######## serial_paralelo ########
==> src/rtl/serial_paralelo.sv <==
// serial_paralelo: MSB-first serial-to-byte deserializer with comma (8'hBC) alignment and lock.
// Ports:
//   clk_32f    bit clock, one serial bit sampled per rising edge
//   reset_L    asynchronous active-low reset
//   data_in    serial data, MSB of each byte first
//   data_out   last received non-comma byte
//   valid_out  one-cycle strobe when data_out takes a new byte
//   active     high while locked
//   comma_det  one-cycle pulse on each byte-aligned comma in ALIGN/ACTIVE
`timescale 1ns/1ps
module serial_paralelo #(
    parameter logic [7:0] COMMA    = 8'hBC,
    parameter int         BC_COUNT = 4
) (
    input  logic       clk_32f,
    input  logic       reset_L,
    input  logic       data_in,
    output logic [7:0] data_out,
    output logic       valid_out,
    output logic       active,
    output logic       comma_det
);
    typedef enum logic [1:0] {SEARCH, ALIGN, ACTIVE} state_t;
    state_t     state, state_n;
    logic [7:0] shift_reg, byte_next, data_out_n;
    logic [2:0] bit_cnt, bit_cnt_n;
    logic [3:0] bc_cnt, bc_cnt_n;
    logic       valid_n, comma_n, is_comma, byte_done;
    assign byte_next = {shift_reg[6:0], data_in};
    assign is_comma  = byte_next == COMMA;
    assign byte_done = bit_cnt == 3'd7;
    always_ff @(posedge clk_32f or negedge reset_L) begin
        if (!reset_L) begin
            state     <= SEARCH;
            shift_reg <= 8'h00;
            bit_cnt   <= 3'd0;
            bc_cnt    <= 4'd0;
            data_out  <= 8'h00;
            valid_out <= 1'b0;
            comma_det <= 1'b0;
            active    <= 1'b0;
        end else begin
            state     <= state_n;
            shift_reg <= byte_next;
            bit_cnt   <= bit_cnt_n;
            bc_cnt    <= bc_cnt_n;
            data_out  <= data_out_n;
            valid_out <= valid_n;
            comma_det <= comma_n;
            active    <= state_n == ACTIVE;
        end
    end
    always_comb begin
        state_n    = state;
        bit_cnt_n  = (state == SEARCH) ? bit_cnt : bit_cnt + 3'd1;
        bc_cnt_n   = bc_cnt;
        data_out_n = data_out;
        valid_n    = 1'b0;
        comma_n    = 1'b0;
        case (state)
            SEARCH: if (is_comma) begin
                // Sliding-window hit: the next bit starts a byte, so restart the bit counter.
                bit_cnt_n = 3'd0;
                bc_cnt_n  = 4'd1;
                state_n   = (BC_COUNT == 1) ? ACTIVE : ALIGN;
            end
            ALIGN: if (byte_done) begin
                if (is_comma) begin
                    comma_n  = 1'b1;
                    bc_cnt_n = bc_cnt + 4'd1;
                    state_n  = (bc_cnt + 4'd1 == 4'(BC_COUNT)) ? ACTIVE : ALIGN;
                end else begin
                    bc_cnt_n = 4'd0;
                    state_n  = SEARCH;
                end
            end
            ACTIVE: if (byte_done) begin
                comma_n    = is_comma;
                valid_n    = !is_comma;
                data_out_n = is_comma ? data_out : byte_next;
            end
            default: state_n = SEARCH;
        endcase
    end
endmodule

==> config.mk <==
export PLATFORM = sky130hd
export DESIGN_NAME = serial_paralelo
export DESIGN_NICKNAME = d
export VERILOG_FILES = /design/src/rtl/serial_paralelo.sv
export SDC_FILE = /design/constraint.sdc
export NUM_CORES = 1
export LEC_CHECK = 0
export ABC_AREA = 0
export CORE_MARGIN = 1
export CORE_UTILIZATION = 44
export DETAILED_ROUTE_END_ITERATION = 8
export PLACE_DENSITY_LB_ADDON = 0.15
export SLEW_MARGIN = 30
export SYNTH_ARGS = -nofsm -noshare
export SYNTH_HDL_FRONTEND = slang
export SYNTH_SLANG_ARGS = --single-unit
==> constraint.sdc <==
create_clock -name clk_32f -period 4.1 [get_ports clk_32f]
set_clock_uncertainty 0.05 [all_clocks]
set_input_delay 0.615 -clock clk_32f [delete_from_list [all_inputs] [get_ports clk_32f]]
set_output_delay 0.615 -clock clk_32f [all_outputs]
set_load 0.02 [all_outputs]
######## deser_aligner ########
[config.mk]
export PLATFORM = sky130hd
export DESIGN_NAME = deser_aligner
export DESIGN_NICKNAME = d
export VERILOG_FILES = /design/src/rtl/deser_aligner.sv
export SDC_FILE = /design/constraint.sdc
export NUM_CORES = 1
export LEC_CHECK = 0
export CORE_MARGIN = 5
export CORE_UTILIZATION = 57
export CTS_BUF_LIST = sky130_fd_sc_hd__clkbuf_8
export CTS_CLUSTER_SIZE = 20
export DETAILED_ROUTE_END_ITERATION = 7
export PLACE_DENSITY = 0.87
export SYNTH_ARGS = -nofsm -noshare
export SYNTH_HDL_FRONTEND = slang
export SYNTH_SLANG_ARGS = --single-unit
[constraint.sdc]
create_clock -name clk -period 3.05 [get_ports clk]
set_clock_uncertainty 0.15 [all_clocks]
set_input_delay 0.4575 -clock clk [delete_from_list [all_inputs] [get_ports clk]]
set_output_delay 0.4575 -clock clk [all_outputs]
set_load 0.005 [all_outputs]
[src/rtl/deser_aligner.sv]
// Serial-to-parallel deserializer with comma-based word alignment.
// A HUNT/VERIFY/LOCKED tracker moves the word boundary onto received commas.
module deser_aligner #(
   parameter int               WIDTH     = 10,
   parameter int               LSB_FIRST = 1,
   parameter logic [WIDTH-1:0] COMMA_P   = 10'h17C,
   parameter logic [WIDTH-1:0] COMMA_N   = 10'h283,
   parameter int               LOCK_CNT  = 3,
   parameter int               LOSS_CNT  = 4
) (
   input  logic             clk,
   input  logic             rst,
   input  logic             ip,
   input  logic             en,
   input  logic             align_en,
   output logic [WIDTH-1:0] par_out,
   output logic             par_valid,
   output logic             aligned,
   output logic             comma_det
);

   localparam int             CW       = $clog2(WIDTH);
   localparam logic [CW-1:0]  LAST     = CW'(WIDTH - 1);
   localparam logic [3:0]     LOCK_LIM = 4'(LOCK_CNT);
   localparam logic [3:0]     LOSS_LIM = 4'(LOSS_CNT);

   typedef enum logic [1:0] {
      HUNT   = 2'd0,
      VERIFY = 2'd1,
      LOCKED = 2'd2
   } state_t;

   state_t           state_reg, state_next;
   logic [WIDTH-1:0] window_reg, window_next;
   logic [CW-1:0]    cnt_reg;
   logic [WIDTH-1:0] par_out_reg;
   logic             par_valid_reg;
   logic             comma_det_reg;
   logic             aligned_reg;
   logic [3:0]       good_reg, good_next, good_inc;
   logic [3:0]       bad_reg, bad_next, bad_inc;
   logic             match;
   logic             hit;
   logic             at_boundary;
   logic             realign;

   // The window always shows the last WIDTH bits; bit order decides which end the newest bit enters.
   generate
      if (LSB_FIRST != 0) begin : g_lsb_first
         assign window_next = {ip, window_reg[WIDTH-1:1]};
      end else begin : g_msb_first
         assign window_next = {window_reg[WIDTH-2:0], ip};
      end
   endgenerate

   assign match       = (window_next == COMMA_P) || (window_next == COMMA_N);
   assign hit         = en && match;
   assign at_boundary = (cnt_reg == LAST);
   assign good_inc    = (good_reg == 4'hF) ? good_reg : good_reg + 4'd1;
   assign bad_inc     = (bad_reg == 4'hF) ? bad_reg : bad_reg + 4'd1;

   // State register; aligned follows the state being entered so it is valid one clk later.
   always_ff @(posedge clk) begin
      if (rst) begin
         state_reg   <= HUNT;
         aligned_reg <= 1'b0;
      end else begin
         state_reg   <= state_next;
         aligned_reg <= (state_next == LOCKED);
      end
   end

   // Next-state logic
   always_comb begin
      state_next = state_reg;
      if (hit) begin
         case (state_reg)
            HUNT: begin
               if (align_en) begin
                  state_next = (LOCK_CNT > 1) ? VERIFY : LOCKED;
               end
            end
            VERIFY: begin
               if (at_boundary && align_en && (good_inc >= LOCK_LIM)) begin
                  state_next = LOCKED;
               end
            end
            LOCKED: begin
               if (!at_boundary && (bad_inc >= LOSS_LIM)) begin
                  state_next = HUNT;
               end
            end
            default: state_next = HUNT;
         endcase
      end
   end

   // Action logic: realignment and the good/bad comma counters.
   always_comb begin
      realign   = 1'b0;
      good_next = good_reg;
      bad_next  = bad_reg;
      if (hit) begin
         case (state_reg)
            HUNT: begin
               if (align_en) begin
                  realign = 1'b1;
               end
            end
            VERIFY: begin
               if (at_boundary) begin
                  good_next = good_inc;
               end else if (align_en) begin
                  realign = 1'b1;
               end
            end
            LOCKED: begin
               if (at_boundary) begin
                  bad_next = 4'd0;
               end else if (bad_inc >= LOSS_LIM) begin
                  bad_next = 4'd0;
               end else begin
                  bad_next = bad_inc;
               end
            end
            default: ;
         endcase
      end
      if (realign) begin
         good_next = 4'd1;
      end
      if ((state_next == LOCKED) && (state_reg != LOCKED)) begin
         bad_next = 4'd0;
      end
   end

   // Datapath. A realign on the natural boundary still yields a single par_valid pulse.
   always_ff @(posedge clk) begin
      if (rst) begin
         window_reg    <= '0;
         cnt_reg       <= '0;
         par_out_reg   <= '0;
         par_valid_reg <= 1'b0;
         comma_det_reg <= 1'b0;
         good_reg      <= 4'd0;
         bad_reg       <= 4'd0;
      end else if (en) begin
         window_reg    <= window_next;
         comma_det_reg <= match;
         good_reg      <= good_next;
         bad_reg       <= bad_next;
         if (realign) begin
            cnt_reg       <= '0;
            par_out_reg   <= window_next;
            par_valid_reg <= 1'b1;
         end else begin
            cnt_reg       <= at_boundary ? '0 : cnt_reg + CW'(1);
            par_valid_reg <= at_boundary;
            if (at_boundary) begin
               par_out_reg <= window_next;
            end
         end
      end else begin
         par_valid_reg <= 1'b0;
         comma_det_reg <= 1'b0;
      end
   end

   assign par_out   = par_out_reg;
   assign par_valid = par_valid_reg;
   assign aligned   = aligned_reg;
   assign comma_det = comma_det_reg;

endmodule

deser_aligner, clock nets:
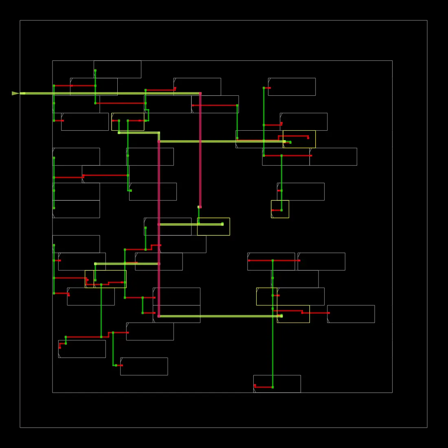
number of clock buffers in the layout: 5
Insertion Delay late pin: 0.29 ns
clock sink count: 36

==> ci_impl_report.md, deser_aligner <==
### Flow metrics

| Metric | Value |
|---|---|
| Number of placed instances, taps included | `216` |
| Data arrival at the endpoint of the critical path | `2.53 ns` |
| Seq/Total Area, Yosys | `44.4%` |
| Total iterations of the first detailed-routing run | `4` |
| Dominant logic cell types in the final layout | `36 x dfxtp_1, 17 x nor2_1, 17 x clkdlybuf4s50_1, 13 x a21oi_1, 11 x mux2i_1` |
| Total wirelength of the detailed-routed design | `3570 µm` |
| MUX share of area | `6.78%` |
| Number of rows in the core area | `19` |
| Area fraction in compound gates | `18.4%` |
| Via count of the first global-routing pass | `1,318` |
| Unrepaired setup endpoints after global routing | `false` |
| Placeable core area | `2730 µm²` |
| Worst-case hold slack | `0.330 ns` |
| Proportion of total power due to net switching | `23.4%` |
| Max Buffers Root-to-Sink | `2` |
| Ys async rst share | `0%` |
| Total die area | `4020 µm²` |
| Global-route wire length before repair | `6030 µm` |
| Number of buffers created by CTS | `5` |
| Clock tree from TritonCTS | `yes` |
| Half-perimeter wire length of the detailed placement result | `2400 µm` |
| # H-tree levels | `2` |
| # DRC | `0` |
| Wire length per cell | `15.9 µm` |
| Xor/xnor cell area share of the yosys netlist | `0%` |
| Run status | `completed` |
deser_aligner: cells by family after synthesis:
| group | after synthesis |
|---|---|
| simple gates | 70 |
| fa+ha+maj | 4 |
| flops | 36 |
| compound gates | 41 |
| mux | 11 |
| buf+inv | 10 |
deser_aligner: worst max path at each step:
stage | startpoint | endpoint | slack, ns | depth (start not counted)
2_1_floorplan | window_reg[4] | par_out[0] | 0.82 | 6
3_5_place_dp | en | par_out[7] | 0.31 | 7
5_1_grt | en | par_out[3] | 0.40 | 7
4_1_cts | window_reg[4] | par_out[3] | 0.55 | 5
3_3_place_gp | en | par_out[4] | 0.42 | 7
6_report | window_reg[4] | par_out[7] | 0.55 | 5
deser_aligner: power by group through the flow:
stage	sequential [W]	clock [W]	combinational (W)
floorplan	0.000488	0	0.0000284
CTS	0.000478	0.000333	0.0000436
global placement	0.000489	0	0.0000412
finish	0.000479	0.000330	0.0000438
global route	0.000479	0.000358	0.0000476
detailed placement	0.000489	0	0.0000434
deser_aligner: final cells by class:
class,instances,area [µm²]
clock buffer,5,68.8
inverter,3,11.3
sequential,36,721
fill,206,823
clock inverter,3,20.0
multi-input combinational,126,858
tap,31,38.8
timing repair buffer,20,193
serial_paralelo, a small window of the routed layout:
Scale bar: 5 µm. Region (18, 29) to (38, 49) µm. Cells in gray, sequential cells in the stronger gray; small squares are vias.
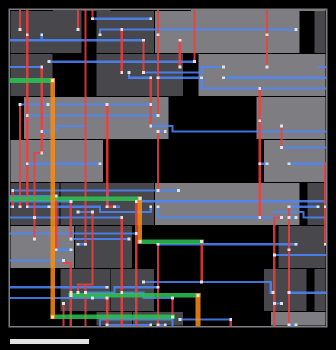
red -> met2
green -> met3
blue -> met1
orange -> met4
cells with their middle in the window = 16
most frequent = dfrtp_1 (5), clkdlybuf4s50_1 (3)
netlist names of flops here include = shift_reg (3)
sequential cells in the window = 5

serial_paralelo, logic cells by family:
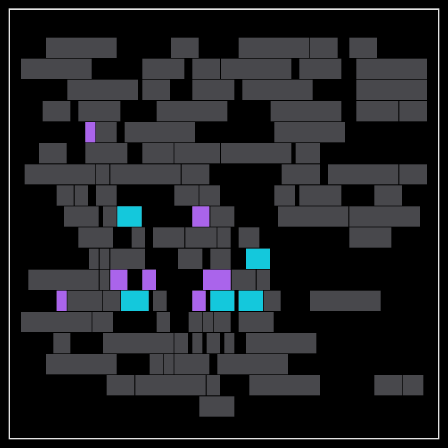
purple -> NOR gates  # cells 7
cyan -> AND-OR and OR-AND gates  # cells 5, most used a22o_1
post-route non-filler standard cell count: 140
highest-count logic cell in the final layout: dfrtp_1

==> ci_impl_report.md, serial_paralelo <==
### Flow metrics

| Metric | Value |
|---|---|
| Seq/Total Area, Yosys | `54.3%` |
| Count of nets after finishing | `121` |
| Width of the die | `55.2 µm` |
| DRC marker count from the first detailed-route iteration | `7` |
| Post-synthesis cell area | `1240 µm²` |
| Critical path class | `register to output pin` |
| Launch point of the worst path | `data_out[4]` |
| Run status | `completed` |
| Fill cell instance count of the final layout | `234` |
| Yosys top cell by area | `dfrtp_1` |
| Clock sink count | `27` |
| Static Leak | `0.630 nW` |
| CP delay by family, top | `buffers and inverters` |
| Power after layout | `0.000467 W` |
| Worst-case hold slack | `0.378 ns` |
| Met2 routed wirelength | `905 µm` |
| Number of instances in the synthesized netlist | `96` |
| Clock-cell share of area | `2.11%` |
| Crit path max fanout | `2` |
| Number of antenna violations at the first check in global routing | `0` |
| Number of clock buffers in the layout | `3` |
| Dominant kind of combinational cell | `simple AND/OR/NAND/NOR gates` |
| Total wirelength of the detailed-routed design | `2150 µm` |
| Count of non-CTS buffers in the layout | `14` |
| Global routing met1 resource utilization | `24.4%` |
| Clk pwr share | `24.9%` |
| Top area cells in the synthesized netlist | `dfrtp_1 54%, mux2_4 9.6%, ha_1 7.0%` |
[serial_paralelo: cells in the final DEF (no fill, tap or decap), types with 2 or more instances in the layout]
cell             instances
dfrtp_1                 27
clkdlybuf4s50_1         13
mux2_4                   8
ha_1                     7
inv_1                    5
nand3_1                  5
a41oi_1                  3
o21ai_0                  3
o21ai_1                  3
a22o_1                   3
clkbuf_4                 3
nor2b_1                  2
nand2_1                  2
a21oi_1                  2
nor3_1                   2
nor2_1                   2
o31ai_1                  2
[serial_paralelo: worst register-to-register path, stage by stage (launching register included)]
cell	delay, ns
dfrtp_1	0.39
ha_1	0.15
ha_1	0.41
and3_4	0.39
mux2_4	0.32
[serial_paralelo: per-stage QoR]
stage | utilization (%) | std cells
after CTS | 55.6 | 140
after global placement | 54.4 | 136
after floorplan | - | 96
final | 55.6 | 140
after global routing | 55.6 | 140
after detailed placement | 54.4 | 136
[serial_paralelo: final timing paths]
kind                                     end  slack [ns]  depth (start not counted)
worst min-delay path            shift_reg[6]        0.38                          0
min in group asynchronous         bit_cnt[2]        0.58                          2
worst max register to register   data_out[1]        2.28                          4
worst max-delay path             data_out[4]        2.12                          1
max in group asynchronous       shift_reg[0]        3.16                          2
worst min register to register  shift_reg[6]        0.38                          0

==> gallery <==
Signal metal coverage by tile.
(a)
The die is cut into 11 by 11 equal tiles; white is low, dark blue is high, scaled to the fullest tile. Values are wire area over tile area, all layers added.
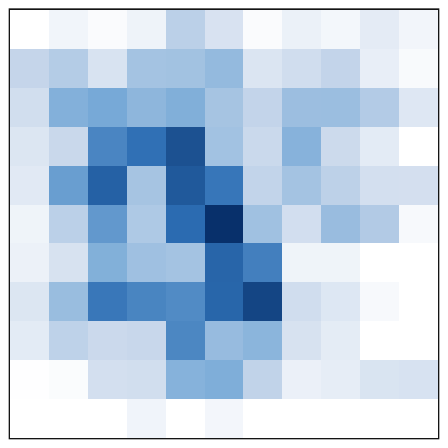
(b)
The die is cut into 13 by 13 equal tiles; white is low, dark blue is high, scaled to the fullest tile. Values are wire area over tile area, all layers added.
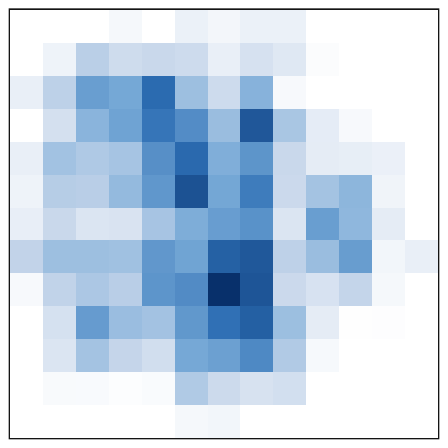
(a): serial_paralelo
(b): deser_aligner

Key to (b):
densest ninth of the die = middle
emptiest ninth of the die = top right
mean over tiles = 0.14
tiles over half the peak = 20%
nearly empty tiles = 29%
fullest tile = 0.59


######## pc_ctrl ########
<file path="config.mk">
export PLATFORM = sky130hd
export DESIGN_NAME = pc_ctrl
export DESIGN_NICKNAME = d
export VERILOG_FILES = /design/src/rtl/cpu_pkg.sv /design/src/rtl/pc_next_mux.sv /design/src/rtl/pc_ctrl.sv
export SDC_FILE = /design/constraint.sdc
export NUM_CORES = 1
export LEC_CHECK = 0
export CORE_ASPECT_RATIO = 0.7
export CORE_UTILIZATION = 30
export CTS_CLUSTER_SIZE = 20
export DETAILED_ROUTE_END_ITERATION = 8
export GPL_TIMING_DRIVEN = 0
export PLACE_DENSITY = 0.73
export SLEW_MARGIN = 20
export SYNTH_ARGS = -nofsm -noshare
export SYNTH_HDL_FRONTEND = slang
export SYNTH_SLANG_ARGS = --single-unit
</file>
<file path="constraint.sdc">
create_clock -name clk -period 2.3 [get_ports clk]
set_input_delay 0.575 -clock clk [delete_from_list [all_inputs] [get_ports clk]]
set_output_delay 0.575 -clock clk [all_outputs]
set_load 0.02 [all_outputs]
</file>
<file path="src/rtl/cpu_pkg.sv">
// ----------------------------------------------------------------------------
// cpu_pkg
// Definitions shared by the multi-cycle MIPS core blocks:
//   - pc_src_e : next-PC source select encoding driven by the control FSM
//   - pc_act_e : the single PC-register action chosen in a given cycle
//   - default reset and exception vectors for the program counter
// ----------------------------------------------------------------------------
package cpu_pkg;

    typedef enum logic [1:0] {
        PC_SRC_SEQ = 2'b00,   // PC + 4
        PC_SRC_BR  = 2'b01,   // branch target (ALUOut)
        PC_SRC_J   = 2'b10,   // pseudo-direct jump
        PC_SRC_JR  = 2'b11    // register jump (rs)
    } pc_src_e;

    typedef enum logic [2:0] {
        PC_ACT_HOLD     = 3'd0,
        PC_ACT_EXC      = 3'd1,
        PC_ACT_ERET     = 3'd2,
        PC_ACT_ADDR_ERR = 3'd3,
        PC_ACT_TAKE     = 3'd4
    } pc_act_e;

    localparam logic [31:0] RESET_VEC_DEF = 32'h0000_0000;
    localparam logic [31:0] EXC_VEC_DEF   = 32'h0000_0080;

endpackage : cpu_pkg

</file>
<file path="src/rtl/pc_next_mux.sv">
// ----------------------------------------------------------------------------
// pc_next_mux
// Combinational next-PC selection for the multi-cycle core, including the
// construction of the pseudo-direct jump target.
// Ports:
//   pc_src     in  2       source select (see cpu_pkg::pc_src_e)
//   pc_plus4   in  ADDR_W  sequential next address
//   branch_tgt in  ADDR_W  branch target from ALUOut
//   jtarget    in  26      instruction[25:0]
//   reg_tgt    in  ADDR_W  rs value for jr
//   next_pc    out ADDR_W  selected next PC
// ----------------------------------------------------------------------------
module pc_next_mux
    import cpu_pkg::*;
#(
    parameter int ADDR_W = 32
) (
    input  logic [1:0]        pc_src,
    input  logic [ADDR_W-1:0] pc_plus4,
    input  logic [ADDR_W-1:0] branch_tgt,
    input  logic [25:0]       jtarget,
    input  logic [ADDR_W-1:0] reg_tgt,
    output logic [ADDR_W-1:0] next_pc
);

    logic [ADDR_W-1:0] jump_tgt;

    // Jumps keep the region bits of PC+4 above bit 27; narrower PCs simply
    // drop the top of the shifted 26-bit field.
    generate
        if (ADDR_W > 28) begin : g_jump_region
            assign jump_tgt = {pc_plus4[ADDR_W-1:28], jtarget, 2'b00};
        end else begin : g_jump_trunc
            logic [27:0] jump_full;
            assign jump_full = {jtarget, 2'b00};
            assign jump_tgt  = jump_full[ADDR_W-1:0];
        end
    endgenerate

    always_comb begin
        next_pc = pc_plus4;
        case (pc_src_e'(pc_src))
            PC_SRC_SEQ: next_pc = pc_plus4;
            PC_SRC_BR:  next_pc = branch_tgt;
            PC_SRC_J:   next_pc = jump_tgt;
            PC_SRC_JR:  next_pc = reg_tgt;
            default:    next_pc = pc_plus4;
        endcase
    end

endmodule : pc_next_mux

</file>
<file path="src/rtl/pc_ctrl.sv">
// ----------------------------------------------------------------------------
// pc_ctrl
// Program-counter unit for the multi-cycle MIPS core. Holds the fetch
// address, selects the next PC under PCWrite/PCWriteCond control, and handles
// exception entry, eret and misaligned-target faults (EPC / BadVAddr capture).
// Ports:
//   clk, rst_n         clock, synchronous active-low reset
//   pc_write           unconditional PC update
//   pc_write_cond      conditional (branch) update
//   branch_ne, zero    branch condition: take when zero ^ branch_ne
//   pc_src             next-PC source select
//   branch_tgt, jtarget, reg_tgt   candidate targets
//   exc_req, eret      exception entry / return
//   pc, pc_plus4       current PC and PC+4 (combinational, wraps)
//   epc, badvaddr      saved exception PC and last misaligned target
//   addr_err           one-cycle pulse on a misaligned taken target
// ----------------------------------------------------------------------------
module pc_ctrl
    import cpu_pkg::*;
#(
    parameter int          ADDR_W    = 32,
    parameter logic [31:0] RESET_VEC = RESET_VEC_DEF,
    parameter logic [31:0] EXC_VEC   = EXC_VEC_DEF
) (
    input  logic              clk,
    input  logic              rst_n,
    input  logic              pc_write,
    input  logic              pc_write_cond,
    input  logic              branch_ne,
    input  logic              zero,
    input  logic [1:0]        pc_src,
    input  logic [ADDR_W-1:0] branch_tgt,
    input  logic [25:0]       jtarget,
    input  logic [ADDR_W-1:0] reg_tgt,
    input  logic              exc_req,
    input  logic              eret,
    output logic [ADDR_W-1:0] pc,
    output logic [ADDR_W-1:0] pc_plus4,
    output logic [ADDR_W-1:0] epc,
    output logic [ADDR_W-1:0] badvaddr,
    output logic              addr_err
);

    localparam logic [ADDR_W-1:0] RST_PC = RESET_VEC[ADDR_W-1:0];
    localparam logic [ADDR_W-1:0] EXC_PC = EXC_VEC[ADDR_W-1:0];
    localparam logic [ADDR_W-1:0] FOUR   = {{(ADDR_W-3){1'b0}}, 3'd4};

    logic [ADDR_W-1:0] pc_q, pc_d;
    logic [ADDR_W-1:0] epc_q, epc_d;
    logic [ADDR_W-1:0] badvaddr_q, badvaddr_d;
    logic              addr_err_q, addr_err_d;

    logic [ADDR_W-1:0] next_pc;
    logic              take;
    logic              misaligned;
    pc_act_e           act;

    assign pc_plus4 = pc_q + FOUR;

    pc_next_mux #(
        .ADDR_W (ADDR_W)
    ) u_next_mux (
        .pc_src     (pc_src),
        .pc_plus4   (pc_plus4),
        .branch_tgt (branch_tgt),
        .jtarget    (jtarget),
        .reg_tgt    (reg_tgt),
        .next_pc    (next_pc)
    );

    // A not-taken branch never reaches the alignment check, so a junk
    // branch target on a false condition cannot raise a fault.
    assign take       = pc_write | (pc_write_cond & (zero ^ branch_ne));
    assign misaligned = take & (next_pc[1:0] != 2'b00);

    always_comb begin
        act = PC_ACT_HOLD;
        if (exc_req) begin
            act = PC_ACT_EXC;
        end else if (eret) begin
            act = PC_ACT_ERET;
        end else if (misaligned) begin
            act = PC_ACT_ADDR_ERR;
        end else if (take) begin
            act = PC_ACT_TAKE;
        end
    end

    always_comb begin
        pc_d       = pc_q;
        epc_d      = epc_q;
        badvaddr_d = badvaddr_q;
        addr_err_d = 1'b0;
        case (act)
            PC_ACT_EXC: begin
                epc_d = pc_q;
                pc_d  = EXC_PC;
            end
            PC_ACT_ERET: begin
                pc_d = epc_q;
            end
            PC_ACT_ADDR_ERR: begin
                badvaddr_d = next_pc;
                epc_d      = pc_q;
                pc_d       = EXC_PC;
                addr_err_d = 1'b1;
            end
            PC_ACT_TAKE: begin
                pc_d = next_pc;
            end
            default: begin
                pc_d = pc_q;
            end
        endcase
    end

    always_ff @(posedge clk) begin
        if (!rst_n) begin
            pc_q       <= RST_PC;
            epc_q      <= '0;
            badvaddr_q <= '0;
            addr_err_q <= 1'b0;
        end else begin
            pc_q       <= pc_d;
            epc_q      <= epc_d;
            badvaddr_q <= badvaddr_d;
            addr_err_q <= addr_err_d;
        end
    end

    assign pc       = pc_q;
    assign epc      = epc_q;
    assign badvaddr = badvaddr_q;
    assign addr_err = addr_err_q;

endmodule : pc_ctrl

</file>
######## llc_output_encoder_flat ########
[src/rtl/llc_output_encoder_if.sv]
// LLC encoder bus: process-stage push port plus four
// outbound valid/ready channels (rsp, fwd, mem_req, dma_rsp).
interface llc_output_encoder_if #(
  parameter int LINE_ADDR_W = 28,
  parameter int DATA_W      = 128,
  parameter int MSG_W       = 3
);
  logic                     enc_valid;
  logic [1:0]               enc_chan;
  logic [MSG_W-1:0]         enc_msg;
  logic [LINE_ADDR_W-1:0]   enc_addr;
  logic [DATA_W-1:0]        enc_data;
  logic                     enc_ready;
  logic [3:0]               out_valid;
  logic [3:0]               out_ready;
  logic [4*MSG_W-1:0]       out_msg;
  logic [4*LINE_ADDR_W-1:0] out_addr;
  logic [4*DATA_W-1:0]      out_data;
  logic [3:0]               chan_full;
  logic                     idle;

  modport master (
    output enc_valid, enc_chan, enc_msg,
    output enc_addr, enc_data, out_ready,
    input  enc_ready, out_valid, out_msg,
    input  out_addr, out_data, chan_full, idle
  );

  modport slave (
    input  enc_valid, enc_chan, enc_msg,
    input  enc_addr, enc_data, out_ready,
    output enc_ready, out_valid, out_msg,
    output out_addr, out_data, chan_full, idle
  );
endinterface

[src/rtl/llc_output_encoder.sv]
// LLC output encoder: one push per cycle into four per-channel
// circular FIFOs, each drained by its own valid/ready channel.
module llc_output_encoder #(
  parameter int LINE_ADDR_W = 28,
  parameter int DATA_W      = 128,
  parameter int MSG_W       = 3,
  parameter int DEPTH       = 2
) (
  input logic clk,
  input logic rst,
  llc_output_encoder_if.slave bus
);
  localparam int CW = $clog2(DEPTH) + 1;
  localparam int PW = (DEPTH > 1) ? $clog2(DEPTH) : 1;

  logic [3:0]               valid;
  logic [3:0]               full;
  logic [4*MSG_W-1:0]       msg_o;
  logic [4*LINE_ADDR_W-1:0] addr_o;
  logic [4*DATA_W-1:0]      data_o;

  function automatic logic [PW-1:0] ptr_inc(
    input logic [PW-1:0] p
  );
    return (p == PW'(DEPTH - 1)) ? '0 : p + 1'b1;
  endfunction

  for (genvar i = 0; i < 4; i++) begin : g_ch
    logic [CW-1:0]          count;
    logic [PW-1:0]          wr_ptr;
    logic [PW-1:0]          rd_ptr;
    logic                   push;
    logic                   pop;
    logic [MSG_W-1:0]       msg_q  [DEPTH];
    logic [LINE_ADDR_W-1:0] addr_q [DEPTH];

    // full is the registered count, so a pop never frees a slot early
    assign push = bus.enc_valid
                & (bus.enc_chan == 2'(i))
                & ~full[i];
    assign pop  = valid[i] & bus.out_ready[i];

    assign valid[i] = (count != '0);
    assign full[i]  = (count == CW'(DEPTH));

    always_ff @(posedge clk) begin
      if (rst) begin
        count  <= '0;
        wr_ptr <= '0;
        rd_ptr <= '0;
      end else begin
        if (push) wr_ptr <= ptr_inc(wr_ptr);
        if (pop)  rd_ptr <= ptr_inc(rd_ptr);
        if (push && !pop)
          count <= count + 1'b1;
        else if (!push && pop)
          count <= count - 1'b1;
      end
    end

    always_ff @(posedge clk) begin
      if (push) begin
        msg_q[wr_ptr]  <= bus.enc_msg;
        addr_q[wr_ptr] <= bus.enc_addr;
      end
    end

    assign msg_o[i*MSG_W +: MSG_W] =
      valid[i] ? msg_q[rd_ptr] : '0;
    assign addr_o[i*LINE_ADDR_W +: LINE_ADDR_W] =
      valid[i] ? addr_q[rd_ptr] : '0;

    if (i == 1) begin : g_nodata
      assign data_o[i*DATA_W +: DATA_W] = '0;
    end else begin : g_data
      logic [DATA_W-1:0] data_q [DEPTH];

      always_ff @(posedge clk) begin
        if (push) data_q[wr_ptr] <= bus.enc_data;
      end

      assign data_o[i*DATA_W +: DATA_W] =
        valid[i] ? data_q[rd_ptr] : '0;
    end
  end

  assign bus.enc_ready = ~full[bus.enc_chan];
  assign bus.out_valid = valid;
  assign bus.chan_full = full;
  assign bus.out_msg   = msg_o;
  assign bus.out_addr  = addr_o;
  assign bus.out_data  = data_o;
  assign bus.idle      = ~(|valid) & ~bus.enc_valid;
endmodule

[src/flat_wrapper.sv]
// flat-port wrapper written by rule: the top's interface ports become plain ports
module llc_output_encoder_flat 
#(
  parameter int LINE_ADDR_W = 28,
  parameter int DATA_W      = 128,
  parameter int MSG_W       = 3,
  parameter int DEPTH       = 2
)
  (clk, rst, bus_enc_valid, bus_enc_chan, bus_enc_msg, bus_enc_addr, bus_enc_data, bus_out_ready, bus_enc_ready, bus_out_valid, bus_out_msg, bus_out_addr, bus_out_data, bus_chan_full, bus_idle);
  llc_output_encoder_if #(.LINE_ADDR_W(LINE_ADDR_W), .DATA_W(DATA_W), .MSG_W(MSG_W)) bus_i ();
  input logic clk;
  input logic rst;
  input wire logic [$bits(bus_i.enc_valid)-1:0] bus_enc_valid;
  input wire logic [$bits(bus_i.enc_chan)-1:0] bus_enc_chan;
  input wire logic [$bits(bus_i.enc_msg)-1:0] bus_enc_msg;
  input wire logic [$bits(bus_i.enc_addr)-1:0] bus_enc_addr;
  input wire logic [$bits(bus_i.enc_data)-1:0] bus_enc_data;
  input wire logic [$bits(bus_i.out_ready)-1:0] bus_out_ready;
  output wire logic [$bits(bus_i.enc_ready)-1:0] bus_enc_ready;
  output wire logic [$bits(bus_i.out_valid)-1:0] bus_out_valid;
  output wire logic [$bits(bus_i.out_msg)-1:0] bus_out_msg;
  output wire logic [$bits(bus_i.out_addr)-1:0] bus_out_addr;
  output wire logic [$bits(bus_i.out_data)-1:0] bus_out_data;
  output wire logic [$bits(bus_i.chan_full)-1:0] bus_chan_full;
  output wire logic [$bits(bus_i.idle)-1:0] bus_idle;
  assign bus_i.enc_valid = bus_enc_valid;
  assign bus_i.enc_chan = bus_enc_chan;
  assign bus_i.enc_msg = bus_enc_msg;
  assign bus_i.enc_addr = bus_enc_addr;
  assign bus_i.enc_data = bus_enc_data;
  assign bus_i.out_ready = bus_out_ready;
  assign bus_enc_ready = bus_i.enc_ready;
  assign bus_out_valid = bus_i.out_valid;
  assign bus_out_msg = bus_i.out_msg;
  assign bus_out_addr = bus_i.out_addr;
  assign bus_out_data = bus_i.out_data;
  assign bus_chan_full = bus_i.chan_full;
  assign bus_idle = bus_i.idle;
  llc_output_encoder #(.LINE_ADDR_W(LINE_ADDR_W), .DATA_W(DATA_W), .MSG_W(MSG_W), .DEPTH(DEPTH)) u_core (.clk(clk), .rst(rst), .bus(bus_i));
endmodule
[config.mk]
export PLATFORM = sky130hd
export DESIGN_NAME = llc_output_encoder_flat
export DESIGN_NICKNAME = d
export VERILOG_FILES = /design/src/rtl/llc_output_encoder_if.sv /design/src/rtl/llc_output_encoder.sv /design/src/flat_wrapper.sv
export SDC_FILE = /design/constraint.sdc
export NUM_CORES = 1
export LEC_CHECK = 0
export CAP_MARGIN = 20
export CORE_AREA = 4 4 318 320
export DETAILED_ROUTE_END_ITERATION = 7
export DIE_AREA = 0 0 322 324
export MAX_ROUTING_LAYER = met4
export PLACE_DENSITY = 0.7
export SETUP_SLACK_MARGIN = 0.5
export SLEW_MARGIN = 20
export SYNTH_ARGS = -nofsm -noshare
export SYNTH_HDL_FRONTEND = slang
export SYNTH_SLANG_ARGS = --single-unit
[constraint.sdc]
create_clock -name clk -period 41.9 [get_ports clk]
set_input_delay 8.38 -clock clk [delete_from_list [all_inputs] [get_ports clk]]
set_output_delay 8.38 -clock clk [all_outputs]
set_load 0.02 [all_outputs]
######## err_monitor ########
==> config.mk <==
export PLATFORM = sky130hd
export DESIGN_NAME = err_monitor
export DESIGN_NICKNAME = d
export VERILOG_FILES = /design/src/rtl/err_monitor.sv
export SDC_FILE = /design/constraint.sdc
export NUM_CORES = 1
export LEC_CHECK = 0
export ABC_CLOCK_PERIOD_IN_PS = 4300
export CAP_MARGIN = 20
export CORE_MARGIN = 3
export CORE_UTILIZATION = 58
export DETAILED_ROUTE_END_ITERATION = 7
export PLACE_DENSITY = 0.9
export SLEW_MARGIN = 0
export SYNTH_ARGS = -nofsm -noshare
export SYNTH_HDL_FRONTEND = slang
export SYNTH_SLANG_ARGS = --single-unit
==> constraint.sdc <==
create_clock -name clk -period 4.3 [get_ports clk]
set_input_delay 0.86 -clock clk [delete_from_list [all_inputs] [get_ports clk]]
set_output_delay 0.86 -clock clk [all_outputs]
set_load 0.01 [all_outputs]
==> src/rtl/err_monitor.sv <==
// Run-time error monitor: watches retire/illegal/misalign/halt activity, latches
// the first error cause and the cycle it was seen, and counts elapsed cycles.
module err_monitor #(
  parameter int unsigned WDOG_LIMIT = 16,
  parameter int unsigned CYC_LIMIT  = 100
) (
  input  logic        clk,
  input  logic        rst,
  input  logic        retire,
  input  logic        illegal,
  input  logic        misalign,
  input  logic        halt,
  input  logic        clr,
  output logic        err,
  output logic [2:0]  err_code,
  output logic [31:0] err_cycle,
  output logic [31:0] cyc_cnt,
  output logic [1:0]  state
);

  localparam int unsigned CNT_W = 32;
  localparam int unsigned CODE_W = 3;

  localparam logic [CNT_W-1:0] WDOG_LAST = CNT_W'(WDOG_LIMIT - 1);
  localparam logic [CNT_W-1:0] CYC_LAST  = CNT_W'(CYC_LIMIT - 1);
  localparam logic [CNT_W-1:0] CNT_MAX   = '1;

  localparam logic [CODE_W-1:0] CODE_NONE     = 3'd0;
  localparam logic [CODE_W-1:0] CODE_ILLEGAL  = 3'd1;
  localparam logic [CODE_W-1:0] CODE_MISALIGN = 3'd2;
  localparam logic [CODE_W-1:0] CODE_WDOG     = 3'd3;
  localparam logic [CODE_W-1:0] CODE_CYCLIM   = 3'd4;
  localparam logic [CODE_W-1:0] CODE_POSTHALT = 3'd5;

  typedef enum logic [1:0] {
    RUN    = 2'b00,
    HALTED = 2'b01,
    ERROR  = 2'b10
  } state_e;

  state_e            state_q, state_d;
  logic              err_q, err_d;
  logic [CODE_W-1:0] err_code_q, err_code_d;
  logic [CNT_W-1:0]  err_cycle_q, err_cycle_d;
  logic [CNT_W-1:0]  cyc_cnt_q, cyc_cnt_d;
  logic [CNT_W-1:0]  idle_q, idle_d;
  logic [CODE_W-1:0] cause;
  logic              in_err;

  // Bit 1 set covers both ERROR and the unreachable 2'b11 encoding.
  assign in_err = state_q[1];

  always_comb begin
    state_d     = state_q;
    err_d       = err_q;
    err_code_d  = err_code_q;
    err_cycle_d = err_cycle_q;
    cyc_cnt_d   = cyc_cnt_q;
    idle_d      = idle_q;
    cause       = CODE_NONE;

    if (!in_err && (cyc_cnt_q != CNT_MAX)) begin
      cyc_cnt_d = cyc_cnt_q + CNT_W'(1);
    end

    case (state_q)
      RUN: begin
        if (illegal) begin
          cause = CODE_ILLEGAL;
        end else if (misalign) begin
          cause = CODE_MISALIGN;
        end else if (!retire && (idle_q == WDOG_LAST)) begin
          cause = CODE_WDOG;
        end else if (cyc_cnt_q == CYC_LAST) begin
          cause = CODE_CYCLIM;
        end
        idle_d = retire ? '0 : idle_q + CNT_W'(1);
        if (cause != CODE_NONE) begin
          state_d = ERROR;
        end else if (halt) begin
          state_d = HALTED;
        end
      end
      HALTED: begin
        if (retire || illegal || misalign) begin
          cause   = CODE_POSTHALT;
          state_d = ERROR;
        end
      end
      default: begin
        if (clr) begin
          state_d     = RUN;
          err_d       = 1'b0;
          err_code_d  = CODE_NONE;
          err_cycle_d = '0;
          idle_d      = '0;
        end
      end
    endcase

    if (cause != CODE_NONE) begin
      err_d       = 1'b1;
      err_code_d  = cause;
      err_cycle_d = cyc_cnt_q;
    end
  end

  always_ff @(posedge clk) begin
    if (!rst) begin
      state_q     <= RUN;
      err_q       <= 1'b0;
      err_code_q  <= CODE_NONE;
      err_cycle_q <= '0;
      cyc_cnt_q   <= '0;
      idle_q      <= '0;
    end else begin
      state_q     <= state_d;
      err_q       <= err_d;
      err_code_q  <= err_code_d;
      err_cycle_q <= err_cycle_d;
      cyc_cnt_q   <= cyc_cnt_d;
      idle_q      <= idle_d;
    end
  end

  assign err       = err_q;
  assign err_code  = err_code_q;
  assign err_cycle = err_cycle_q;
  assign cyc_cnt   = cyc_cnt_q;
  assign state     = state_q;

endmodule

err_monitor, a small window of the routed layout:
Scale bar: 5 µm. Region (39, 58) to (59, 78) µm. Cells in gray, sequential cells in the stronger gray; small squares are vias.
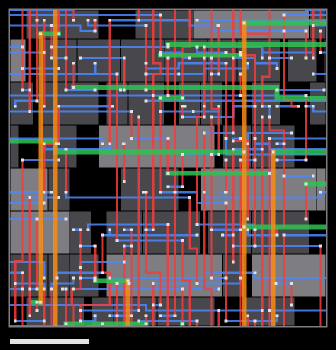
orange -> met4
red -> met2
blue -> met1
green -> met3
netlist names of flops here include = cyc_cnt (2), err_code (2)
sequential cells in the window = 6
most frequent = dfxtp_1 (6), clkdlybuf4s50_1 (5)
cells with their middle in the window = 41

==> ci_impl_report.md, err_monitor <==
### Flow metrics

| Metric | Value |
|---|---|
| Vias per cell | `6.70` |
| Worst vdd ir | `206 µV` |
| Min-Delay Endpoint | `err_cycle[10]` |
| Number of placed instances, taps included | `706` |
| Post-route non-filler standard cell count | `722` |
| Fill cell instance count of the final layout | `604` |
| Commonest flop | `dfxtp_1` |
| Clock tree from TritonCTS | `yes` |
| Number of cell instances on the worst register-to-register path | `6` |
| Total GRT Usage | `26.1%` |
| Insertion Delay late pin | `0.37 ns` |
| Combinational Gates | `407` |
| Crit path to | `idle_q[30]` |
| Wire length per cell | `17.5 µm` |
| Half-perimeter wire length of the detailed placement result | `8920 µm` |
| Cells along the critical path | `clkdlybuf4s50_1, or3_1, nor2_1, o21ai_0, a31oi_1` |
| Sort of element at the start of the critical path | `primary input` |
| Setup Skew | `0.00834 ns` |
| Number of instances in the synthesized netlist | `556` |
| Worst-Margin Slew | `0.905 ns` |
| Count of sequential standard cells | `102` |
| Seq/Total Area, Yosys | `41.9%` |
| Starting utilization of the core area | `61.5%` |
| Via count of the routed design | `4,837` |
| Count of cell instances traversed by the critical path | `5` |
| CTS Root Cell | `clkbuf_8` |
| Run status | `completed` |
[err_monitor: where the power goes]
group / internal (W) / total (W) / switching, W
clock: 0.000277 / 0.000621 / 0.000344
combinational: 0.0000576 / 0.000147 / 0.0000891
sequential: 0.000955 / 0.000973 / 0.0000186
[err_monitor: per-stage QoR]
step	instance area, µm²	power (W)
2_1_floorplan	4870	0.00108
3_3_place_gp	5620	0.00113
3_5_place_dp	5640	0.00114
4_1_cts	5850	0.00174
5_1_grt	5850	0.00180
6_report	5850	0.00174
[err_monitor: sequential cells by signal (all words and copies together), names as in the netlist]
signal / count
err: 1
err_code: 3
err_cycle: 32
idle_q: 32
state: 2
cyc_cnt: 32
[err_monitor: layer usage]
metal,global-route usage [%],vias to the layer above
met3,5.67,37
met1,31.4,2297
met4,8.31,0
met2,46.3,241
met5,0,-
li1,-,2262
[err_monitor: cells by family (layout without fill, tap and decap cells)]
family                     count (synthesis)  after routing  share of synthesized area (%)
and+or+nand+nor                          225            225                           26.4
AOI/OAI and AO/OA                        172            172                           24.7
DFF                                      102            102                           41.9
buffers and inverters                     47            111                           4.96
xor gates and xnor gates                   4              4                          0.719
muxes                                      4              4                          0.822
adders and majority gates                  2              2                          0.514
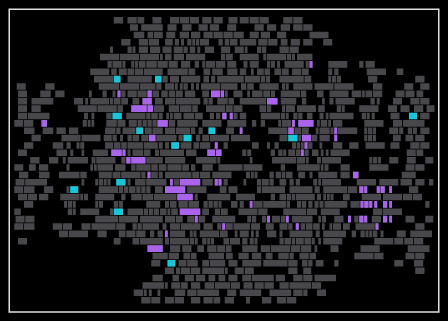
pc_ctrl: logic cells by family
cyan -> AND-OR and OR-AND gates  # cells 13
purple -> NOR gates  # cells 64, most used nor2_1
highest-count logic cell in the final layout: clkdlybuf4s50_1
post-route non-filler standard cell count: 1,165

==> ci_impl_report.md, pc_ctrl <==
### Flow metrics

| Metric | Value |
|---|---|
| Sum of negative setup slack | `-9.57 ns` |
| Placed cell area | `7790 µm²` |
| Failing checks | `setup timing` |
| Via count of the first global-routing pass | `5,987` |
| Share of total power in combinational logic | `23.7%` |
| Post-synth top cells | `111 x nand2_1, 97 x dfxtp_1, 77 x a21oi_1` |
| Crit path max fanout | `5` |
| Utilization after layout | `55.8%` |
| Worst Hold Class | `register to register` |
| DRC marker count from the first detailed-route iteration | `996` |
| Run status | `finished with violations` |
| Final setup viols | `28` |
| P_int | `0.00296 W` |
| Largest stage delay on the critical path | `0.52 ns` |
| Setup ws final | `-0.630 ns` |
| Net Count, Synth | `734` |
## pc_ctrl: sequential cells by signal (all words and copies together) (netlist names)
register	flops
epc	32
badvaddr	32
addr_err	1
pc	32
## pc_ctrl: worst max-delay path, delay by kind of cell, from the launching register on
kind          cells  cell delay, ns
flops             1            0.36
simple gates      4            1.17
buf+inv           3            0.47
## pc_ctrl: power groups by stage
stage               Sequential [W]  Clock [W]  Combinational, W
floorplan                  0.00187          0          0.000362
global placement           0.00182          0          0.000890
detailed placement         0.00183          0          0.000898
CTS                        0.00177    0.00150          0.000970
global route               0.00179    0.00155           0.00106
finish                     0.00178    0.00150           0.00102
## pc_ctrl: final timing paths
check | start | endpoint | slack [ns]
hold / removal | badvaddr[2] | badvaddr[2] | 0.45
hold reg to reg | badvaddr[2] | badvaddr[2] | 0.45
setup / recovery | pc[12] | pc_plus4[20] | -0.63
setup reg to reg | pc[12] | pc[16] | -0.31
## pc_ctrl: area by class of cell
type	instances	share of cell area [%]
multi-input combinational	472	37.6
timing repair buffer	297	30.9
sequential	97	21.8
buffer	47	3.21
tap	225	3.06
clock buffer	9	2.45
clock inverter	7	0.639
inverter	11	0.449
llc_output_encoder_flat, ports around the boundary:
Scale bar: 100 µm. Pins as bars across the die edge, other pins in gray.
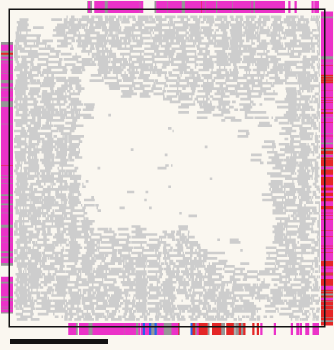
blue -> bus_out_ready  # pins 4, direction input, edge bottom
magenta -> bus_out_data  # pins 512, direction output, edge 160 top, 140 left, 121 right, 91 bottom
red -> bus_out_addr  # pins 112, direction output, edge 80 right, 28 bottom, 2 top, 2 left
width of the die: 322 µm
overall die height: 324 µm
count of port buffers added during placement: 685

==> ci_impl_report.md, llc_output_encoder_flat <==
### Flow metrics

| Metric | Value |
|---|---|
| Post-synth top cells | `1,016 x edfxtp_1, 523 x nor2_1, 508 x mux2i_1` |
| Total GRT Usage | `20.1%` |
| Clk pwr share | `25.2%` |
| Origin of the worst min-delay path | `u_core.g_ch[2].rd_ptr` |
| Via count of the routed design | `22,000` |
| # H-tree levels | `3` |
| Global-route wire length before repair | `149,000 µm` |
| Wire length per cell | `23.6 µm` |
| Fraction of final layout cells sized beyond drive strength 1 | `6.39%` |
| MUX share of area | `12.8%` |
| Post CTS Setup Buffer Count | `0` |
| Via count of the first global-routing pass | `21,900` |
| Reg-to-reg endpoint | `u_core.g_ch[3].addr_q[0][25]` |
| Post-synth tally of flip-flops with integrated enable | `1,016` |
| Top cell type's share of synthesized area | `76.1%` |
| Yosys warning count | `0` |
| Worst-case hold slack | `0.507 ns` |
| Launch point of the worst path | `bus_enc_chan[1]` |
| Run status | `completed` |
==> llc_output_encoder_flat: cell type report <==
| class | count | area [µm²] |
|---|---|---|
| clock inverter | 62 | 618 |
| antenna | 12 | 30.0 |
| multi-input combinational | 1223 | 8080 |
| tap | 1287 | 1610 |
| timing repair buffer | 723 | 7150 |
| clock buffer | 127 | 2710 |
| sequential | 1036 | 30900 |
| fill | 7989 | 47000 |
| inverter | 5 | 18.8 |
==> llc_output_encoder_flat: power by group through the flow <==
stage	clock [W]	sequential [W]	combinational, W
floorplan	0	0.00123	0.000786
global placement	0	0.00126	0.00145
detailed placement	0	0.00126	0.00146
CTS	0.000924	0.00124	0.00146
global route	0.000969	0.00124	0.00152
finish	0.000904	0.00124	0.00144
==> llc_output_encoder_flat: kinds of logic after synthesis <==
family	count (synthesis)
simple gates	552
flops	1036
fa+ha+maj	4
xor+xnor	12
buf+inv	248
compound gates	16
other cells	1
mux	511
==> llc_output_encoder_flat: worst reg2reg max path: stages, from the launching register on <==
cell,delay (ns)
dfxtp_1,0.48
nor2b_2,0.15
nor3b_4,0.33
nor2b_4,0.93
buf_4,0.77
buf_4,0.75

######## arbitro_rr ########
arbitro_rr, signal metal coverage by tile:
The die is cut into 14 by 14 equal tiles; white is low, dark blue is high, scaled to the fullest tile. Values are wire area over tile area, all layers added.
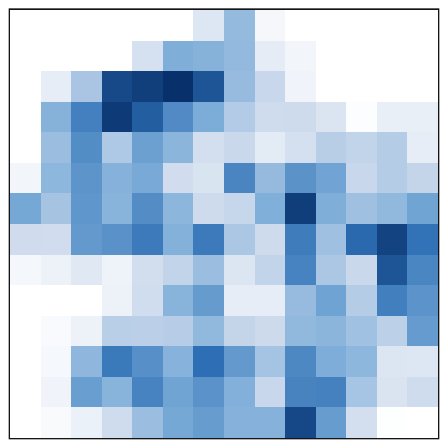

`config.mk`:
```
export PLATFORM = sky130hd
export DESIGN_NAME = arbitro_rr
export DESIGN_NICKNAME = d
export VERILOG_FILES = /design/src/rtl/arbitro_rr_pkg.sv /design/src/rtl/rr_pick.sv /design/src/rtl/arbitro_rr.sv
export SDC_FILE = /design/constraint.sdc
export NUM_CORES = 1
export LEC_CHECK = 0
export CORE_MARGIN = 2
export CORE_UTILIZATION = 30
export CTS_CLUSTER_DIAMETER = 40
export DETAILED_ROUTE_END_ITERATION = 10
export PLACE_DENSITY = 0.6
export SYNTH_ARGS = -nofsm -noshare
export SYNTH_HDL_FRONTEND = slang
export SYNTH_SLANG_ARGS = --single-unit
```
`constraint.sdc`:
```
create_clock -name clk -period 3.01 [get_ports clk]
set_clock_uncertainty 0.05 [all_clocks]
set_input_delay 0.4515 -clock clk [delete_from_list [all_inputs] [get_ports clk]]
set_output_delay 0.4515 -clock clk [all_outputs]
set_load 0.01 [all_outputs]
```
`src/rtl/arbitro_rr_pkg.sv`:
```
// Shared constants for the round-robin read arbiter: FSM encoding, port count
// and the position of the destination field inside a data word.
package arbitro_rr_pkg;

  localparam int NUM_PORTS = 4;
  localparam int DEST_W    = 2;

  typedef enum logic [1:0] {
    ST_IDLE  = 2'd0,
    ST_RUN   = 2'd1,
    ST_STALL = 2'd2
  } state_t;

  // Destination field sits in the top DEST_W bits of the word.
  function automatic int dest_lsb(input int data_width);
    return data_width - DEST_W;
  endfunction

endpackage

```
`src/rtl/rr_pick.sv`:
```
// Round-robin pick: rotate requests so the slot after last is at bit 0,
// take the lowest set bit, then rotate the index back.
module rr_pick
  import arbitro_rr_pkg::*;
(
  input  logic [NUM_PORTS-1:0] req,
  input  logic [1:0]           last,
  output logic [1:0]           gnt_idx,
  output logic                 any
);

  logic [1:0]             start;
  logic [2*NUM_PORTS-1:0] dbl;
  logic [NUM_PORTS-1:0]   rot;
  logic [1:0]             off;

  assign start = last + 2'd1;
  assign dbl   = {req, req};
  assign rot   = dbl[start +: NUM_PORTS];

  always_comb begin
    off = 2'd0;
    for (int k = NUM_PORTS - 1; k >= 0; k--) begin
      if (rot[k]) off = 2'(k);
    end
  end

  assign gnt_idx = start + off;
  assign any     = |req;

endmodule

```
`src/rtl/arbitro_rr.sv`:
```
// Round-robin reader of four input FIFOs: pop -> registered FIFO read -> push
// to the destination named by the word's top two bits; stalls on any almost-full.
module arbitro_rr
  import arbitro_rr_pkg::*;
#(
  parameter int data_width = 10
) (
  input  logic                            clk,
  input  logic                            reset,
  input  logic [NUM_PORTS-1:0]            fifo_empty,
  input  logic [NUM_PORTS*data_width-1:0] fifo_data,
  input  logic [NUM_PORTS-1:0]            down_almost_full,
  output logic [NUM_PORTS-1:0]            pop,
  output logic [NUM_PORTS-1:0]            push,
  output logic [data_width-1:0]           data_out,
  output logic                            idle
);

  state_t              state;
  state_t              nxt_state;
  logic [1:0]          last_grant;
  logic [1:0]          gnt;
  logic                any_req;
  logic                valid1;
  logic [1:0]          sel1;
  logic [data_width-1:0] word;
  logic [DEST_W-1:0]   dest;

  rr_pick u_pick (
    .req     (~fifo_empty),
    .last    (last_grant),
    .gnt_idx (gnt),
    .any     (any_req)
  );

  always_comb begin
    if (|down_almost_full) nxt_state = ST_STALL;
    else if (!any_req)     nxt_state = ST_IDLE;
    else                   nxt_state = ST_RUN;
  end

  // Pop follows this cycle's flags directly so a stall bites immediately and
  // a release resumes without a bubble.
  assign pop  = (reset && nxt_state == ST_RUN) ? (4'b0001 << gnt) : 4'b0000;

  assign word = fifo_data[sel1*data_width +: data_width];
  assign dest = word[dest_lsb(data_width) +: DEST_W];
  assign idle = (state == ST_IDLE) && !valid1 && (push == 4'b0000);

  always_ff @(posedge clk or negedge reset) begin
    if (!reset) begin
      state      <= ST_IDLE;
      last_grant <= 2'd3;
      valid1     <= 1'b0;
      sel1       <= 2'd0;
      push       <= '0;
      data_out   <= '0;
    end else begin
      state  <= nxt_state;
      valid1 <= |pop;
      if (|pop) begin
        sel1       <= gnt;
        last_grant <= gnt;
      end
      // Words already popped always complete, even into an almost-full target.
      if (valid1) begin
        push     <= 4'b0001 << dest;
        data_out <= word;
      end else begin
        push <= '0;
      end
    end
  end

endmodule

```
######## alu_issue_stage ########
`config.mk`:
```
export PLATFORM = sky130hd
export DESIGN_NAME = alu_issue_stage
export DESIGN_NICKNAME = d
export VERILOG_FILES = /design/src/rtl/alu_issue_stage.sv
export SDC_FILE = /design/constraint.sdc
export NUM_CORES = 1
export LEC_CHECK = 0
export ABC_CLOCK_PERIOD_IN_PS = 3900
export CAP_MARGIN = 20
export CORE_ASPECT_RATIO = 1.4
export CORE_MARGIN = 2
export CORE_UTILIZATION = 44
export DETAILED_ROUTE_END_ITERATION = 10
export PLACE_DENSITY = 0.92
export SLEW_MARGIN = 20
export SYNTH_ARGS = -nofsm -noshare
export SYNTH_HDL_FRONTEND = slang
export SYNTH_SLANG_ARGS = --single-unit
```
`constraint.sdc`:
```
create_clock -name clk -period 3.9 [get_ports clk]
set_clock_uncertainty 0.1 [all_clocks]
set_input_delay 1.17 -clock clk [delete_from_list [all_inputs] [get_ports clk]]
set_output_delay 1.17 -clock clk [all_outputs]
set_load 0.01 [all_outputs]
```
`src/rtl/alu_issue_stage.sv`:
```
// alu_issue_stage: ID/EX register that decodes MIPS opcode/funct and drives the ALU op/operand interface.
// Optional issue/illegal statistics counters are enabled by defining ALU_ISSUE_STATS_EN.
module alu_issue_stage #(
  parameter int DW = 32
) (
  input  logic          clk,
  input  logic          reset,
  input  logic          in_valid,
  input  logic [5:0]    in_opcode,
  input  logic [5:0]    in_funct,
  input  logic [DW-1:0] in_rs,
  input  logic [DW-1:0] in_rt,
  input  logic [15:0]   in_imm,
  input  logic          stall,
  input  logic          flush,
  output logic [2:0]    alu_op,
  output logic [DW-1:0] alu_a,
  output logic [DW-1:0] alu_b,
  output logic          out_valid,
  output logic          illegal
`ifdef ALU_ISSUE_STATS_EN
  ,output logic [31:0]  issue_count,
  output logic [15:0]   illegal_count
`endif
);

  typedef enum logic [2:0] {
    OP_AND = 3'b000,
    OP_OR  = 3'b001,
    OP_ADD = 3'b010,
    OP_SUB = 3'b110,
    OP_SLT = 3'b111
  } alu_op_e;

  localparam logic [5:0] OPC_RTYPE = 6'b000000;
  localparam logic [5:0] OPC_ADDI  = 6'b001000;
  localparam logic [5:0] OPC_ADDIU = 6'b001001;
  localparam logic [5:0] OPC_SLTI  = 6'b001010;
  localparam logic [5:0] OPC_ANDI  = 6'b001100;
  localparam logic [5:0] OPC_ORI   = 6'b001101;
  localparam logic [5:0] OPC_LW    = 6'b100011;
  localparam logic [5:0] OPC_SW    = 6'b101011;
  localparam logic [5:0] OPC_BEQ   = 6'b000100;
  localparam logic [5:0] OPC_BNE   = 6'b000101;

  alu_op_e       dec_op;
  logic [DW-1:0] dec_a;
  logic [DW-1:0] dec_b;
  logic [DW-1:0] opnd_b;
  logic          dec_illegal;
  logic [DW-1:0] imm_sx;
  logic [DW-1:0] imm_zx;
  logic          load_en;

  assign imm_sx  = DW'($signed(in_imm));
  assign imm_zx  = DW'(in_imm);
  assign load_en = !flush && !stall && in_valid;

  // NOTE: every signal driven here gets a default first, so no path can infer a latch.
  always_comb begin
    dec_op      = OP_AND;
    opnd_b      = '0;
    dec_illegal = 1'b0;
    case (in_opcode)
      OPC_RTYPE: begin
        opnd_b = in_rt;
        case (in_funct)
          6'b100100:            dec_op = OP_AND;
          6'b100101:            dec_op = OP_OR;
          6'b100000, 6'b100001: dec_op = OP_ADD;
          6'b100010, 6'b100011: dec_op = OP_SUB;
          6'b101010:            dec_op = OP_SLT;
          default:              dec_illegal = 1'b1;
        endcase
      end
      OPC_ADDI, OPC_ADDIU, OPC_LW, OPC_SW: begin
        dec_op = OP_ADD;
        opnd_b = imm_sx;
      end
      OPC_SLTI: begin
        dec_op = OP_SLT;
        opnd_b = imm_sx;
      end
      OPC_ANDI: begin
        dec_op = OP_AND;
        opnd_b = imm_zx;
      end
      OPC_ORI: begin
        dec_op = OP_OR;
        opnd_b = imm_zx;
      end
      OPC_BEQ, OPC_BNE: begin
        dec_op = OP_SUB;
        opnd_b = in_rt;
      end
      default: dec_illegal = 1'b1;
    endcase
  end

  // An unrecognised encoding travels with zeroed operands so nothing stale reaches the ALU.
  assign dec_a = dec_illegal ? '0 : in_rs;
  assign dec_b = dec_illegal ? '0 : opnd_b;

  // NOTE: state registers use non-blocking assignments so all flops sample pre-edge values.
  always_ff @(posedge clk or posedge reset) begin
    if (reset) begin
      alu_op    <= OP_AND;
      alu_a     <= '0;
      alu_b     <= '0;
      out_valid <= 1'b0;
      illegal   <= 1'b0;
    end else if (flush || (!stall && !in_valid)) begin
      alu_op    <= OP_AND;
      alu_a     <= '0;
      alu_b     <= '0;
      out_valid <= 1'b0;
      illegal   <= 1'b0;
    end else if (!stall) begin
      alu_op    <= dec_op;
      alu_a     <= dec_a;
      alu_b     <= dec_b;
      out_valid <= 1'b1;
      illegal   <= dec_illegal;
    end
  end

`ifdef ALU_ISSUE_STATS_EN
  always_ff @(posedge clk or posedge reset) begin
    if (reset) begin
      issue_count   <= '0;
      illegal_count <= '0;
    end else if (load_en) begin
      if (dec_illegal) illegal_count <= illegal_count + 16'd1;
      else             issue_count   <= issue_count + 32'd1;
    end
  end
`else
  logic unused_load_en;
  assign unused_load_en = load_en;
`endif

endmodule

```

==> gallery <==
Logic cells by family.
Plate I
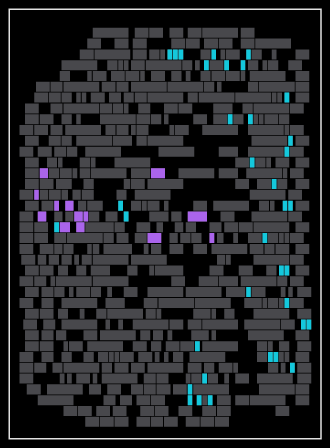
Plate II
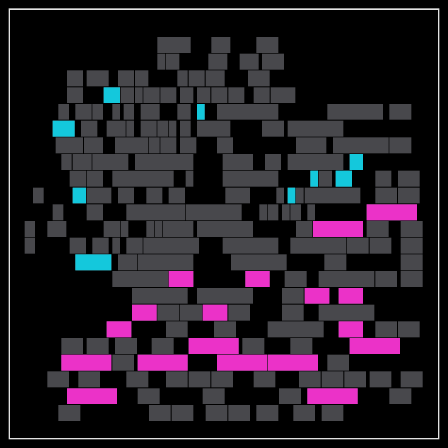
- Plate II = arbitro_rr
- Plate I = alu_issue_stage
Of these, most cells: Plate I

Key to Plate II:
magenta -> multiplexers  # cells 18, most used mux4_2
cyan -> NOR gates  # cells 9, most used nor2_1

arbitro_rr, clock nets:
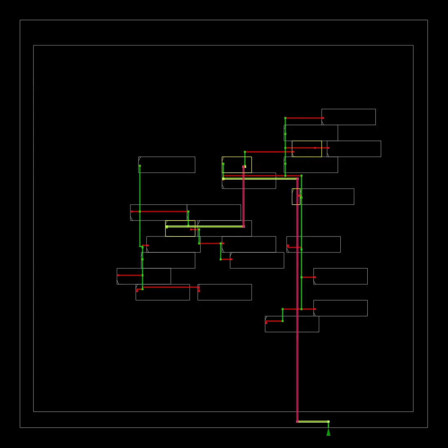
clock sink count: 21
number of buffers created by CTS: 3

## Picture notes: 'signal metal coverage by tile' of arbitro_rr
fullest tile = 0.35
mean over tiles = 0.12
nearly empty tiles = 18%
densest ninth of the die = right middle
tiles over half the peak = 26%
emptiest ninth of the die = top right
Total GRT Usage: 15.7%
wire length per cell: 14.9 µm
via count of the routed design: 1,188
total wirelength of the detailed-routed design: 3660 µm

==> ci_impl_report.md, arbitro_rr <==
### Flow metrics

| Metric | Value |
|---|---|
| Synth-to-layout area growth | `74.5%` |
| Maximum achievable frequency | `0.336 GHz` |
| Adder-cell share of the synthesized area | `0.969%` |
| Tapcell count | `50` |
| Combinational Gates | `76` |
| Final count of pins violating max slew | `0` |
| Count of sequential standard cells | `21` |
| Count of port buffers added during placement | `68` |
| Post-route non-filler standard cell count | `246` |
| Net Count, Synth | `160` |
| Sort of element at the start of the critical path | `register` |
| Number of placed instances, taps included | `240` |
| Overall die height | `69.6 µm` |
| Run status | `completed` |
| Yosys synthesis chip area | `1290 µm²` |
| Largest stage delay on the critical path | `0.58 ns` |
| Sequential cell area | `528 µm²` |
| Unrepaired setup endpoints after global routing | `true` |
| Fraction of power consumed by sequential logic | `29.5%` |
| Global routing met1 resource utilization | `19.1%` |
| Worst path bufs/invs | `2` |
| Clk pin slew, worst setup/hold paths | `0.07 ns` |
| Dominant kind of combinational cell | `multiplexers` |
==> arbitro_rr: flip-flops by register name, indices dropped and copies added (netlist names) <==
| signal | cells |
|---|---|
| data_out | 10 |
| valid1 | 1 |
| state | 2 |
| sel1 | 2 |
| last_grant | 2 |
| push | 4 |
==> arbitro_rr: per-layer routing <==
| layer | vias up | wire length, µm |
|---|---|---|
| met3 | 4 | 123 |
| met4 | 0 | 51 |
| met2 | 29 | 1950 |
| li1 | 581 | - |
| met1 | 574 | 1540 |
| met5 | - | 0 |
==> arbitro_rr: synth_stat cells <==
cell type	count
a211oi_2	1
a21oi_1	2
a21oi_2	1
a41oi_4	1
and2_1	1
and3_1	1
and4_1	1
buf_2	4
clkbuf_1	4
clkinv_4	1
dfrtp_1	19
dfstp_2	2
ha_1	1
inv_1	3
mux2_2	8
mux4_2	10
nand2_1	15
nand2_4	2
nand2b_1	1
nand3_1	3
nor2_1	3
nor3_2	2
nor3b_1	2
nor4_1	2
o211ai_1	1
o21a_1	1
o21ai_0	3
o21ai_1	3
o221ai_1	1
o2bb2ai_1	1
o31ai_1	2
o32a_1	1
o32ai_1	1
or4_1	1
or4_4	1
xnor2_1	2
xor2_1	1
alu_issue_stage, a small window of the routed layout:
Scale bar: 5 µm. Region (29, 65) to (49, 85) µm. Cells in gray, sequential cells in the stronger gray; small squares are vias.
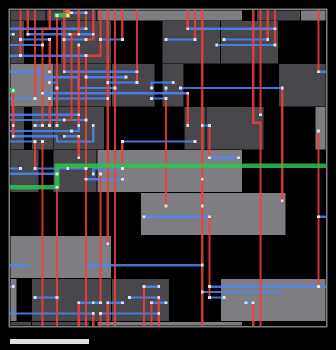
blue -> met1
orange -> met4
green -> met3
red -> met2
most frequent = clkdlybuf4s50_1 (5), nand2_1 (4), dfrtp_1 (4)
sequential cells in the window = 4
netlist names of flops here include = alu_b (3), alu_op (1)
cells with their middle in the window = 19

==> ci_impl_report.md, alu_issue_stage <==
### Flow metrics

| Metric | Value |
|---|---|
| Synth-to-layout area growth | `55.9%` |
| Via count of the routed design | `3,354` |
| Number of instances in the synthesized netlist | `346` |
| Post-synthesis cell area | `3380 µm²` |
| Top cell type's share of synthesized area | `51.1%` |
| Number of placed instances, taps included | `587` |
| Clk pin slew, worst setup/hold paths | `0.07 ns` |
| Number of instances resized during post-cts repair | `0` |
| Combinational Gates | `209` |
| Clk pwr share | `33.7%` |
| Total congestion overflow after global routing | `0` |
| Number of flip-flops and latches in the synthesized netlist | `69` |
| Placeable core area | `7410 µm²` |
| Run status | `completed` |
| CP Data Required Time | `3.99 ns` |
| Ant. Diodes | `0` |
| Clock-cell share of area | `3.13%` |
| Number of clock buffers in the layout | `12` |
| Critical-path cell with the highest stage delay | `or4_4` |
| Ys async rst share | `100%` |
| Per-instance average area after synthesis | `9.77 µm²` |
| Count of instantiated cells in the yosys netlist | `346` |
| Insertion Delay late pin | `0.32 ns` |
| Top layer in use | `met4` |
| Area fraction in compound gates | `27.6%` |
## alu_issue_stage: metrics by stage
step           power (W)  hold slack (ns)  worst slack (ns)  util [%]  cell area (µm²)
3_5_place_dp    0.000985            0.367             0.349      68.9             5100
5_1_grt          0.00154            0.398             0.614      71.2             5270
3_3_place_gp    0.000978            0.360             0.443      68.9             5100
2_1_floorplan   0.000844            0.417             0.890         -             3380
6_report         0.00147            0.377             0.651      71.2             5270
4_1_cts          0.00148            0.382             0.705      71.1             5270
## alu_issue_stage: state kept, by name, summed over array words and instances, names as in the netlist
| signal | flops |
|---|---|
| out_valid | 1 |
| illegal | 1 |
| alu_op | 3 |
| alu_a | 32 |
| alu_b | 32 |
## alu_issue_stage: critical path: cells and delay by family
family,cells,cell delay (ns)
compound gates,2,0.30
buf+inv,2,0.91
simple gates,2,0.94
## alu_issue_stage: power by group through the flow
stage	Sequential (W)	Combinational [W]	Clock, W
finish	0.000725	0.000248	0.000495
global route	0.000725	0.000267	0.000549
CTS	0.000725	0.000247	0.000510
detailed placement	0.000739	0.000246	0
global placement	0.000738	0.000240	0
floorplan	0.000741	0.000103	0

######## mux2_arb_ctrl ########
mux2_arb_ctrl, clock nets:
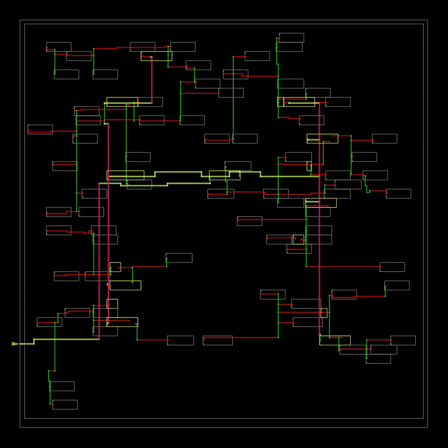

## config.mk

```make
export PLATFORM = sky130hd
export DESIGN_NAME = mux2_arb_ctrl
export DESIGN_NICKNAME = d
export VERILOG_FILES = /design/src/rtl/mux_arb_pkg.sv /design/src/rtl/mux2_arb_ctrl_mux2_32.sv /design/src/rtl/mux2_arb_ctrl.sv
export SDC_FILE = /design/constraint.sdc
export NUM_CORES = 1
export LEC_CHECK = 0
export CORE_UTILIZATION = 25
export DETAILED_ROUTE_END_ITERATION = 6
export GPL_ROUTABILITY_DRIVEN = 0
export PLACE_DENSITY = 0.59
export RECOVER_POWER = 25
export SLEW_MARGIN = 25
export SYNTH_ARGS = -nofsm -noshare
export SYNTH_HDL_FRONTEND = slang
export SYNTH_SLANG_ARGS = --single-unit
```

## constraint.sdc

```tcl
create_clock -name clk -period 1.65 [get_ports clk]
set_clock_uncertainty 0.05 [all_clocks]
set_input_delay 0.33 -clock clk [delete_from_list [all_inputs] [get_ports clk]]
set_output_delay 0.33 -clock clk [all_outputs]
set_load 0.02 [all_outputs]
```

## src/rtl/mux_arb_pkg.sv

```systemverilog
// Shared types and constants for the two-source result-path arbiter.
package mux_arb_pkg;

    typedef enum logic [1:0] {
        IDLE  = 2'd0,
        GNT_A = 2'd1,
        GNT_B = 2'd2
    } arb_state_t;

    localparam logic SRC_A = 1'b0;
    localparam logic SRC_B = 1'b1;

    // One bit wider than MAX_BURST's range so burst+1 never wraps when saturated at 15.
    localparam int BURST_W = 5;

endpackage

```

## src/rtl/mux2_arb_ctrl_mux2_32.sv

```systemverilog
// 32-bit two-input word select used on the shared result path.
module mux2_32
    import mux_arb_pkg::*;
(
    input  logic [31:0] a,
    input  logic [31:0] b,
    input  logic        mux2_ctr,
    output logic [31:0] y
);

    assign y = (mux2_ctr == SRC_B) ? b : a;

endmodule

```

## src/rtl/mux2_arb_ctrl.sv

```systemverilog
// Round-robin arbiter with bounded burst lock feeding one registered valid/ready output stage.
module mux2_arb_ctrl
    import mux_arb_pkg::*;
#(
    parameter int DATA_W    = 32,
    parameter int MAX_BURST = 4,
    parameter int CNT_W     = 16
) (
    input  logic              clk,
    input  logic              rst_n,
    input  logic              a_valid,
    input  logic [DATA_W-1:0] a_data,
    output logic              a_ready,
    input  logic              b_valid,
    input  logic [DATA_W-1:0] b_data,
    output logic              b_ready,
    output logic              out_valid,
    output logic [DATA_W-1:0] out_data,
    output logic              out_src,
    input  logic              out_ready,
    output logic              mux2_ctr,
    output logic [CNT_W-1:0]  a_cnt,
    output logic [CNT_W-1:0]  b_cnt
);

    localparam logic [BURST_W-1:0] MAX_BURST_L = BURST_W'(MAX_BURST);

    arb_state_t         state_reg, state_next;
    logic               last_reg, last_next;
    logic [BURST_W-1:0] burst_reg, burst_next;
    logic               out_valid_reg;
    logic [DATA_W-1:0]  out_data_reg;
    logic               out_src_reg;

    logic               slot_free, grant_b, cur_valid, other_valid;
    logic               xfer_a, xfer_b, xfer;
    logic [BURST_W-1:0] burst_inc;
    logic               burst_done;
    logic [DATA_W-1:0]  sel_data;

    always_comb begin
        slot_free   = !out_valid_reg || out_ready;
        grant_b     = (state_reg == GNT_B);
        mux2_ctr    = rst_n && grant_b;
        a_ready     = rst_n && (state_reg == GNT_A) && slot_free;
        b_ready     = rst_n && grant_b && slot_free;
        xfer_a      = a_valid && a_ready;
        xfer_b      = b_valid && b_ready;
        xfer        = xfer_a || xfer_b;
        cur_valid   = grant_b ? b_valid : a_valid;
        other_valid = grant_b ? a_valid : b_valid;
        burst_inc   = burst_reg + BURST_W'(1);
        // Once saturated, the very next transfer hands over as soon as the other side asks.
        burst_done  = (burst_inc >= MAX_BURST_L);
    end

    always_comb begin
        state_next = state_reg;
        last_next  = last_reg;
        burst_next = burst_reg;
        case (state_reg)
            IDLE: begin
                if (a_valid && b_valid) begin
                    state_next = (last_reg == SRC_B) ? GNT_A : GNT_B;
                end else if (a_valid) begin
                    state_next = GNT_A;
                end else if (b_valid) begin
                    state_next = GNT_B;
                end
            end
            GNT_A, GNT_B: begin
                if (!cur_valid) begin
                    state_next = IDLE;
                    last_next  = grant_b;
                    burst_next = '0;
                end else if (xfer) begin
                    if (burst_done && other_valid) begin
                        state_next = grant_b ? GNT_A : GNT_B;
                        last_next  = grant_b;
                        burst_next = '0;
                    end else begin
                        burst_next = burst_done ? MAX_BURST_L : burst_inc;
                    end
                end
            end
            default: state_next = IDLE;
        endcase
    end

    always_ff @(posedge clk) begin
        if (!rst_n) begin
            state_reg <= IDLE;
            last_reg  <= SRC_B;
            burst_reg <= '0;
        end else begin
            state_reg <= state_next;
            last_reg  <= last_next;
            burst_reg <= burst_next;
        end
    end

    generate
        if (DATA_W == 32) begin : g_mux32
            mux2_32 u_mux2_32 (
                .a        (a_data),
                .b        (b_data),
                .mux2_ctr (mux2_ctr),
                .y        (sel_data)
            );
        end else begin : g_mux_generic
            assign sel_data = mux2_ctr ? b_data : a_data;
        end
    endgenerate

    // A push takes priority over a pop so pop+push in one cycle streams back-to-back.
    always_ff @(posedge clk) begin
        if (!rst_n) begin
            out_valid_reg <= 1'b0;
            out_data_reg  <= '0;
            out_src_reg   <= SRC_A;
        end else if (xfer) begin
            out_valid_reg <= 1'b1;
            out_data_reg  <= sel_data;
            out_src_reg   <= xfer_b;
        end else if (out_ready) begin
            out_valid_reg <= 1'b0;
        end
    end

    assign out_valid = out_valid_reg;
    assign out_data  = out_data_reg;
    assign out_src   = out_src_reg;

    logic [1:0]            xfer_vec;
    logic [1:0][CNT_W-1:0] cnt_bus;

    assign xfer_vec = {xfer_b, xfer_a};

    genvar gi;
    generate
        for (gi = 0; gi < 2; gi++) begin : g_cnt
            logic [CNT_W-1:0] cnt_reg;
            always_ff @(posedge clk) begin
                if (!rst_n) begin
                    cnt_reg <= '0;
                end else if (xfer_vec[gi] && (cnt_reg != {CNT_W{1'b1}})) begin
                    cnt_reg <= cnt_reg + CNT_W'(1);
                end
            end
            assign cnt_bus[gi] = cnt_reg;
        end
    endgenerate

    assign a_cnt = cnt_bus[SRC_A];
    assign b_cnt = cnt_bus[SRC_B];

endmodule

```

######## vga_circle_ctrl_flat ########
[config.mk]
export PLATFORM = sky130hd
export DESIGN_NAME = vga_circle_ctrl_flat
export DESIGN_NICKNAME = d
export VERILOG_FILES = /design/src/rtl/vga_circle_ctrl_pkg.sv /design/src/rtl/vga_circle_ctrl_if.sv /design/src/rtl/vga_circle_ctrl_timing.sv /design/src/rtl/vga_circle_ctrl.sv /design/src/flat_wrapper.sv
export SDC_FILE = /design/constraint.sdc
export NUM_CORES = 1
export LEC_CHECK = 0
export CAP_MARGIN = 40
export CORE_MARGIN = 4
export CORE_UTILIZATION = 55
export DETAILED_ROUTE_END_ITERATION = 6
export GPL_TIMING_DRIVEN = 0
export PLACE_DENSITY = 0.85
export RECOVER_POWER = 25
export SLEW_MARGIN = 20
export SYNTH_ARGS = -nofsm -noshare
export SYNTH_HDL_FRONTEND = slang
export SYNTH_SLANG_ARGS = --single-unit
export TNS_END_PERCENT = 100
[constraint.sdc]
create_clock -name clk -period 4.1 [get_ports clk]
set_clock_uncertainty 0.2 [all_clocks]
set_input_delay 0.41 -clock clk [delete_from_list [all_inputs] [get_ports clk]]
set_output_delay 0.41 -clock clk [all_outputs]
set_load 0.01 [all_outputs]
[src/rtl/vga_circle_ctrl_pkg.sv]
// Shared raster constants and types for the five-circle lamp display.
package vga_circle_pkg;

   localparam int H_ACTIVE = 640;
   localparam int H_FP     = 16;
   localparam int H_SYNC   = 96;
   localparam int H_BP     = 48;
   localparam int H_TOTAL  = H_ACTIVE + H_FP + H_SYNC + H_BP;

   localparam int V_ACTIVE = 480;
   localparam int V_FP     = 10;
   localparam int V_SYNC   = 2;
   localparam int V_BP     = 33;
   localparam int V_TOTAL  = V_ACTIVE + V_FP + V_SYNC + V_BP;

   localparam int N_LAMPS = 5;
   localparam int CNT_W   = 11;

   typedef logic [11:0]             rgb444_t;
   typedef logic [N_LAMPS-1:0]      lamp_vec_t;
   typedef logic signed [CNT_W-1:0] cnt_t;

   function automatic logic in_range(input int val, input int lo, input int hi);
      return (val >= lo) && (val <= hi);
   endfunction

endpackage

[src/rtl/vga_circle_ctrl_if.sv]
// Bundle between the scan controller and its surroundings (lamp control, hit detector, VGA pins).
interface vga_circle_ctrl_if;
   import vga_circle_pkg::*;

   lamp_vec_t lamp_in;
   lamp_vec_t blink_in;
   lamp_vec_t fc;
   cnt_t      hcnt;
   cnt_t      vcnt;
   logic      hsync;
   logic      vsync;
   rgb444_t   rgb;
   logic      frame_start;

   modport master (
      output lamp_in, blink_in, fc,
      input  hcnt, vcnt, hsync, vsync, rgb, frame_start
   );

   modport slave (
      input  lamp_in, blink_in, fc,
      output hcnt, vcnt, hsync, vsync, rgb, frame_start
   );

endinterface

[src/rtl/vga_circle_ctrl_timing.sv]
// Raster generator: pixel-clock divider, h/v counters, raw sync/blanking decode, end-of-frame strobe.
module vga_timing
   import vga_circle_pkg::*;
#(
   parameter int CLK_DIV  = 4,
   parameter int H_ACT    = H_ACTIVE,
   parameter int H_FRONT  = H_FP,
   parameter int H_SYNC_W = H_SYNC,
   parameter int H_BACK   = H_BP,
   parameter int V_ACT    = V_ACTIVE,
   parameter int V_FRONT  = V_FP,
   parameter int V_SYNC_W = V_SYNC,
   parameter int V_BACK   = V_BP
) (
   input  logic clk,
   input  logic rst,
   output logic pix_tick_o,
   output cnt_t hcnt_o,
   output cnt_t vcnt_o,
   output logic hsync_raw_o,
   output logic vsync_raw_o,
   output logic video_on_o,
   output logic eof_o
);

   localparam int H_TOT    = H_ACT + H_FRONT + H_SYNC_W + H_BACK;
   localparam int V_TOT    = V_ACT + V_FRONT + V_SYNC_W + V_BACK;
   localparam int HS_FIRST = H_ACT + H_FRONT;
   localparam int HS_LAST  = HS_FIRST + H_SYNC_W - 1;
   localparam int VS_FIRST = V_ACT + V_FRONT;
   localparam int VS_LAST  = VS_FIRST + V_SYNC_W - 1;
   localparam int DIV_W    = (CLK_DIV > 1) ? $clog2(CLK_DIV) : 1;
   localparam logic [DIV_W-1:0] DIV_LAST = DIV_W'(CLK_DIV - 1);

   logic [DIV_W-1:0] div_q, div_d;
   cnt_t             hcnt_q, hcnt_d;
   cnt_t             vcnt_q, vcnt_d;
   logic             pix_tick, h_last, v_last;

   // With CLK_DIV=1 the divider is a single bit stuck at 0, so pix_tick is constant 1.
   assign pix_tick = (div_q == DIV_LAST);
   assign h_last   = (hcnt_q == cnt_t'(H_TOT - 1));
   assign v_last   = (vcnt_q == cnt_t'(V_TOT - 1));

   always_comb begin
      // NOTE: every _d gets a default before any branch, so no path can infer a latch.
      div_d  = pix_tick ? '0 : div_q + 1'b1;
      hcnt_d = hcnt_q;
      vcnt_d = vcnt_q;
      if (pix_tick) begin
         if (h_last) begin
            hcnt_d = '0;
            vcnt_d = v_last ? '0 : vcnt_q + cnt_t'(1);
         end else begin
            hcnt_d = hcnt_q + cnt_t'(1);
         end
      end
   end

   always_ff @(posedge clk) begin
      // NOTE: state registers use non-blocking assignments so all flops sample pre-edge values.
      if (rst) begin
         div_q  <= '0;
         hcnt_q <= '0;
         vcnt_q <= '0;
      end else begin
         div_q  <= div_d;
         hcnt_q <= hcnt_d;
         vcnt_q <= vcnt_d;
      end
   end

   assign pix_tick_o  = pix_tick;
   assign hcnt_o      = hcnt_q;
   assign vcnt_o      = vcnt_q;
   assign hsync_raw_o = !in_range(int'(hcnt_q), HS_FIRST, HS_LAST);
   assign vsync_raw_o = !in_range(int'(vcnt_q), VS_FIRST, VS_LAST);
   assign video_on_o  = (hcnt_q < cnt_t'(H_ACT)) && (vcnt_q < cnt_t'(V_ACT));
   assign eof_o       = pix_tick && h_last && v_last;

endmodule

[src/rtl/vga_circle_ctrl.sv]
// Scan controller and colour scheduler for the five-circle lamp display.
// Lamp/blink state is latched once per frame so a frame never mixes two lamp states.
module vga_circle_ctrl
   import vga_circle_pkg::*;
#(
   parameter int      CLK_DIV      = 4,
   parameter int      BLINK_FRAMES = 30,
   parameter rgb444_t COL_ON       = 12'hF00,
   parameter rgb444_t COL_OFF      = 12'h333,
   parameter rgb444_t COL_BG       = 12'h00F,
   parameter int      H_ACT        = H_ACTIVE,
   parameter int      H_FRONT      = H_FP,
   parameter int      H_SYNC_W     = H_SYNC,
   parameter int      H_BACK       = H_BP,
   parameter int      V_ACT        = V_ACTIVE,
   parameter int      V_FRONT      = V_FP,
   parameter int      V_SYNC_W     = V_SYNC,
   parameter int      V_BACK       = V_BP
) (
   input logic              clk,
   input logic              rst,
   vga_circle_ctrl_if.slave vga_if
);

   logic       pix_tick, hsync_raw, vsync_raw, video_on, eof;
   cnt_t       hcnt, vcnt;
   lamp_vec_t  lamp_q, blink_q, lit;
   logic       phase_q, phase_d;
   logic [7:0] frame_cnt_q, frame_cnt_d;
   logic       hsync_q, vsync_q, frame_start_q;
   rgb444_t    rgb_q, rgb_d;

   vga_timing #(
      .CLK_DIV (CLK_DIV),
      .H_ACT   (H_ACT),
      .H_FRONT (H_FRONT),
      .H_SYNC_W(H_SYNC_W),
      .H_BACK  (H_BACK),
      .V_ACT   (V_ACT),
      .V_FRONT (V_FRONT),
      .V_SYNC_W(V_SYNC_W),
      .V_BACK  (V_BACK)
   ) u_timing (
      .clk        (clk),
      .rst        (rst),
      .pix_tick_o (pix_tick),
      .hcnt_o     (hcnt),
      .vcnt_o     (vcnt),
      .hsync_raw_o(hsync_raw),
      .vsync_raw_o(vsync_raw),
      .video_on_o (video_on),
      .eof_o      (eof)
   );

   // A blinking lamp is only shown lit during the "on" half of the blink period.
   assign lit = lamp_q & (~blink_q | {N_LAMPS{phase_q}});

   always_comb begin
      rgb_d = '0;
      if (video_on) begin
         rgb_d = COL_BG;
         // Walk from the highest index down so the lowest hit circle has the last word.
         for (int i = N_LAMPS - 1; i >= 0; i--) begin
            if (vga_if.fc[i]) rgb_d = lit[i] ? COL_ON : COL_OFF;
         end
      end
   end

   always_comb begin
      frame_cnt_d = frame_cnt_q;
      phase_d     = phase_q;
      if (eof) begin
         if (frame_cnt_q == 8'(BLINK_FRAMES - 1)) begin
            frame_cnt_d = '0;
            phase_d     = ~phase_q;
         end else begin
            frame_cnt_d = frame_cnt_q + 8'd1;
         end
      end
   end

   always_ff @(posedge clk) begin
      if (rst) begin
         hsync_q       <= 1'b1;
         vsync_q       <= 1'b1;
         rgb_q         <= '0;
         frame_start_q <= 1'b0;
         lamp_q        <= '0;
         blink_q       <= '0;
         phase_q       <= 1'b0;
         frame_cnt_q   <= '0;
      end else begin
         frame_start_q <= eof;
         frame_cnt_q   <= frame_cnt_d;
         phase_q       <= phase_d;
         if (pix_tick) begin
            hsync_q <= hsync_raw;
            vsync_q <= vsync_raw;
            rgb_q   <= rgb_d;
         end
         if (eof) begin
            lamp_q  <= vga_if.lamp_in;
            blink_q <= vga_if.blink_in;
         end
      end
   end

   assign vga_if.hcnt        = hcnt;
   assign vga_if.vcnt        = vcnt;
   assign vga_if.hsync       = hsync_q;
   assign vga_if.vsync       = vsync_q;
   assign vga_if.rgb         = rgb_q;
   assign vga_if.frame_start = frame_start_q;

endmodule

[src/flat_wrapper.sv]
// flat-port wrapper written by rule: the top's interface ports become plain ports
module vga_circle_ctrl_flat import vga_circle_pkg::*;
#(
   parameter int      CLK_DIV      = 4,
   parameter int      BLINK_FRAMES = 30,
   parameter rgb444_t COL_ON       = 12'hF00,
   parameter rgb444_t COL_OFF      = 12'h333,
   parameter rgb444_t COL_BG       = 12'h00F,
   parameter int      H_ACT        = H_ACTIVE,
   parameter int      H_FRONT      = H_FP,
   parameter int      H_SYNC_W     = H_SYNC,
   parameter int      H_BACK       = H_BP,
   parameter int      V_ACT        = V_ACTIVE,
   parameter int      V_FRONT      = V_FP,
   parameter int      V_SYNC_W     = V_SYNC,
   parameter int      V_BACK       = V_BP
)
  (clk, rst, vga_if_lamp_in, vga_if_blink_in, vga_if_fc, vga_if_hcnt, vga_if_vcnt, vga_if_hsync, vga_if_vsync, vga_if_rgb, vga_if_frame_start);
  vga_circle_ctrl_if vga_if_i ();
  input logic clk;
  input logic rst;
  input wire logic [$bits(vga_if_i.lamp_in)-1:0] vga_if_lamp_in;
  input wire logic [$bits(vga_if_i.blink_in)-1:0] vga_if_blink_in;
  input wire logic [$bits(vga_if_i.fc)-1:0] vga_if_fc;
  output wire logic [$bits(vga_if_i.hcnt)-1:0] vga_if_hcnt;
  output wire logic [$bits(vga_if_i.vcnt)-1:0] vga_if_vcnt;
  output wire logic [$bits(vga_if_i.hsync)-1:0] vga_if_hsync;
  output wire logic [$bits(vga_if_i.vsync)-1:0] vga_if_vsync;
  output wire logic [$bits(vga_if_i.rgb)-1:0] vga_if_rgb;
  output wire logic [$bits(vga_if_i.frame_start)-1:0] vga_if_frame_start;
  assign vga_if_i.lamp_in = vga_if_lamp_in;
  assign vga_if_i.blink_in = vga_if_blink_in;
  assign vga_if_i.fc = vga_if_fc;
  assign vga_if_hcnt = vga_if_i.hcnt;
  assign vga_if_vcnt = vga_if_i.vcnt;
  assign vga_if_hsync = vga_if_i.hsync;
  assign vga_if_vsync = vga_if_i.vsync;
  assign vga_if_rgb = vga_if_i.rgb;
  assign vga_if_frame_start = vga_if_i.frame_start;
  vga_circle_ctrl #(.CLK_DIV(CLK_DIV), .BLINK_FRAMES(BLINK_FRAMES), .COL_ON(COL_ON), .COL_OFF(COL_OFF), .COL_BG(COL_BG), .H_ACT(H_ACT), .H_FRONT(H_FRONT), .H_SYNC_W(H_SYNC_W), .H_BACK(H_BACK), .V_ACT(V_ACT), .V_FRONT(V_FRONT), .V_SYNC_W(V_SYNC_W), .V_BACK(V_BACK)) u_core (.clk(clk), .rst(rst), .vga_if(vga_if_i));
endmodule
######## adma_desc_sequencer ########
--- src/rtl/adma_desc_sequencer.sv ---
`timescale 1ns/1ps
`default_nettype none
// ============================================================================
//  Module   : adma_desc_sequencer
//  Brief    : ADMA descriptor-chain sequencer. Walks a 96-bit descriptor
//             table in memory, issues transfer requests to the DMA engine,
//             follows link descriptors, and stops on invalid entries or on
//             a table overrun.
//  Revision : 1.0  initial release
// ============================================================================
module adma_desc_sequencer (
   input  logic        clk,
   input  logic        reset,
   input  logic        start,
   input  logic        abort,
   input  logic        Continue,
   input  logic [63:0] desc_base,
   output logic        mem_rd_req,
   output logic [63:0] mem_rd_addr,
   input  logic        mem_rd_ack,
   input  logic [95:0] mem_rd_data,
   output logic        TRAN,
   output logic [63:0] data_address,
   output logic [16:0] length,
   output logic [5:0]  descriptor_index,
   input  logic        TFC,
   output logic        STOP,
   output logic        int_req,
   output logic        done,
   output logic        busy
);

   localparam logic [63:0] c_desc_stride = 64'd16;
   localparam logic [5:0]  c_last_index  = 6'd63;
   localparam logic [16:0] c_max_length  = 17'h1_0000;

   typedef enum logic [2:0] {
      IDLE     = 3'd0,
      FETCH    = 3'd1,
      WAIT_ACK = 3'd2,
      DECODE   = 3'd3,
      XFER     = 3'd4,
      STOP_ST  = 3'd5,
      DONE_ST  = 3'd6
   } state_t;

   state_t      state_q, state_d;
   logic [63:0] desc_addr_q, desc_addr_d;
   logic [5:0]  index_q, index_d;
   logic [95:0] word_q, word_d;
   logic [63:0] data_address_q, data_address_d;
   logic [16:0] length_q, length_d;

   // Fields of the registered descriptor word
   logic [63:0] w_desc_addr;
   logic [15:0] w_desc_len;
   logic        w_valid;
   logic        w_end;
   logic        w_int;
   logic [1:0]  w_act;
   logic        w_at_last;
   logic        w_unused_attr;

   // Retirement of the current descriptor (nop/link in DECODE, TFC in XFER)
   logic        w_retire;
   logic [63:0] w_retire_addr;

   assign w_desc_addr   = word_q[95:32];
   assign w_desc_len    = word_q[31:16];
   assign w_valid       = word_q[0];
   assign w_end         = word_q[1];
   assign w_int         = word_q[2];
   assign w_act         = word_q[5:4];
   assign w_at_last     = (index_q == c_last_index);
   // Reserved attribute bits carry no meaning and are deliberately ignored
   assign w_unused_attr = ^{word_q[15:6], word_q[3]};

   // Next-state and datapath updates; abort outside IDLE overrides everything
   always_comb begin
      state_d        = state_q;
      desc_addr_d    = desc_addr_q;
      index_d        = index_q;
      word_d         = word_q;
      data_address_d = data_address_q;
      length_d       = length_q;
      w_retire       = 1'b0;
      w_retire_addr  = desc_addr_q + c_desc_stride;

      if (abort && (state_q != IDLE)) begin
         state_d = IDLE;
      end else begin
         unique case (state_q)
            IDLE: begin
               if (start) begin
                  desc_addr_d = desc_base;
                  index_d     = 6'd0;
                  state_d     = FETCH;
               end
            end
            FETCH: begin
               // Request is raised here; the ack is only honoured in WAIT_ACK
               state_d = WAIT_ACK;
            end
            WAIT_ACK: begin
               if (mem_rd_ack) begin
                  word_d  = mem_rd_data;
                  state_d = DECODE;
               end
            end
            DECODE: begin
               if (!w_valid) begin
                  state_d = STOP_ST;
               end else if (w_act == 2'b10) begin
                  data_address_d = w_desc_addr;
                  length_d       = (w_desc_len == 16'd0) ? c_max_length : {1'b0, w_desc_len};
                  state_d        = XFER;
               end else begin
                  w_retire      = 1'b1;
                  w_retire_addr = (w_act == 2'b11) ? w_desc_addr : desc_addr_q + c_desc_stride;
               end
            end
            XFER: begin
               if (TFC) begin
                  w_retire = 1'b1;
               end
            end
            STOP_ST: begin
               if (Continue) begin
                  if (w_at_last) begin
                     state_d = DONE_ST;
                  end else begin
                     desc_addr_d = desc_addr_q + c_desc_stride;
                     index_d     = index_q + 6'd1;
                     state_d     = FETCH;
                  end
               end
            end
            DONE_ST: begin
               state_d = IDLE;
            end
            default: begin
               state_d = IDLE;
            end
         endcase

         // Index saturates at the last table slot; running past it without
         // an END marker is reported as an overrun stop.
         if (w_retire) begin
            if (w_end) begin
               desc_addr_d = w_retire_addr;
               index_d     = w_at_last ? index_q : index_q + 6'd1;
               state_d     = DONE_ST;
            end else if (w_at_last) begin
               state_d = STOP_ST;
            end else begin
               desc_addr_d = w_retire_addr;
               index_d     = index_q + 6'd1;
               state_d     = FETCH;
            end
         end
      end
   end

   // State and datapath registers with asynchronous active-low reset
   always_ff @(posedge clk or negedge reset) begin
      if (!reset) begin
         state_q        <= IDLE;
         desc_addr_q    <= 64'd0;
         index_q        <= 6'd0;
         word_q         <= 96'd0;
         data_address_q <= 64'd0;
         length_q       <= 17'd0;
      end else begin
         state_q        <= state_d;
         desc_addr_q    <= desc_addr_d;
         index_q        <= index_d;
         word_q         <= word_d;
         data_address_q <= data_address_d;
         length_q       <= length_d;
      end
   end

   // Handshake levels follow the state; int_req fires in the TFC cycle itself
   assign mem_rd_req       = (state_q == FETCH) || (state_q == WAIT_ACK);
   assign mem_rd_addr      = desc_addr_q;
   assign TRAN             = (state_q == XFER);
   assign STOP             = (state_q == STOP_ST);
   assign done             = (state_q == DONE_ST);
   assign busy             = (state_q != IDLE);
   assign int_req          = TRAN && TFC && w_int && !abort;
   assign data_address     = data_address_q;
   assign length           = length_q;
   assign descriptor_index = index_q;

endmodule
`default_nettype wire

--- config.mk ---
export PLATFORM = sky130hd
export DESIGN_NAME = adma_desc_sequencer
export DESIGN_NICKNAME = d
export VERILOG_FILES = /design/src/rtl/adma_desc_sequencer.sv
export SDC_FILE = /design/constraint.sdc
export NUM_CORES = 1
export LEC_CHECK = 0
export CAP_MARGIN = 20
export CORE_ASPECT_RATIO = 0.5
export CORE_MARGIN = 1
export CORE_UTILIZATION = 45
export DETAILED_ROUTE_END_ITERATION = 10
export MAX_ROUTING_LAYER = met4
export PLACE_DENSITY = 0.76
export SETUP_SLACK_MARGIN = 0.1
export SLEW_MARGIN = 10
export SYNTH_ARGS = -nofsm -noshare
export SYNTH_HDL_FRONTEND = slang
export SYNTH_SLANG_ARGS = --single-unit
--- constraint.sdc ---
create_clock -name clk -period 2.3 [get_ports clk]
set_clock_uncertainty 0.05 [all_clocks]
set_input_delay 0.69 -clock clk [delete_from_list [all_inputs] [get_ports clk]]
set_output_delay 0.69 -clock clk [all_outputs]
set_load 0.02 [all_outputs]
adma_desc_sequencer, clock nets:
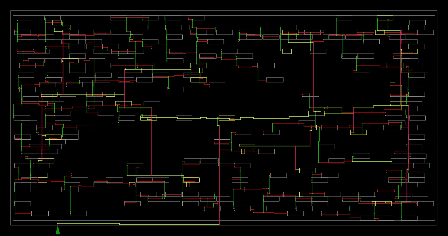
count of sequential standard cells: 239
Clock Power: 0.00388 W
Insertion Delay late pin: 0.54 ns
number of clock buffers in the layout: 31

==> ci_impl_report.md, adma_desc_sequencer <==
### Flow metrics

| Metric | Value |
|---|---|
| Count of nets after finishing | `2,081` |
| Failing checks | `setup timing` |
| Worst Hold Path Cells | `2` |
| Highest-count logic cell in the final layout | `buf_4` |
| Met3 usage in global routing | `5.18%` |
| Final setup viols | `30` |
| Run status | `finished with violations` |
| Max FFs per register | `85` |
| GPL Wtd Cong | `1.00` |
| Crit path to | `mem_rd_addr[20]` |
| Worst path bufs/invs | `5` |
| Fin crit period | `2.55 ns` |
| Tally of max-capacitance violations | `0` |
| Final Cell Area | `22,200 µm²` |
| Net Count, Synth | `1,452` |
| Sum of negative setup slack | `-1.08 ns` |
| Total GRT Usage | `36.5%` |
| Setup ws final | `-0.253 ns` |
| Power after layout | `0.0250 W` |
| Period Utilization, post-route | `111%` |
| Count of port buffers added during placement | `312` |
| P_int | `0.0146 W` |
-- adma_desc_sequencer: final cells by class --
type                    instances  area, µm²
multi-input cells             941       8100
repair buffers                696       6840
clock inverters                11       65.1
fillers                      1803       5920
well taps                     382        478
flip-flops and latches        239       6020
clock buffers                  31        686
inverters                      11       41.3
-- adma_desc_sequencer: worst min-delay path by stage --
stage | endpoint | start | slack (ns)
after CTS | mem_rd_addr[1] | mem_rd_addr[1] | 0.44
after global placement | mem_rd_addr[0] | mem_rd_addr[0] | 0.43
after global routing | mem_rd_addr[1] | mem_rd_addr[1] | 0.47
after floorplan | data_address[0] | reset | 0.34
after detailed placement | mem_rd_addr[1] | mem_rd_addr[1] | 0.43
final | mem_rd_addr[1] | mem_rd_addr[1] | 0.45
-- adma_desc_sequencer: cells by family after synthesis --
family                     after synthesis  share of synthesized area [%]
muxes                                  174                           14.9
buffers and inverters                  103                           3.45
AOI/OAI and AO/OA                      349                           18.0
and+or+nand+nor                        390                           15.9
xor gates and xnor gates                26                           1.74
DFF                                    239                           45.7
adders and majority gates                2                          0.191
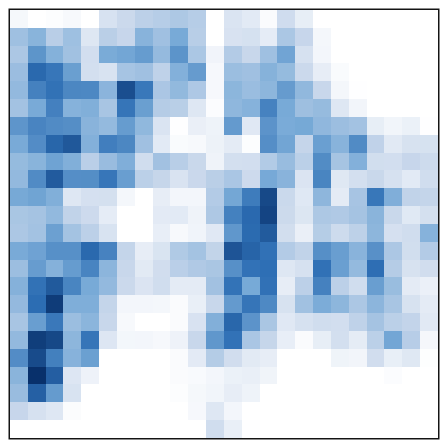
mux2_arb_ctrl: signal metal coverage by tile
The die is cut into 24 by 24 equal tiles; white is low, dark blue is high, scaled to the fullest tile. Values are wire area over tile area, all layers added.
densest ninth of the die = top left
nearly empty tiles = 22%
mean over tiles = 0.14
fullest tile = 0.51
tiles over half the peak = 20%
Total GRT Usage: 17.6%
wire length per cell: 15.3 µm

About 'clock nets' of mux2_arb_ctrl:
number of buffers created by CTS: 9
count of sequential standard cells: 74
number of clock buffers in the layout: 10
clock sink count: 74

==> ci_impl_report.md, mux2_arb_ctrl <==
### Flow metrics

| Metric | Value |
|---|---|
| Cell with the most instances after synthesis | `nand2_1` |
| Via count of the first global-routing pass | `4,094` |
| Proportion of total power due to net switching | `33.8%` |
| Unique cell type count in the Yosys netlist | `54` |
| Grt peak-use layer | `met2` |
| Switching power total | `0.00233 W` |
| Width of the die | `121 µm` |
| Worst-Margin Slew | `0.595 ns` |
| Critical-path cell with the highest stage delay | `dfxtp_4` |
| Number of instances in the synthesized netlist | `415` |
| Failing checks | `setup timing` |
| Setup ws final | `-0.190 ns` |
| Clk pin slew, worst setup/hold paths | `0.06 ns` |
| Number of antenna violations at the first check in global routing | `0` |
| Total wirelength of the detailed-routed design | `12,600 µm` |
| Vias per cell | `4.82` |
| Power after layout | `0.00690 W` |
| Count of instantiated cells in the yosys netlist | `415` |
| Yosys top cell by area | `dfxtp_1` |
| Dominant logic cell types in the final layout | `80 x nand2_1, 69 x dlygate4sd2_1, 66 x buf_4, 64 x clkdlybuf4s50_1, 57 x dfxtp_1` |
| Top area cells in the synthesized netlist | `dfxtp_1 42%, nand2_1 8.9%, a311oi_1 7.9%` |
| Global routing met1 resource utilization | `19.8%` |
| MUX share of area | `0.850%` |
| Basic-gate share of the synthesized area counting and, or, nand and nor cells | `28.4%` |
| Top-Level Pins | `138` |
| CTS Root Cell | `clkbuf_16` |
| Worst vdd ir | `583 µV` |
| Synth-to-layout area growth | `93.7%` |
| Final setup viols | `71` |
| Placeable core area | `13,800 µm²` |
| Combinational cell area excluding buffers and inverters | `2380 µm²` |
| CP Data Required Time | `1.84 ns` |
| Run status | `finished with violations` |
mux2_arb_ctrl: worst reg2reg max path, delay by kind of cell, from the launching register on:
| kind | cells | cell delay [ns] |
|---|---|---|
| xor gates and xnor gates | 1 | 0.17 |
| adders and majority gates | 1 | 0.16 |
| buffers and inverters | 1 | 0.12 |
| DFF | 1 | 0.35 |
| and+or+nand+nor | 5 | 0.89 |
mux2_arb_ctrl: worst paths after layout:
path,cells after the start,endpoint,startpoint
hold / removal,2,out_src,out_src
hold reg to reg,2,out_src,out_src
setup / recovery,8,b_cnt[13],b_cnt[1]
setup reg to reg,8,b_cnt[13],b_cnt[1]
mux2_arb_ctrl: cell families (layout without fill, tap and decap cells):
logic type                 count (synthesis)  after routing
AOI/OAI and AO/OA                         68             69
xor gates and xnor gates                  22             22
adders and majority gates                  8              8
buffers and inverters                     34            264
DFF                                       74             74
muxes                                      3              3
and+or+nand+nor                          206            207
mux2_arb_ctrl: per-stage QoR:
step	setup WS (ns)	cell area, µm²	setup TNS [ns]
floorplan	-0.0715	3590	-0.348
finish	-0.190	6840	-5.22
CTS	-0.153	6630	-5.56
detailed placement	-0.632	5600	-33.15
global placement	-0.546	5600	-31.04
global route	-0.276	6840	-11.64
vga_circle_ctrl_flat, clock nets:
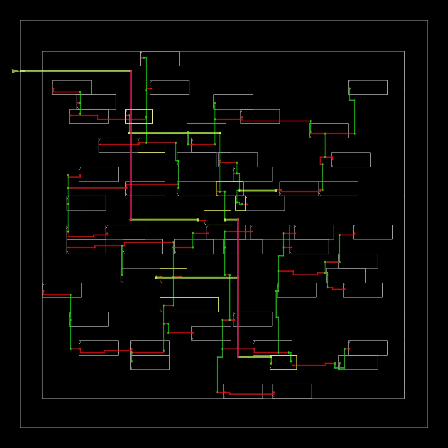
Clock Power: 0.000368 W
count of sequential standard cells: 51

vga_circle_ctrl_flat, a small window of the routed layout:
Scale bar: 5 µm. Region (28, 44) to (48, 64) µm. Cells in gray, sequential cells in the stronger gray; small squares are vias.
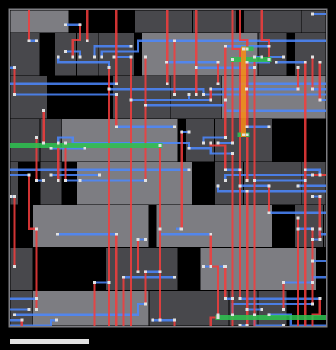
green -> met3
orange -> met4
red -> met2
blue -> met1
sequential cells in the window = 9
cells with their middle in the window = 35
netlist names of flops here include = u_core.vga_if.rgb (3), u_core.u_timing.div_q (2), u_core.u_timing.hcnt_o (2)
most frequent = dfxtp_1 (9), clkdlybuf4s50_1 (5), a21oi_1 (3)

==> ci_impl_report.md, vga_circle_ctrl_flat <==
### Flow metrics

| Metric | Value |
|---|---|
| Clk pin slew, worst setup/hold paths | `0.09 ns` |
| Post CTS Setup Buffer Count | `0` |
| Setup WS pre-CTS | `1.29 ns` |
| Unique cell type count in the Yosys netlist | `54` |
| Total wirelength of the detailed-routed design | `6720 µm` |
| Number of antenna violations at the first check in global routing | `0` |
| Total die area | `5860 µm²` |
| Fraction of power consumed by sequential logic | `54.0%` |
| Final setup viols | `0` |
| Fill cell instance count of the final layout | `347` |
| Top cell type's share of synthesized area | `39.5%` |
| Starting utilization of the core area | `58.1%` |
| P_int | `0.000731 W` |
| Count of nets after finishing | `393` |
| Launch point of the worst path | `u_core.u_timing.hcnt_o[5]` |
| Proportion of total power due to net switching | `21.7%` |
| Vias per cell | `6.11` |
| Run status | `completed` |
| Number of buffers created by CTS | `5` |
| Normalized max-slew margin | `65.9%` |
| Antenna viol nets, final | `0` |
| Top area cells in the synthesized netlist | `dfxtp_1 40%, a21oi_1 4.6%, o21ai_0 4.3%` |
| Clk pwr share | `39.4%` |
| Met2 track demand over resource in global routing | `38.3%` |
| Data arrival at the endpoint of the critical path | `2.82 ns` |
| Worst vdd ir | `172 µV` |
| Clock tree from TritonCTS | `yes` |
| Number of instances resized during post-cts repair | `0` |
| Number of rows in the core area | `24` |
| Worst setup slack for register-to-register paths | `1.27 ns` |
| Yosys top cell by area | `dfxtp_1` |
| Period Utilization, post-route | `69.1%` |
| Static Leak | `1.16 nW` |
==> vga_circle_ctrl_flat: logic make-up (layout without fill, tap and decap cells) <==
group           count (synthesis)  count (layout)  synth area share, %
simple gates                  125             125                 27.1
xor+xnor                       11              11                 3.73
buf+inv                        33              94                 6.44
other cells                     1               2                0.145
compound gates                 77              77                 18.7
mux                             1               1                0.436
fa+ha+maj                       8               8                 3.87
flops                          51              51                 39.5
==> vga_circle_ctrl_flat: area by class of cell <==
| cell class | count | area, µm² | area share [%] |
|---|---|---|---|
| plain buffers | 23 | 129 | 3.91 |
| clock buffers | 6 | 82.6 | 2.51 |
| clock inverters | 2 | 35.0 | 1.06 |
| inverters | 10 | 37.5 | 1.14 |
| multi-input cells | 224 | 1400 | 42.5 |
| flip-flops and latches | 51 | 1020 | 31.0 |
| well taps | 52 | 65.1 | 1.98 |
| repair buffers | 53 | 523 | 15.9 |
==> vga_circle_ctrl_flat: worst max-delay path, stage by stage (launching register included) <==
cell     delay (ns)
dfxtp_1        0.40
or4b_4         0.59
or4_4          0.54
buf_6          0.15
buf_6          0.13
buf_2          0.19
o21ai_2        0.42
nor2_1         0.09

######## key_input_conditioner ########
## src/rtl/key_input_conditioner.sv

```systemverilog
// Push-button front end: two-flop synchroniser, time-based debounce, active-high level and strobes.
// Define KEY_AUTOREPEAT_EN to add hold-to-repeat press strobes on held keys.
module key_input_conditioner #(
  parameter int unsigned N_KEYS         = 4,
  parameter bit          KEY_ACTIVE_LOW = 1'b1,
  parameter int unsigned STABLE_CYCLES  = 500000,
  parameter int unsigned HOLD_CYCLES    = 25000000,
  parameter int unsigned REPEAT_CYCLES  = 5000000
) (
  input  logic              clk,
  input  logic              reset_n,
  input  logic [N_KEYS-1:0] key_raw,
  output logic [N_KEYS-1:0] key_level,
  output logic [N_KEYS-1:0] key_press,
  output logic [N_KEYS-1:0] key_release
);

  localparam int unsigned       CntW    = $clog2(STABLE_CYCLES + 1);
  localparam logic [CntW-1:0]   CntLast = CntW'(STABLE_CYCLES - 1);
  localparam logic [N_KEYS-1:0] RawIdle = {N_KEYS{KEY_ACTIVE_LOW}};

`ifdef KEY_AUTOREPEAT_EN
  localparam int unsigned     HoldMax    = (HOLD_CYCLES > REPEAT_CYCLES) ? HOLD_CYCLES
                                                                         : REPEAT_CYCLES;
  localparam int unsigned     HoldW      = $clog2(HoldMax + 1);
  localparam logic [HoldW-1:0] HoldLast   = HoldW'(HOLD_CYCLES - 1);
  localparam logic [HoldW-1:0] RepeatLast = HoldW'(REPEAT_CYCLES - 1);
`endif

  logic [N_KEYS-1:0] sync1_q, sync2_q;
  logic [N_KEYS-1:0] pressed_sync;

  // Sync stages reset to the not-pressed pin level so no spurious press follows reset.
  always_ff @(posedge clk or negedge reset_n) begin
    if (!reset_n) begin
      sync1_q <= RawIdle;
      sync2_q <= RawIdle;
    end else begin
      sync1_q <= key_raw;
      sync2_q <= sync1_q;
    end
  end

  assign pressed_sync = sync2_q ^ RawIdle;

  for (genvar i = 0; i < N_KEYS; i++) begin : g_ch
    logic [CntW-1:0] cnt_q, cnt_d;
    logic            level_q, press_q, release_q;
    logic            flip, rpt;

    always_comb begin
      flip  = 1'b0;
      cnt_d = cnt_q;
      if (pressed_sync[i] == level_q) begin
        cnt_d = '0;
      end else if (cnt_q == CntLast) begin
        flip  = 1'b1;
        cnt_d = '0;
      end else begin
        cnt_d = cnt_q + 1'b1;
      end
    end

`ifdef KEY_AUTOREPEAT_EN
    logic [HoldW-1:0] hold_q, hold_d;
    logic             rep_q, rep_d;

    // rep_q selects the repeat interval once the initial hold interval has elapsed.
    always_comb begin
      hold_d = hold_q;
      rep_d  = rep_q;
      rpt    = 1'b0;
      if (!level_q || flip) begin
        hold_d = '0;
        rep_d  = 1'b0;
      end else if (hold_q == (rep_q ? RepeatLast : HoldLast)) begin
        rpt    = 1'b1;
        hold_d = '0;
        rep_d  = 1'b1;
      end else begin
        hold_d = hold_q + 1'b1;
      end
    end

    always_ff @(posedge clk or negedge reset_n) begin
      if (!reset_n) begin
        hold_q <= '0;
        rep_q  <= 1'b0;
      end else begin
        hold_q <= hold_d;
        rep_q  <= rep_d;
      end
    end
`else
    assign rpt = 1'b0;
`endif

    always_ff @(posedge clk or negedge reset_n) begin
      if (!reset_n) begin
        cnt_q     <= '0;
        level_q   <= 1'b0;
        press_q   <= 1'b0;
        release_q <= 1'b0;
      end else begin
        cnt_q     <= cnt_d;
        level_q   <= level_q ^ flip;
        press_q   <= (flip & ~level_q) | rpt;
        release_q <= flip & level_q;
      end
    end

    assign key_level[i]   = level_q;
    assign key_press[i]   = press_q;
    assign key_release[i] = release_q;
  end

endmodule

```

## config.mk

```make
export PLATFORM = sky130hd
export DESIGN_NAME = key_input_conditioner
export DESIGN_NICKNAME = d
export VERILOG_FILES = /design/src/rtl/key_input_conditioner.sv
export SDC_FILE = /design/constraint.sdc
export NUM_CORES = 1
export LEC_CHECK = 0
export ABC_AREA = 1
export CAP_MARGIN = 5
export CORE_UTILIZATION = 61
export DETAILED_ROUTE_END_ITERATION = 7
export PLACE_DENSITY = 0.79
export SYNTH_ARGS = -nofsm -noshare
export SYNTH_HDL_FRONTEND = slang
export SYNTH_SLANG_ARGS = --single-unit
```

## constraint.sdc

```tcl
create_clock -name clk -period 1.6 [get_ports clk]
set_input_delay 0.16 -clock clk [delete_from_list [all_inputs] [get_ports clk]]
set_output_delay 0.16 -clock clk [all_outputs]
set_load 0.01 [all_outputs]
```

######## multicycle_ctrl ########
$ cat src/rtl/multicycle_ctrl.sv
// Multicycle MIPS-subset control unit.
// Walks each instruction through FETCH/DECODE/EXEC/MEM/WB and emits the
// datapath strobes and mux selects combinationally from the state register
// and the instruction word. It also keeps a sticky illegal-instruction flag
// and a count of retired instructions.
//
// Memory handshake: the control unit holds the access request by staying in
// MEM. mem_ready=1 in a MEM cycle means the memory finishes the access on the
// coming edge, and the FSM leaves MEM on that edge. mem_ready is ignored in
// every other state. For a store, MemWrite stays high on every MEM cycle
// until that edge.
`timescale 1ns/1ps
module multicycle_ctrl (
  input  logic        clk,
  input  logic        reset,
  input  logic [31:0] Instr,
  input  logic        eq,
  input  logic        gtz,
  input  logic        mem_ready,
  output logic        PCWrite,
  output logic        IRWrite,
  output logic        RegWrite,
  output logic        MemWrite,
  output logic [2:0]  ALUControl,
  output logic [2:0]  EXTControl,
  output logic [2:0]  Mem2Reg,
  output logic [2:0]  NPCControl,
  output logic        ALUSrc,
  output logic [4:0]  RegAddr,
  output logic [2:0]  state,
  output logic        illegal,
  output logic [31:0] retired
);

  typedef enum logic [2:0] {
    S_FETCH  = 3'd0,
    S_DECODE = 3'd1,
    S_EXEC   = 3'd2,
    S_MEM    = 3'd3,
    S_WB     = 3'd4
  } state_e;

  state_e      state_q, state_d;
  logic        illegal_q, illegal_d;
  logic [31:0] retired_q, retired_d;

  // Instruction fields
  logic [5:0] op, funct;
  logic [4:0] rt, rd;
  logic       unused_fields;

  assign op    = Instr[31:26];
  assign funct = Instr[5:0];
  assign rt    = Instr[20:16];
  assign rd    = Instr[15:11];
  assign unused_fields = ^{Instr[25:21], Instr[10:6]};

  logic is_add, is_sub, is_xor, is_sll, is_jr, is_jalr;
  logic is_ori, is_addi, is_lui, is_lw, is_lb, is_sw;
  logic is_beq, is_bgtz, is_j, is_jal, is_legal;
  logic [2:0] alu_dec, ext_dec, m2r_dec;
  logic       src_dec;
  logic [4:0] ra_dec;

  // Instruction decode: per-instruction flags and the instruction-only selects
  always_comb begin
    is_add  = (op == 6'h00) && (funct == 6'h20);
    is_sub  = (op == 6'h00) && (funct == 6'h22);
    is_xor  = (op == 6'h00) && (funct == 6'h26);
    is_sll  = (op == 6'h00) && (funct == 6'h00);
    is_jr   = (op == 6'h00) && (funct == 6'h08);
    is_jalr = (op == 6'h00) && (funct == 6'h09);
    is_ori  = (op == 6'h0D);
    is_addi = (op == 6'h08);
    is_lui  = (op == 6'h0F);
    is_lw   = (op == 6'h23);
    is_lb   = (op == 6'h20);
    is_sw   = (op == 6'h2B);
    is_beq  = (op == 6'h04);
    is_bgtz = (op == 6'h07);
    is_j    = (op == 6'h02);
    is_jal  = (op == 6'h03);
    is_legal = is_add | is_sub | is_xor | is_sll | is_jr | is_jalr |
               is_ori | is_addi | is_lui | is_lw | is_lb | is_sw |
               is_beq | is_bgtz | is_j | is_jal;

    alu_dec = 3'b000;
    if (is_sub)      alu_dec = 3'b001;
    else if (is_xor) alu_dec = 3'b010;
    else if (is_ori) alu_dec = 3'b011;
    else if (is_sll) alu_dec = 3'b100;

    src_dec = is_ori | is_lw | is_sw | is_lui | is_lb | is_addi;

    ext_dec = 3'b000;
    if (is_lw | is_sw | is_beq | is_bgtz | is_lb | is_addi) ext_dec = 3'b001;
    else if (is_lui)                                        ext_dec = 3'b010;

    m2r_dec = 3'b000;
    if (is_lw)                 m2r_dec = 3'b001;
    else if (is_lui)           m2r_dec = 3'b010;
    else if (is_jal | is_jalr) m2r_dec = 3'b011;
    else if (is_lb)            m2r_dec = 3'b100;

    ra_dec = 5'd0;
    if (is_add | is_sub | is_xor | is_sll | is_jalr)        ra_dec = rd;
    else if (is_ori | is_addi | is_lui | is_lw | is_lb)     ra_dec = rt;
    else if (is_jal)                                        ra_dec = 5'd31;
  end

  // Next-state and control outputs; everything is forced low while reset is held
  always_comb begin
    state_d    = state_q;
    illegal_d  = illegal_q;
    PCWrite    = 1'b0;
    IRWrite    = 1'b0;
    RegWrite   = 1'b0;
    MemWrite   = 1'b0;
    ALUControl = 3'b000;
    EXTControl = 3'b000;
    Mem2Reg    = 3'b000;
    NPCControl = 3'b000;
    ALUSrc     = 1'b0;
    RegAddr    = 5'd0;

    // The instruction word is only meaningful once it has been latched
    if (state_q != S_FETCH) begin
      ALUControl = alu_dec;
      EXTControl = ext_dec;
      ALUSrc     = src_dec;
    end

    case (state_q)
      S_FETCH: begin
        IRWrite = 1'b1;
        state_d = S_DECODE;
      end
      S_DECODE: begin
        if (is_j) begin
          PCWrite    = 1'b1;
          NPCControl = 3'b010;
          state_d    = S_FETCH;
        end else if (is_jr) begin
          PCWrite    = 1'b1;
          NPCControl = 3'b100;
          state_d    = S_FETCH;
        end else if (is_jal | is_jalr) begin
          state_d = S_WB;
        end else if (is_legal) begin
          state_d = S_EXEC;
        end else begin
          // Skip the bad word: advance PC sequentially and flag it
          illegal_d  = 1'b1;
          PCWrite    = 1'b1;
          NPCControl = 3'b000;
          state_d    = S_FETCH;
        end
      end
      S_EXEC: begin
        if (is_beq) begin
          PCWrite    = 1'b1;
          NPCControl = eq ? 3'b001 : 3'b000;
          state_d    = S_FETCH;
        end else if (is_bgtz) begin
          PCWrite    = 1'b1;
          NPCControl = gtz ? 3'b001 : 3'b000;
          state_d    = S_FETCH;
        end else if (is_lw | is_lb | is_sw) begin
          state_d = S_MEM;
        end else begin
          state_d = S_WB;
        end
      end
      S_MEM: begin
        MemWrite = is_sw;
        if (mem_ready) begin
          if (is_sw) begin
            PCWrite    = 1'b1;
            NPCControl = 3'b000;
            state_d    = S_FETCH;
          end else begin
            state_d = S_WB;
          end
        end
      end
      S_WB: begin
        RegWrite = 1'b1;
        PCWrite  = 1'b1;
        RegAddr  = ra_dec;
        Mem2Reg  = m2r_dec;
        if (is_jal)       NPCControl = 3'b010;
        else if (is_jalr) NPCControl = 3'b100;
        else              NPCControl = 3'b000;
        state_d = S_FETCH;
      end
      default: begin
        state_d = S_FETCH;
      end
    endcase

    if (!reset) begin
      PCWrite    = 1'b0;
      IRWrite    = 1'b0;
      RegWrite   = 1'b0;
      MemWrite   = 1'b0;
      ALUControl = 3'b000;
      EXTControl = 3'b000;
      Mem2Reg    = 3'b000;
      NPCControl = 3'b000;
      ALUSrc     = 1'b0;
      RegAddr    = 5'd0;
    end

    retired_d = retired_q + {31'd0, PCWrite};
  end

  // State, sticky illegal flag and retire counter
  always_ff @(posedge clk or negedge reset) begin
    if (!reset) begin
      state_q   <= S_FETCH;
      illegal_q <= 1'b0;
      retired_q <= 32'd0;
    end else begin
      state_q   <= state_d;
      illegal_q <= illegal_d;
      retired_q <= retired_d;
    end
  end

  assign state   = state_q;
  assign illegal = illegal_q;
  assign retired = retired_q;

endmodule

$ cat config.mk
export PLATFORM = sky130hd
export DESIGN_NAME = multicycle_ctrl
export DESIGN_NICKNAME = d
export VERILOG_FILES = /design/src/rtl/multicycle_ctrl.sv
export SDC_FILE = /design/constraint.sdc
export NUM_CORES = 1
export LEC_CHECK = 0
export CAP_MARGIN = 20
export CORE_MARGIN = 2
export CORE_UTILIZATION = 47
export DETAILED_ROUTE_END_ITERATION = 12
export GPL_TIMING_DRIVEN = 0
export PLACE_DENSITY = 0.86
export SYNTH_ARGS = -nofsm -noshare
export SYNTH_HDL_FRONTEND = slang
export SYNTH_SLANG_ARGS = --single-unit
export TNS_END_PERCENT = 50
$ cat constraint.sdc
create_clock -name clk -period 7.5 [get_ports clk]
set_input_delay 2.25 -clock clk [delete_from_list [all_inputs] [get_ports clk]]
set_output_delay 2.25 -clock clk [all_outputs]
set_load 0.02 [all_outputs]
multicycle_ctrl, signal metal coverage by tile:
The die is cut into 15 by 15 equal tiles; white is low, dark blue is high, scaled to the fullest tile. Values are wire area over tile area, all layers added.
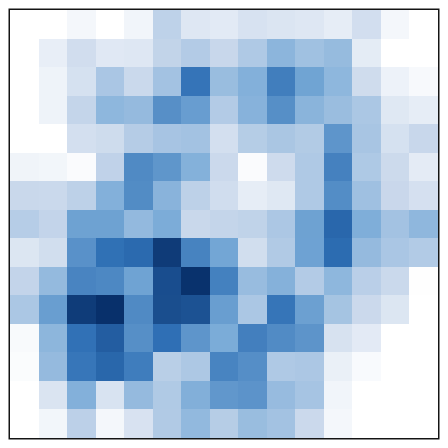
mean over tiles = 0.17
tiles over half the peak = 24%
fullest tile = 0.51
densest ninth of the die = bottom middle
wire length per cell: 14.8 µm
Total GRT Usage: 22.5%
via count of the routed design: 2,217
total wirelength of the detailed-routed design: 6030 µm

==> ci_impl_report.md, multicycle_ctrl <==
### Flow metrics

| Metric | Value |
|---|---|
| Run status | `completed` |
| Worst vdd ir | `214 µV` |
| Worst setup slack for register-to-register paths | `3.89 ns` |
| Commonest flop | `dfrtp_1` |
| Top layer in use | `met4` |
| Final setup viols | `0` |
| Crit. End Element | `output pin` |
| Fill cell instance count of the final layout | `363` |
| Yosys synthesis chip area | `2360 µm²` |
| Min-Delay Endpoint | `retired[31]` |
| Worst Hold Path Cells | `1` |
| Number of instances in the synthesized netlist | `254` |
| Reg-to-reg endpoint | `retired[22]` |
| Period Utilization, post-route | `94.8%` |
| Critical-path cell with the highest stage delay | `clkdlybuf4s50_1` |
| Met3 wire length | `250 µm` |
| Number of placed instances, taps included | `399` |
| Fraction of final layout cells sized beyond drive strength 1 | `9.71%` |
| Vias per cell | `5.45` |
| Total iterations of the first detailed-routing run | `4` |
| Antenna viol nets, final | `0` |
| Number of endpoints with negative hold slack in the final report | `0` |
| Clk pin slew, worst setup/hold paths | `0.07 ns` |
| Setup Skew | `0.00784 ns` |
| # H-tree levels | `2` |
| Crit path to | `PCWrite` |
| Ant. Diodes | `0` |
| Via count of the first global-routing pass | `2,039` |
| Total congestion overflow after global routing | `0` |
| Worst-Margin Slew | `0.866 ns` |
| Worst path bufs/invs | `3` |
| Ys async rst share | `100%` |
| Number of cell instances on the worst register-to-register path | `14` |
| CP delay by family, top | `buffers and inverters` |
| Unrepaired setup endpoints after global routing | `false` |
| Top area cells in the synthesized netlist | `dfrtp_1 38%, xnor2_1 7.8%, nand2_1 4.1%` |
| Met3 usage in global routing | `3.61%` |
| CTS Root Cell | `clkbuf_8` |
| Global-route wire length before repair | `9690 µm` |
-- multicycle_ctrl: layout make-up --
type,instances,area [µm²],share of cell area [%]
clock buffer,5,68.8,2.07
timing repair buffer,78,776,23.3
clock inverter,3,42.5,1.28
sequential,36,901,27.1
multi-input combinational,200,1360,40.9
tap,67,83.8,2.52
buffer,13,77.6,2.33
inverter,5,18.8,0.564
-- multicycle_ctrl: worst register-to-register path, delay by kind of cell (launching register included) --
family | cells | cell delay (ns)
xor+xnor | 1 | 0.13
flops | 1 | 0.34
buf+inv | 2 | 0.45
simple gates | 5 | 1.34
fa+ha+maj | 2 | 0.46
compound gates | 4 | 0.82
-- multicycle_ctrl: state kept, by name (all words and copies together) (netlist names) --
signal   flops
state        3
retired     32
illegal      1
-- multicycle_ctrl: power breakdown --
group,switching [W],leakage [nW],internal [W]
clock,0.0000690,0.0541,0.0000983
combinational,0.000100,0.807,0.0000829
sequential,0.0000181,0.478,0.000211
-- multicycle_ctrl: cells in the mapped netlist, drive strengths merged (6+ instances only) --
cell   count
xnor2     21
nand3     13
buf        8
dfrtp     36
a21oi     13
nor2      22
a22oi      7
xor2      11
nand2     26
o21ai      9
and3       6
nor3       9
nand4      9
key_input_conditioner, signal metal coverage by tile:
The die is cut into 19 by 19 equal tiles; white is low, dark blue is high, scaled to the fullest tile. Values are wire area over tile area, all layers added.
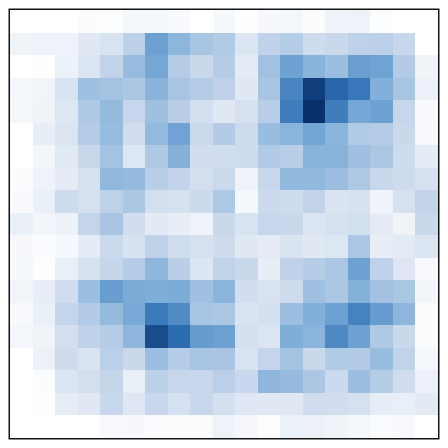
nearly empty tiles = 7.2%
fullest tile = 0.80
mean over tiles = 0.19
densest ninth of the die = top right
tiles over half the peak = 8.0%
via count of the routed design: 4,309
Total GRT Usage: 26.2%
total wirelength of the detailed-routed design: 10,700 µm
wire length per cell: 13.3 µm

==> ci_impl_report.md, key_input_conditioner <==
### Flow metrics

| Metric | Value |
|---|---|
| Run status | `completed` |
| Met2 routed wirelength | `5240 µm` |
| CP delay by family, top | `buffers and inverters` |
| Basic-gate share of the synthesized area counting and, or, nand and nor cells | `33.5%` |
| Count of port buffers added during placement | `17` |
| Final count of pins violating max slew | `0` |
| Max FFs per register | `76` |
| Period Utilization, post-route | `95.5%` |
| P_int | `0.00362 W` |
| Crit path to | `key_level[1]` |
| Met3 wire length | `529 µm` |
| Total die area | `8880 µm²` |
| Width of the die | `94.2 µm` |
| Reg-to-Reg Start | `g_ch[3].cnt_q[0]` |
| Reg-to-reg endpoint | `g_ch[3].cnt_q[16]` |
| Post CTS Setup Buffer Count | `0` |
| Largest stage delay on the critical path | `0.57 ns` |
| Ant. Diodes | `0` |
| Number of instances in the synthesized netlist | `669` |
| Adder-cell share of the synthesized area | `2.89%` |
| Power in combinational cells | `0.000180 W` |
| Worst Hold Path Cells | `1` |
| Count of nets after finishing | `716` |
| Top reg by flops | `g_ch.cnt_q` |
==> key_input_conditioner: cell usage after synthesis <==
| cell | number | area (µm²) |
|---|---|---|
| o21ai_1 | 1 | 5.00 |
| xnor2_1 | 18 | 158 |
| o21bai_1 | 2 | 15.0 |
| nor2_2 | 5 | 31.3 |
| a21oi_1 | 13 | 65.1 |
| and3_1 | 2 | 12.5 |
| and2_0 | 1 | 6.26 |
| nor2_4 | 9 | 101 |
| buf_4 | 13 | 97.6 |
| nand3b_1 | 1 | 7.51 |
| nand2_2 | 10 | 62.6 |
| nor2_1 | 188 | 706 |
| nand2_1 | 118 | 443 |
| xor2_1 | 23 | 201 |
| o21ai_0 | 11 | 55.1 |
| nand3_1 | 55 | 275 |
| inv_1 | 69 | 259 |
| dfstp_2 | 8 | 210 |
| clkbuf_2 | 1 | 5.00 |
| dfrtp_1 | 88 | 2200 |
| nor3b_1 | 4 | 30.0 |
| ha_1 | 12 | 150 |
| buf_2 | 3 | 15.0 |
| nor3_1 | 1 | 5.00 |
| inv_2 | 4 | 15.0 |
| nand4_1 | 9 | 56.3 |

==> notes/layouts.md <==
Pictures saved along the way, in no particular order.

Ports around the boundary.
Scale bar: 20 µm. Pins as bars across the die edge, other pins in gray.
shot_01.png
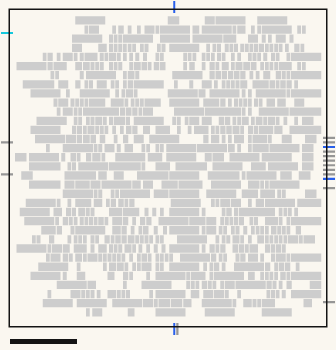
shot_02.png
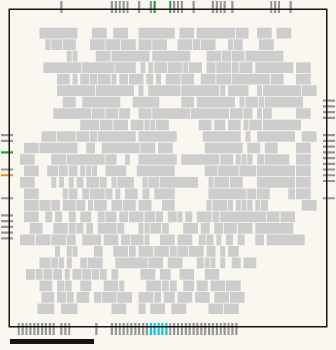
The one with the most pins is shot_02.png.
The one with the largest die is shot_01.png.
shot_02.png: multicycle_ctrl
shot_01.png: key_input_conditioner



==> notes/layouts.md <==
Pictures saved along the way, in no particular order.

A small window of the routed layout.
image #1
Scale bar: 5 µm. Region (112, 76) to (132, 96) µm. Cells in gray, sequential cells in the stronger gray; small squares are vias.
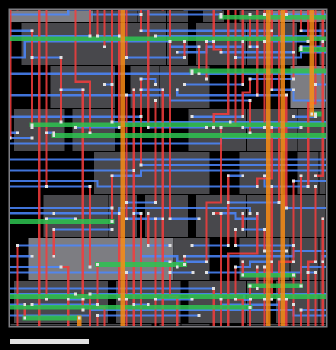
image #2
Scale bar: 5 µm. Region (22, 34) to (42, 54) µm. Cells in gray, sequential cells in the stronger gray; small squares are vias.
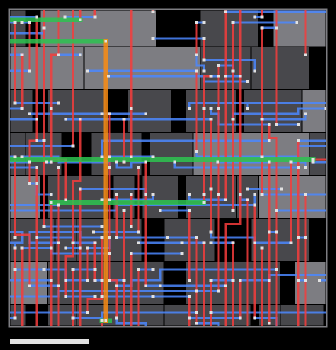
image #3
Scale bar: 5 µm. Region (50, 75) to (70, 95) µm. Cells in gray, sequential cells in the stronger gray; small squares are vias.
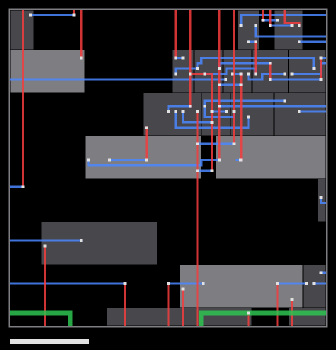
image #4
Scale bar: 5 µm. Region (25, 39) to (45, 59) µm. Cells in gray, sequential cells in the stronger gray; small squares are vias.
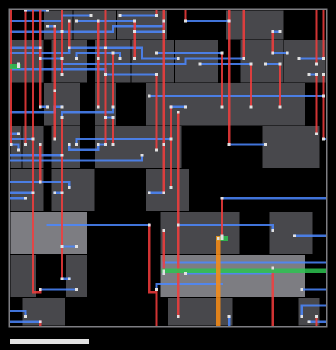
image #5
Scale bar: 5 µm. Region (27, 42) to (47, 62) µm. Cells in gray, sequential cells in the stronger gray; small squares are vias.
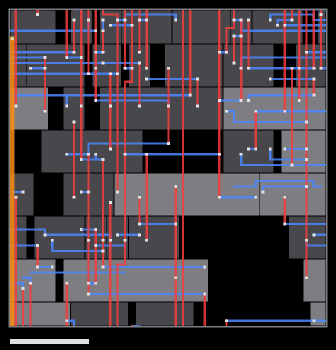
image #6
Scale bar: 5 µm. Region (69, 68) to (89, 88) µm. Cells in gray, sequential cells in the stronger gray; small squares are vias.
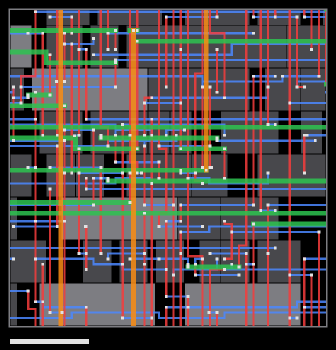
| picture | from |
|---|---|
| image #2 | deser_aligner |
| image #6 | pc_ctrl |
| image #3 | mux2_arb_ctrl |
| image #5 | multicycle_ctrl |
| image #4 | arbitro_rr |
| image #1 | adma_desc_sequencer |
The one with the smallest die is image #2.
The one with the largest die is image #1.


==> gallery <==
Signal metal coverage by tile.
panel A
The die is cut into 15 by 15 equal tiles; white is low, dark blue is high, scaled to the fullest tile. Values are wire area over tile area, all layers added.
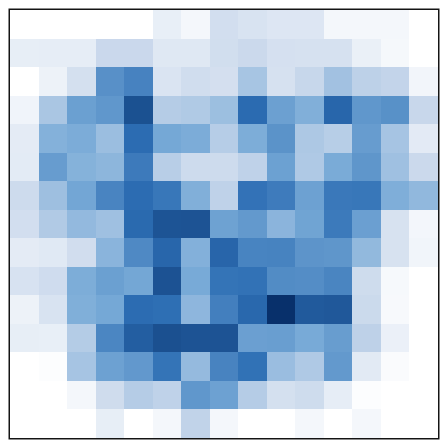
panel B
The die is cut into 32 by 22 equal tiles; white is low, dark blue is high, scaled to the fullest tile. Values are wire area over tile area, all layers added.
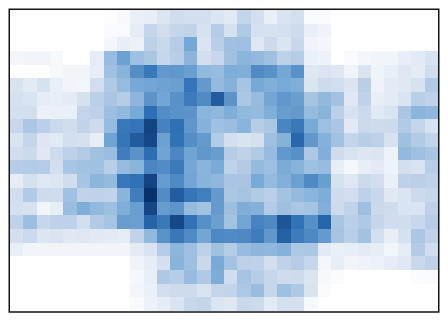
panel C
The die is cut into 16 by 22 equal tiles; white is low, dark blue is high, scaled to the fullest tile. Values are wire area over tile area, all layers added.
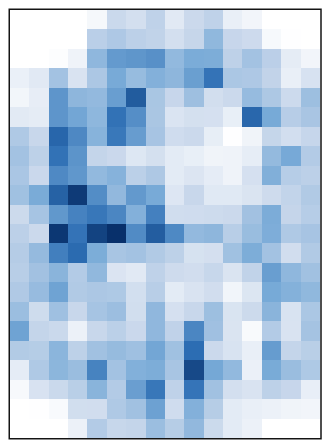
panel D
The die is cut into 32 by 32 equal tiles; white is low, dark blue is high, scaled to the fullest tile. Values are wire area over tile area, all layers added.
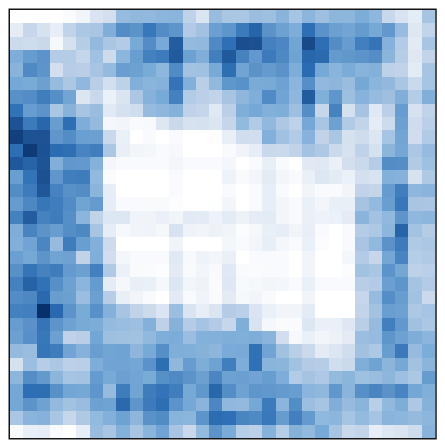
panel E
The die is cut into 20 by 20 equal tiles; white is low, dark blue is high, scaled to the fullest tile. Values are wire area over tile area, all layers added.
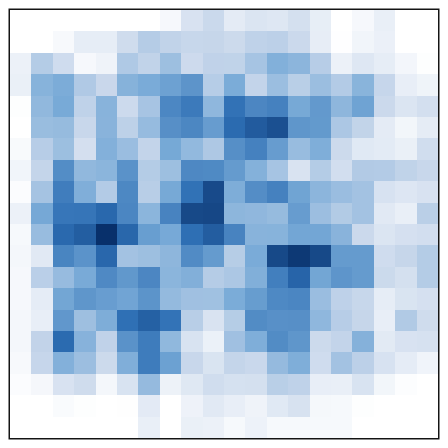
panel F
The die is cut into 24 by 12 equal tiles; white is low, dark blue is high, scaled to the fullest tile. Values are wire area over tile area, all layers added.
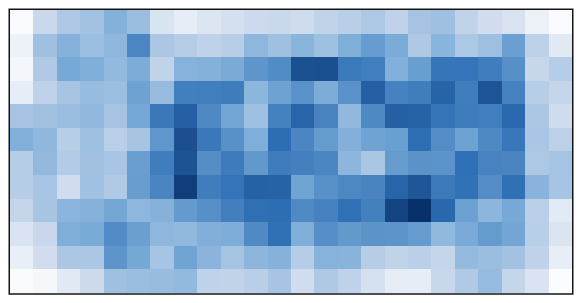
pc_ctrl is panel B.
adma_desc_sequencer is panel F.
vga_circle_ctrl_flat is panel A.
alu_issue_stage is panel C.
llc_output_encoder_flat is panel D.
err_monitor is panel E.

Key to panel A:
emptiest ninth of the die = bottom right
nearly empty tiles = 12%
mean over tiles = 0.18
densest ninth of the die = middle
fullest tile = 0.52

No activity file was given, so power comes from the tool's default toggle rates.
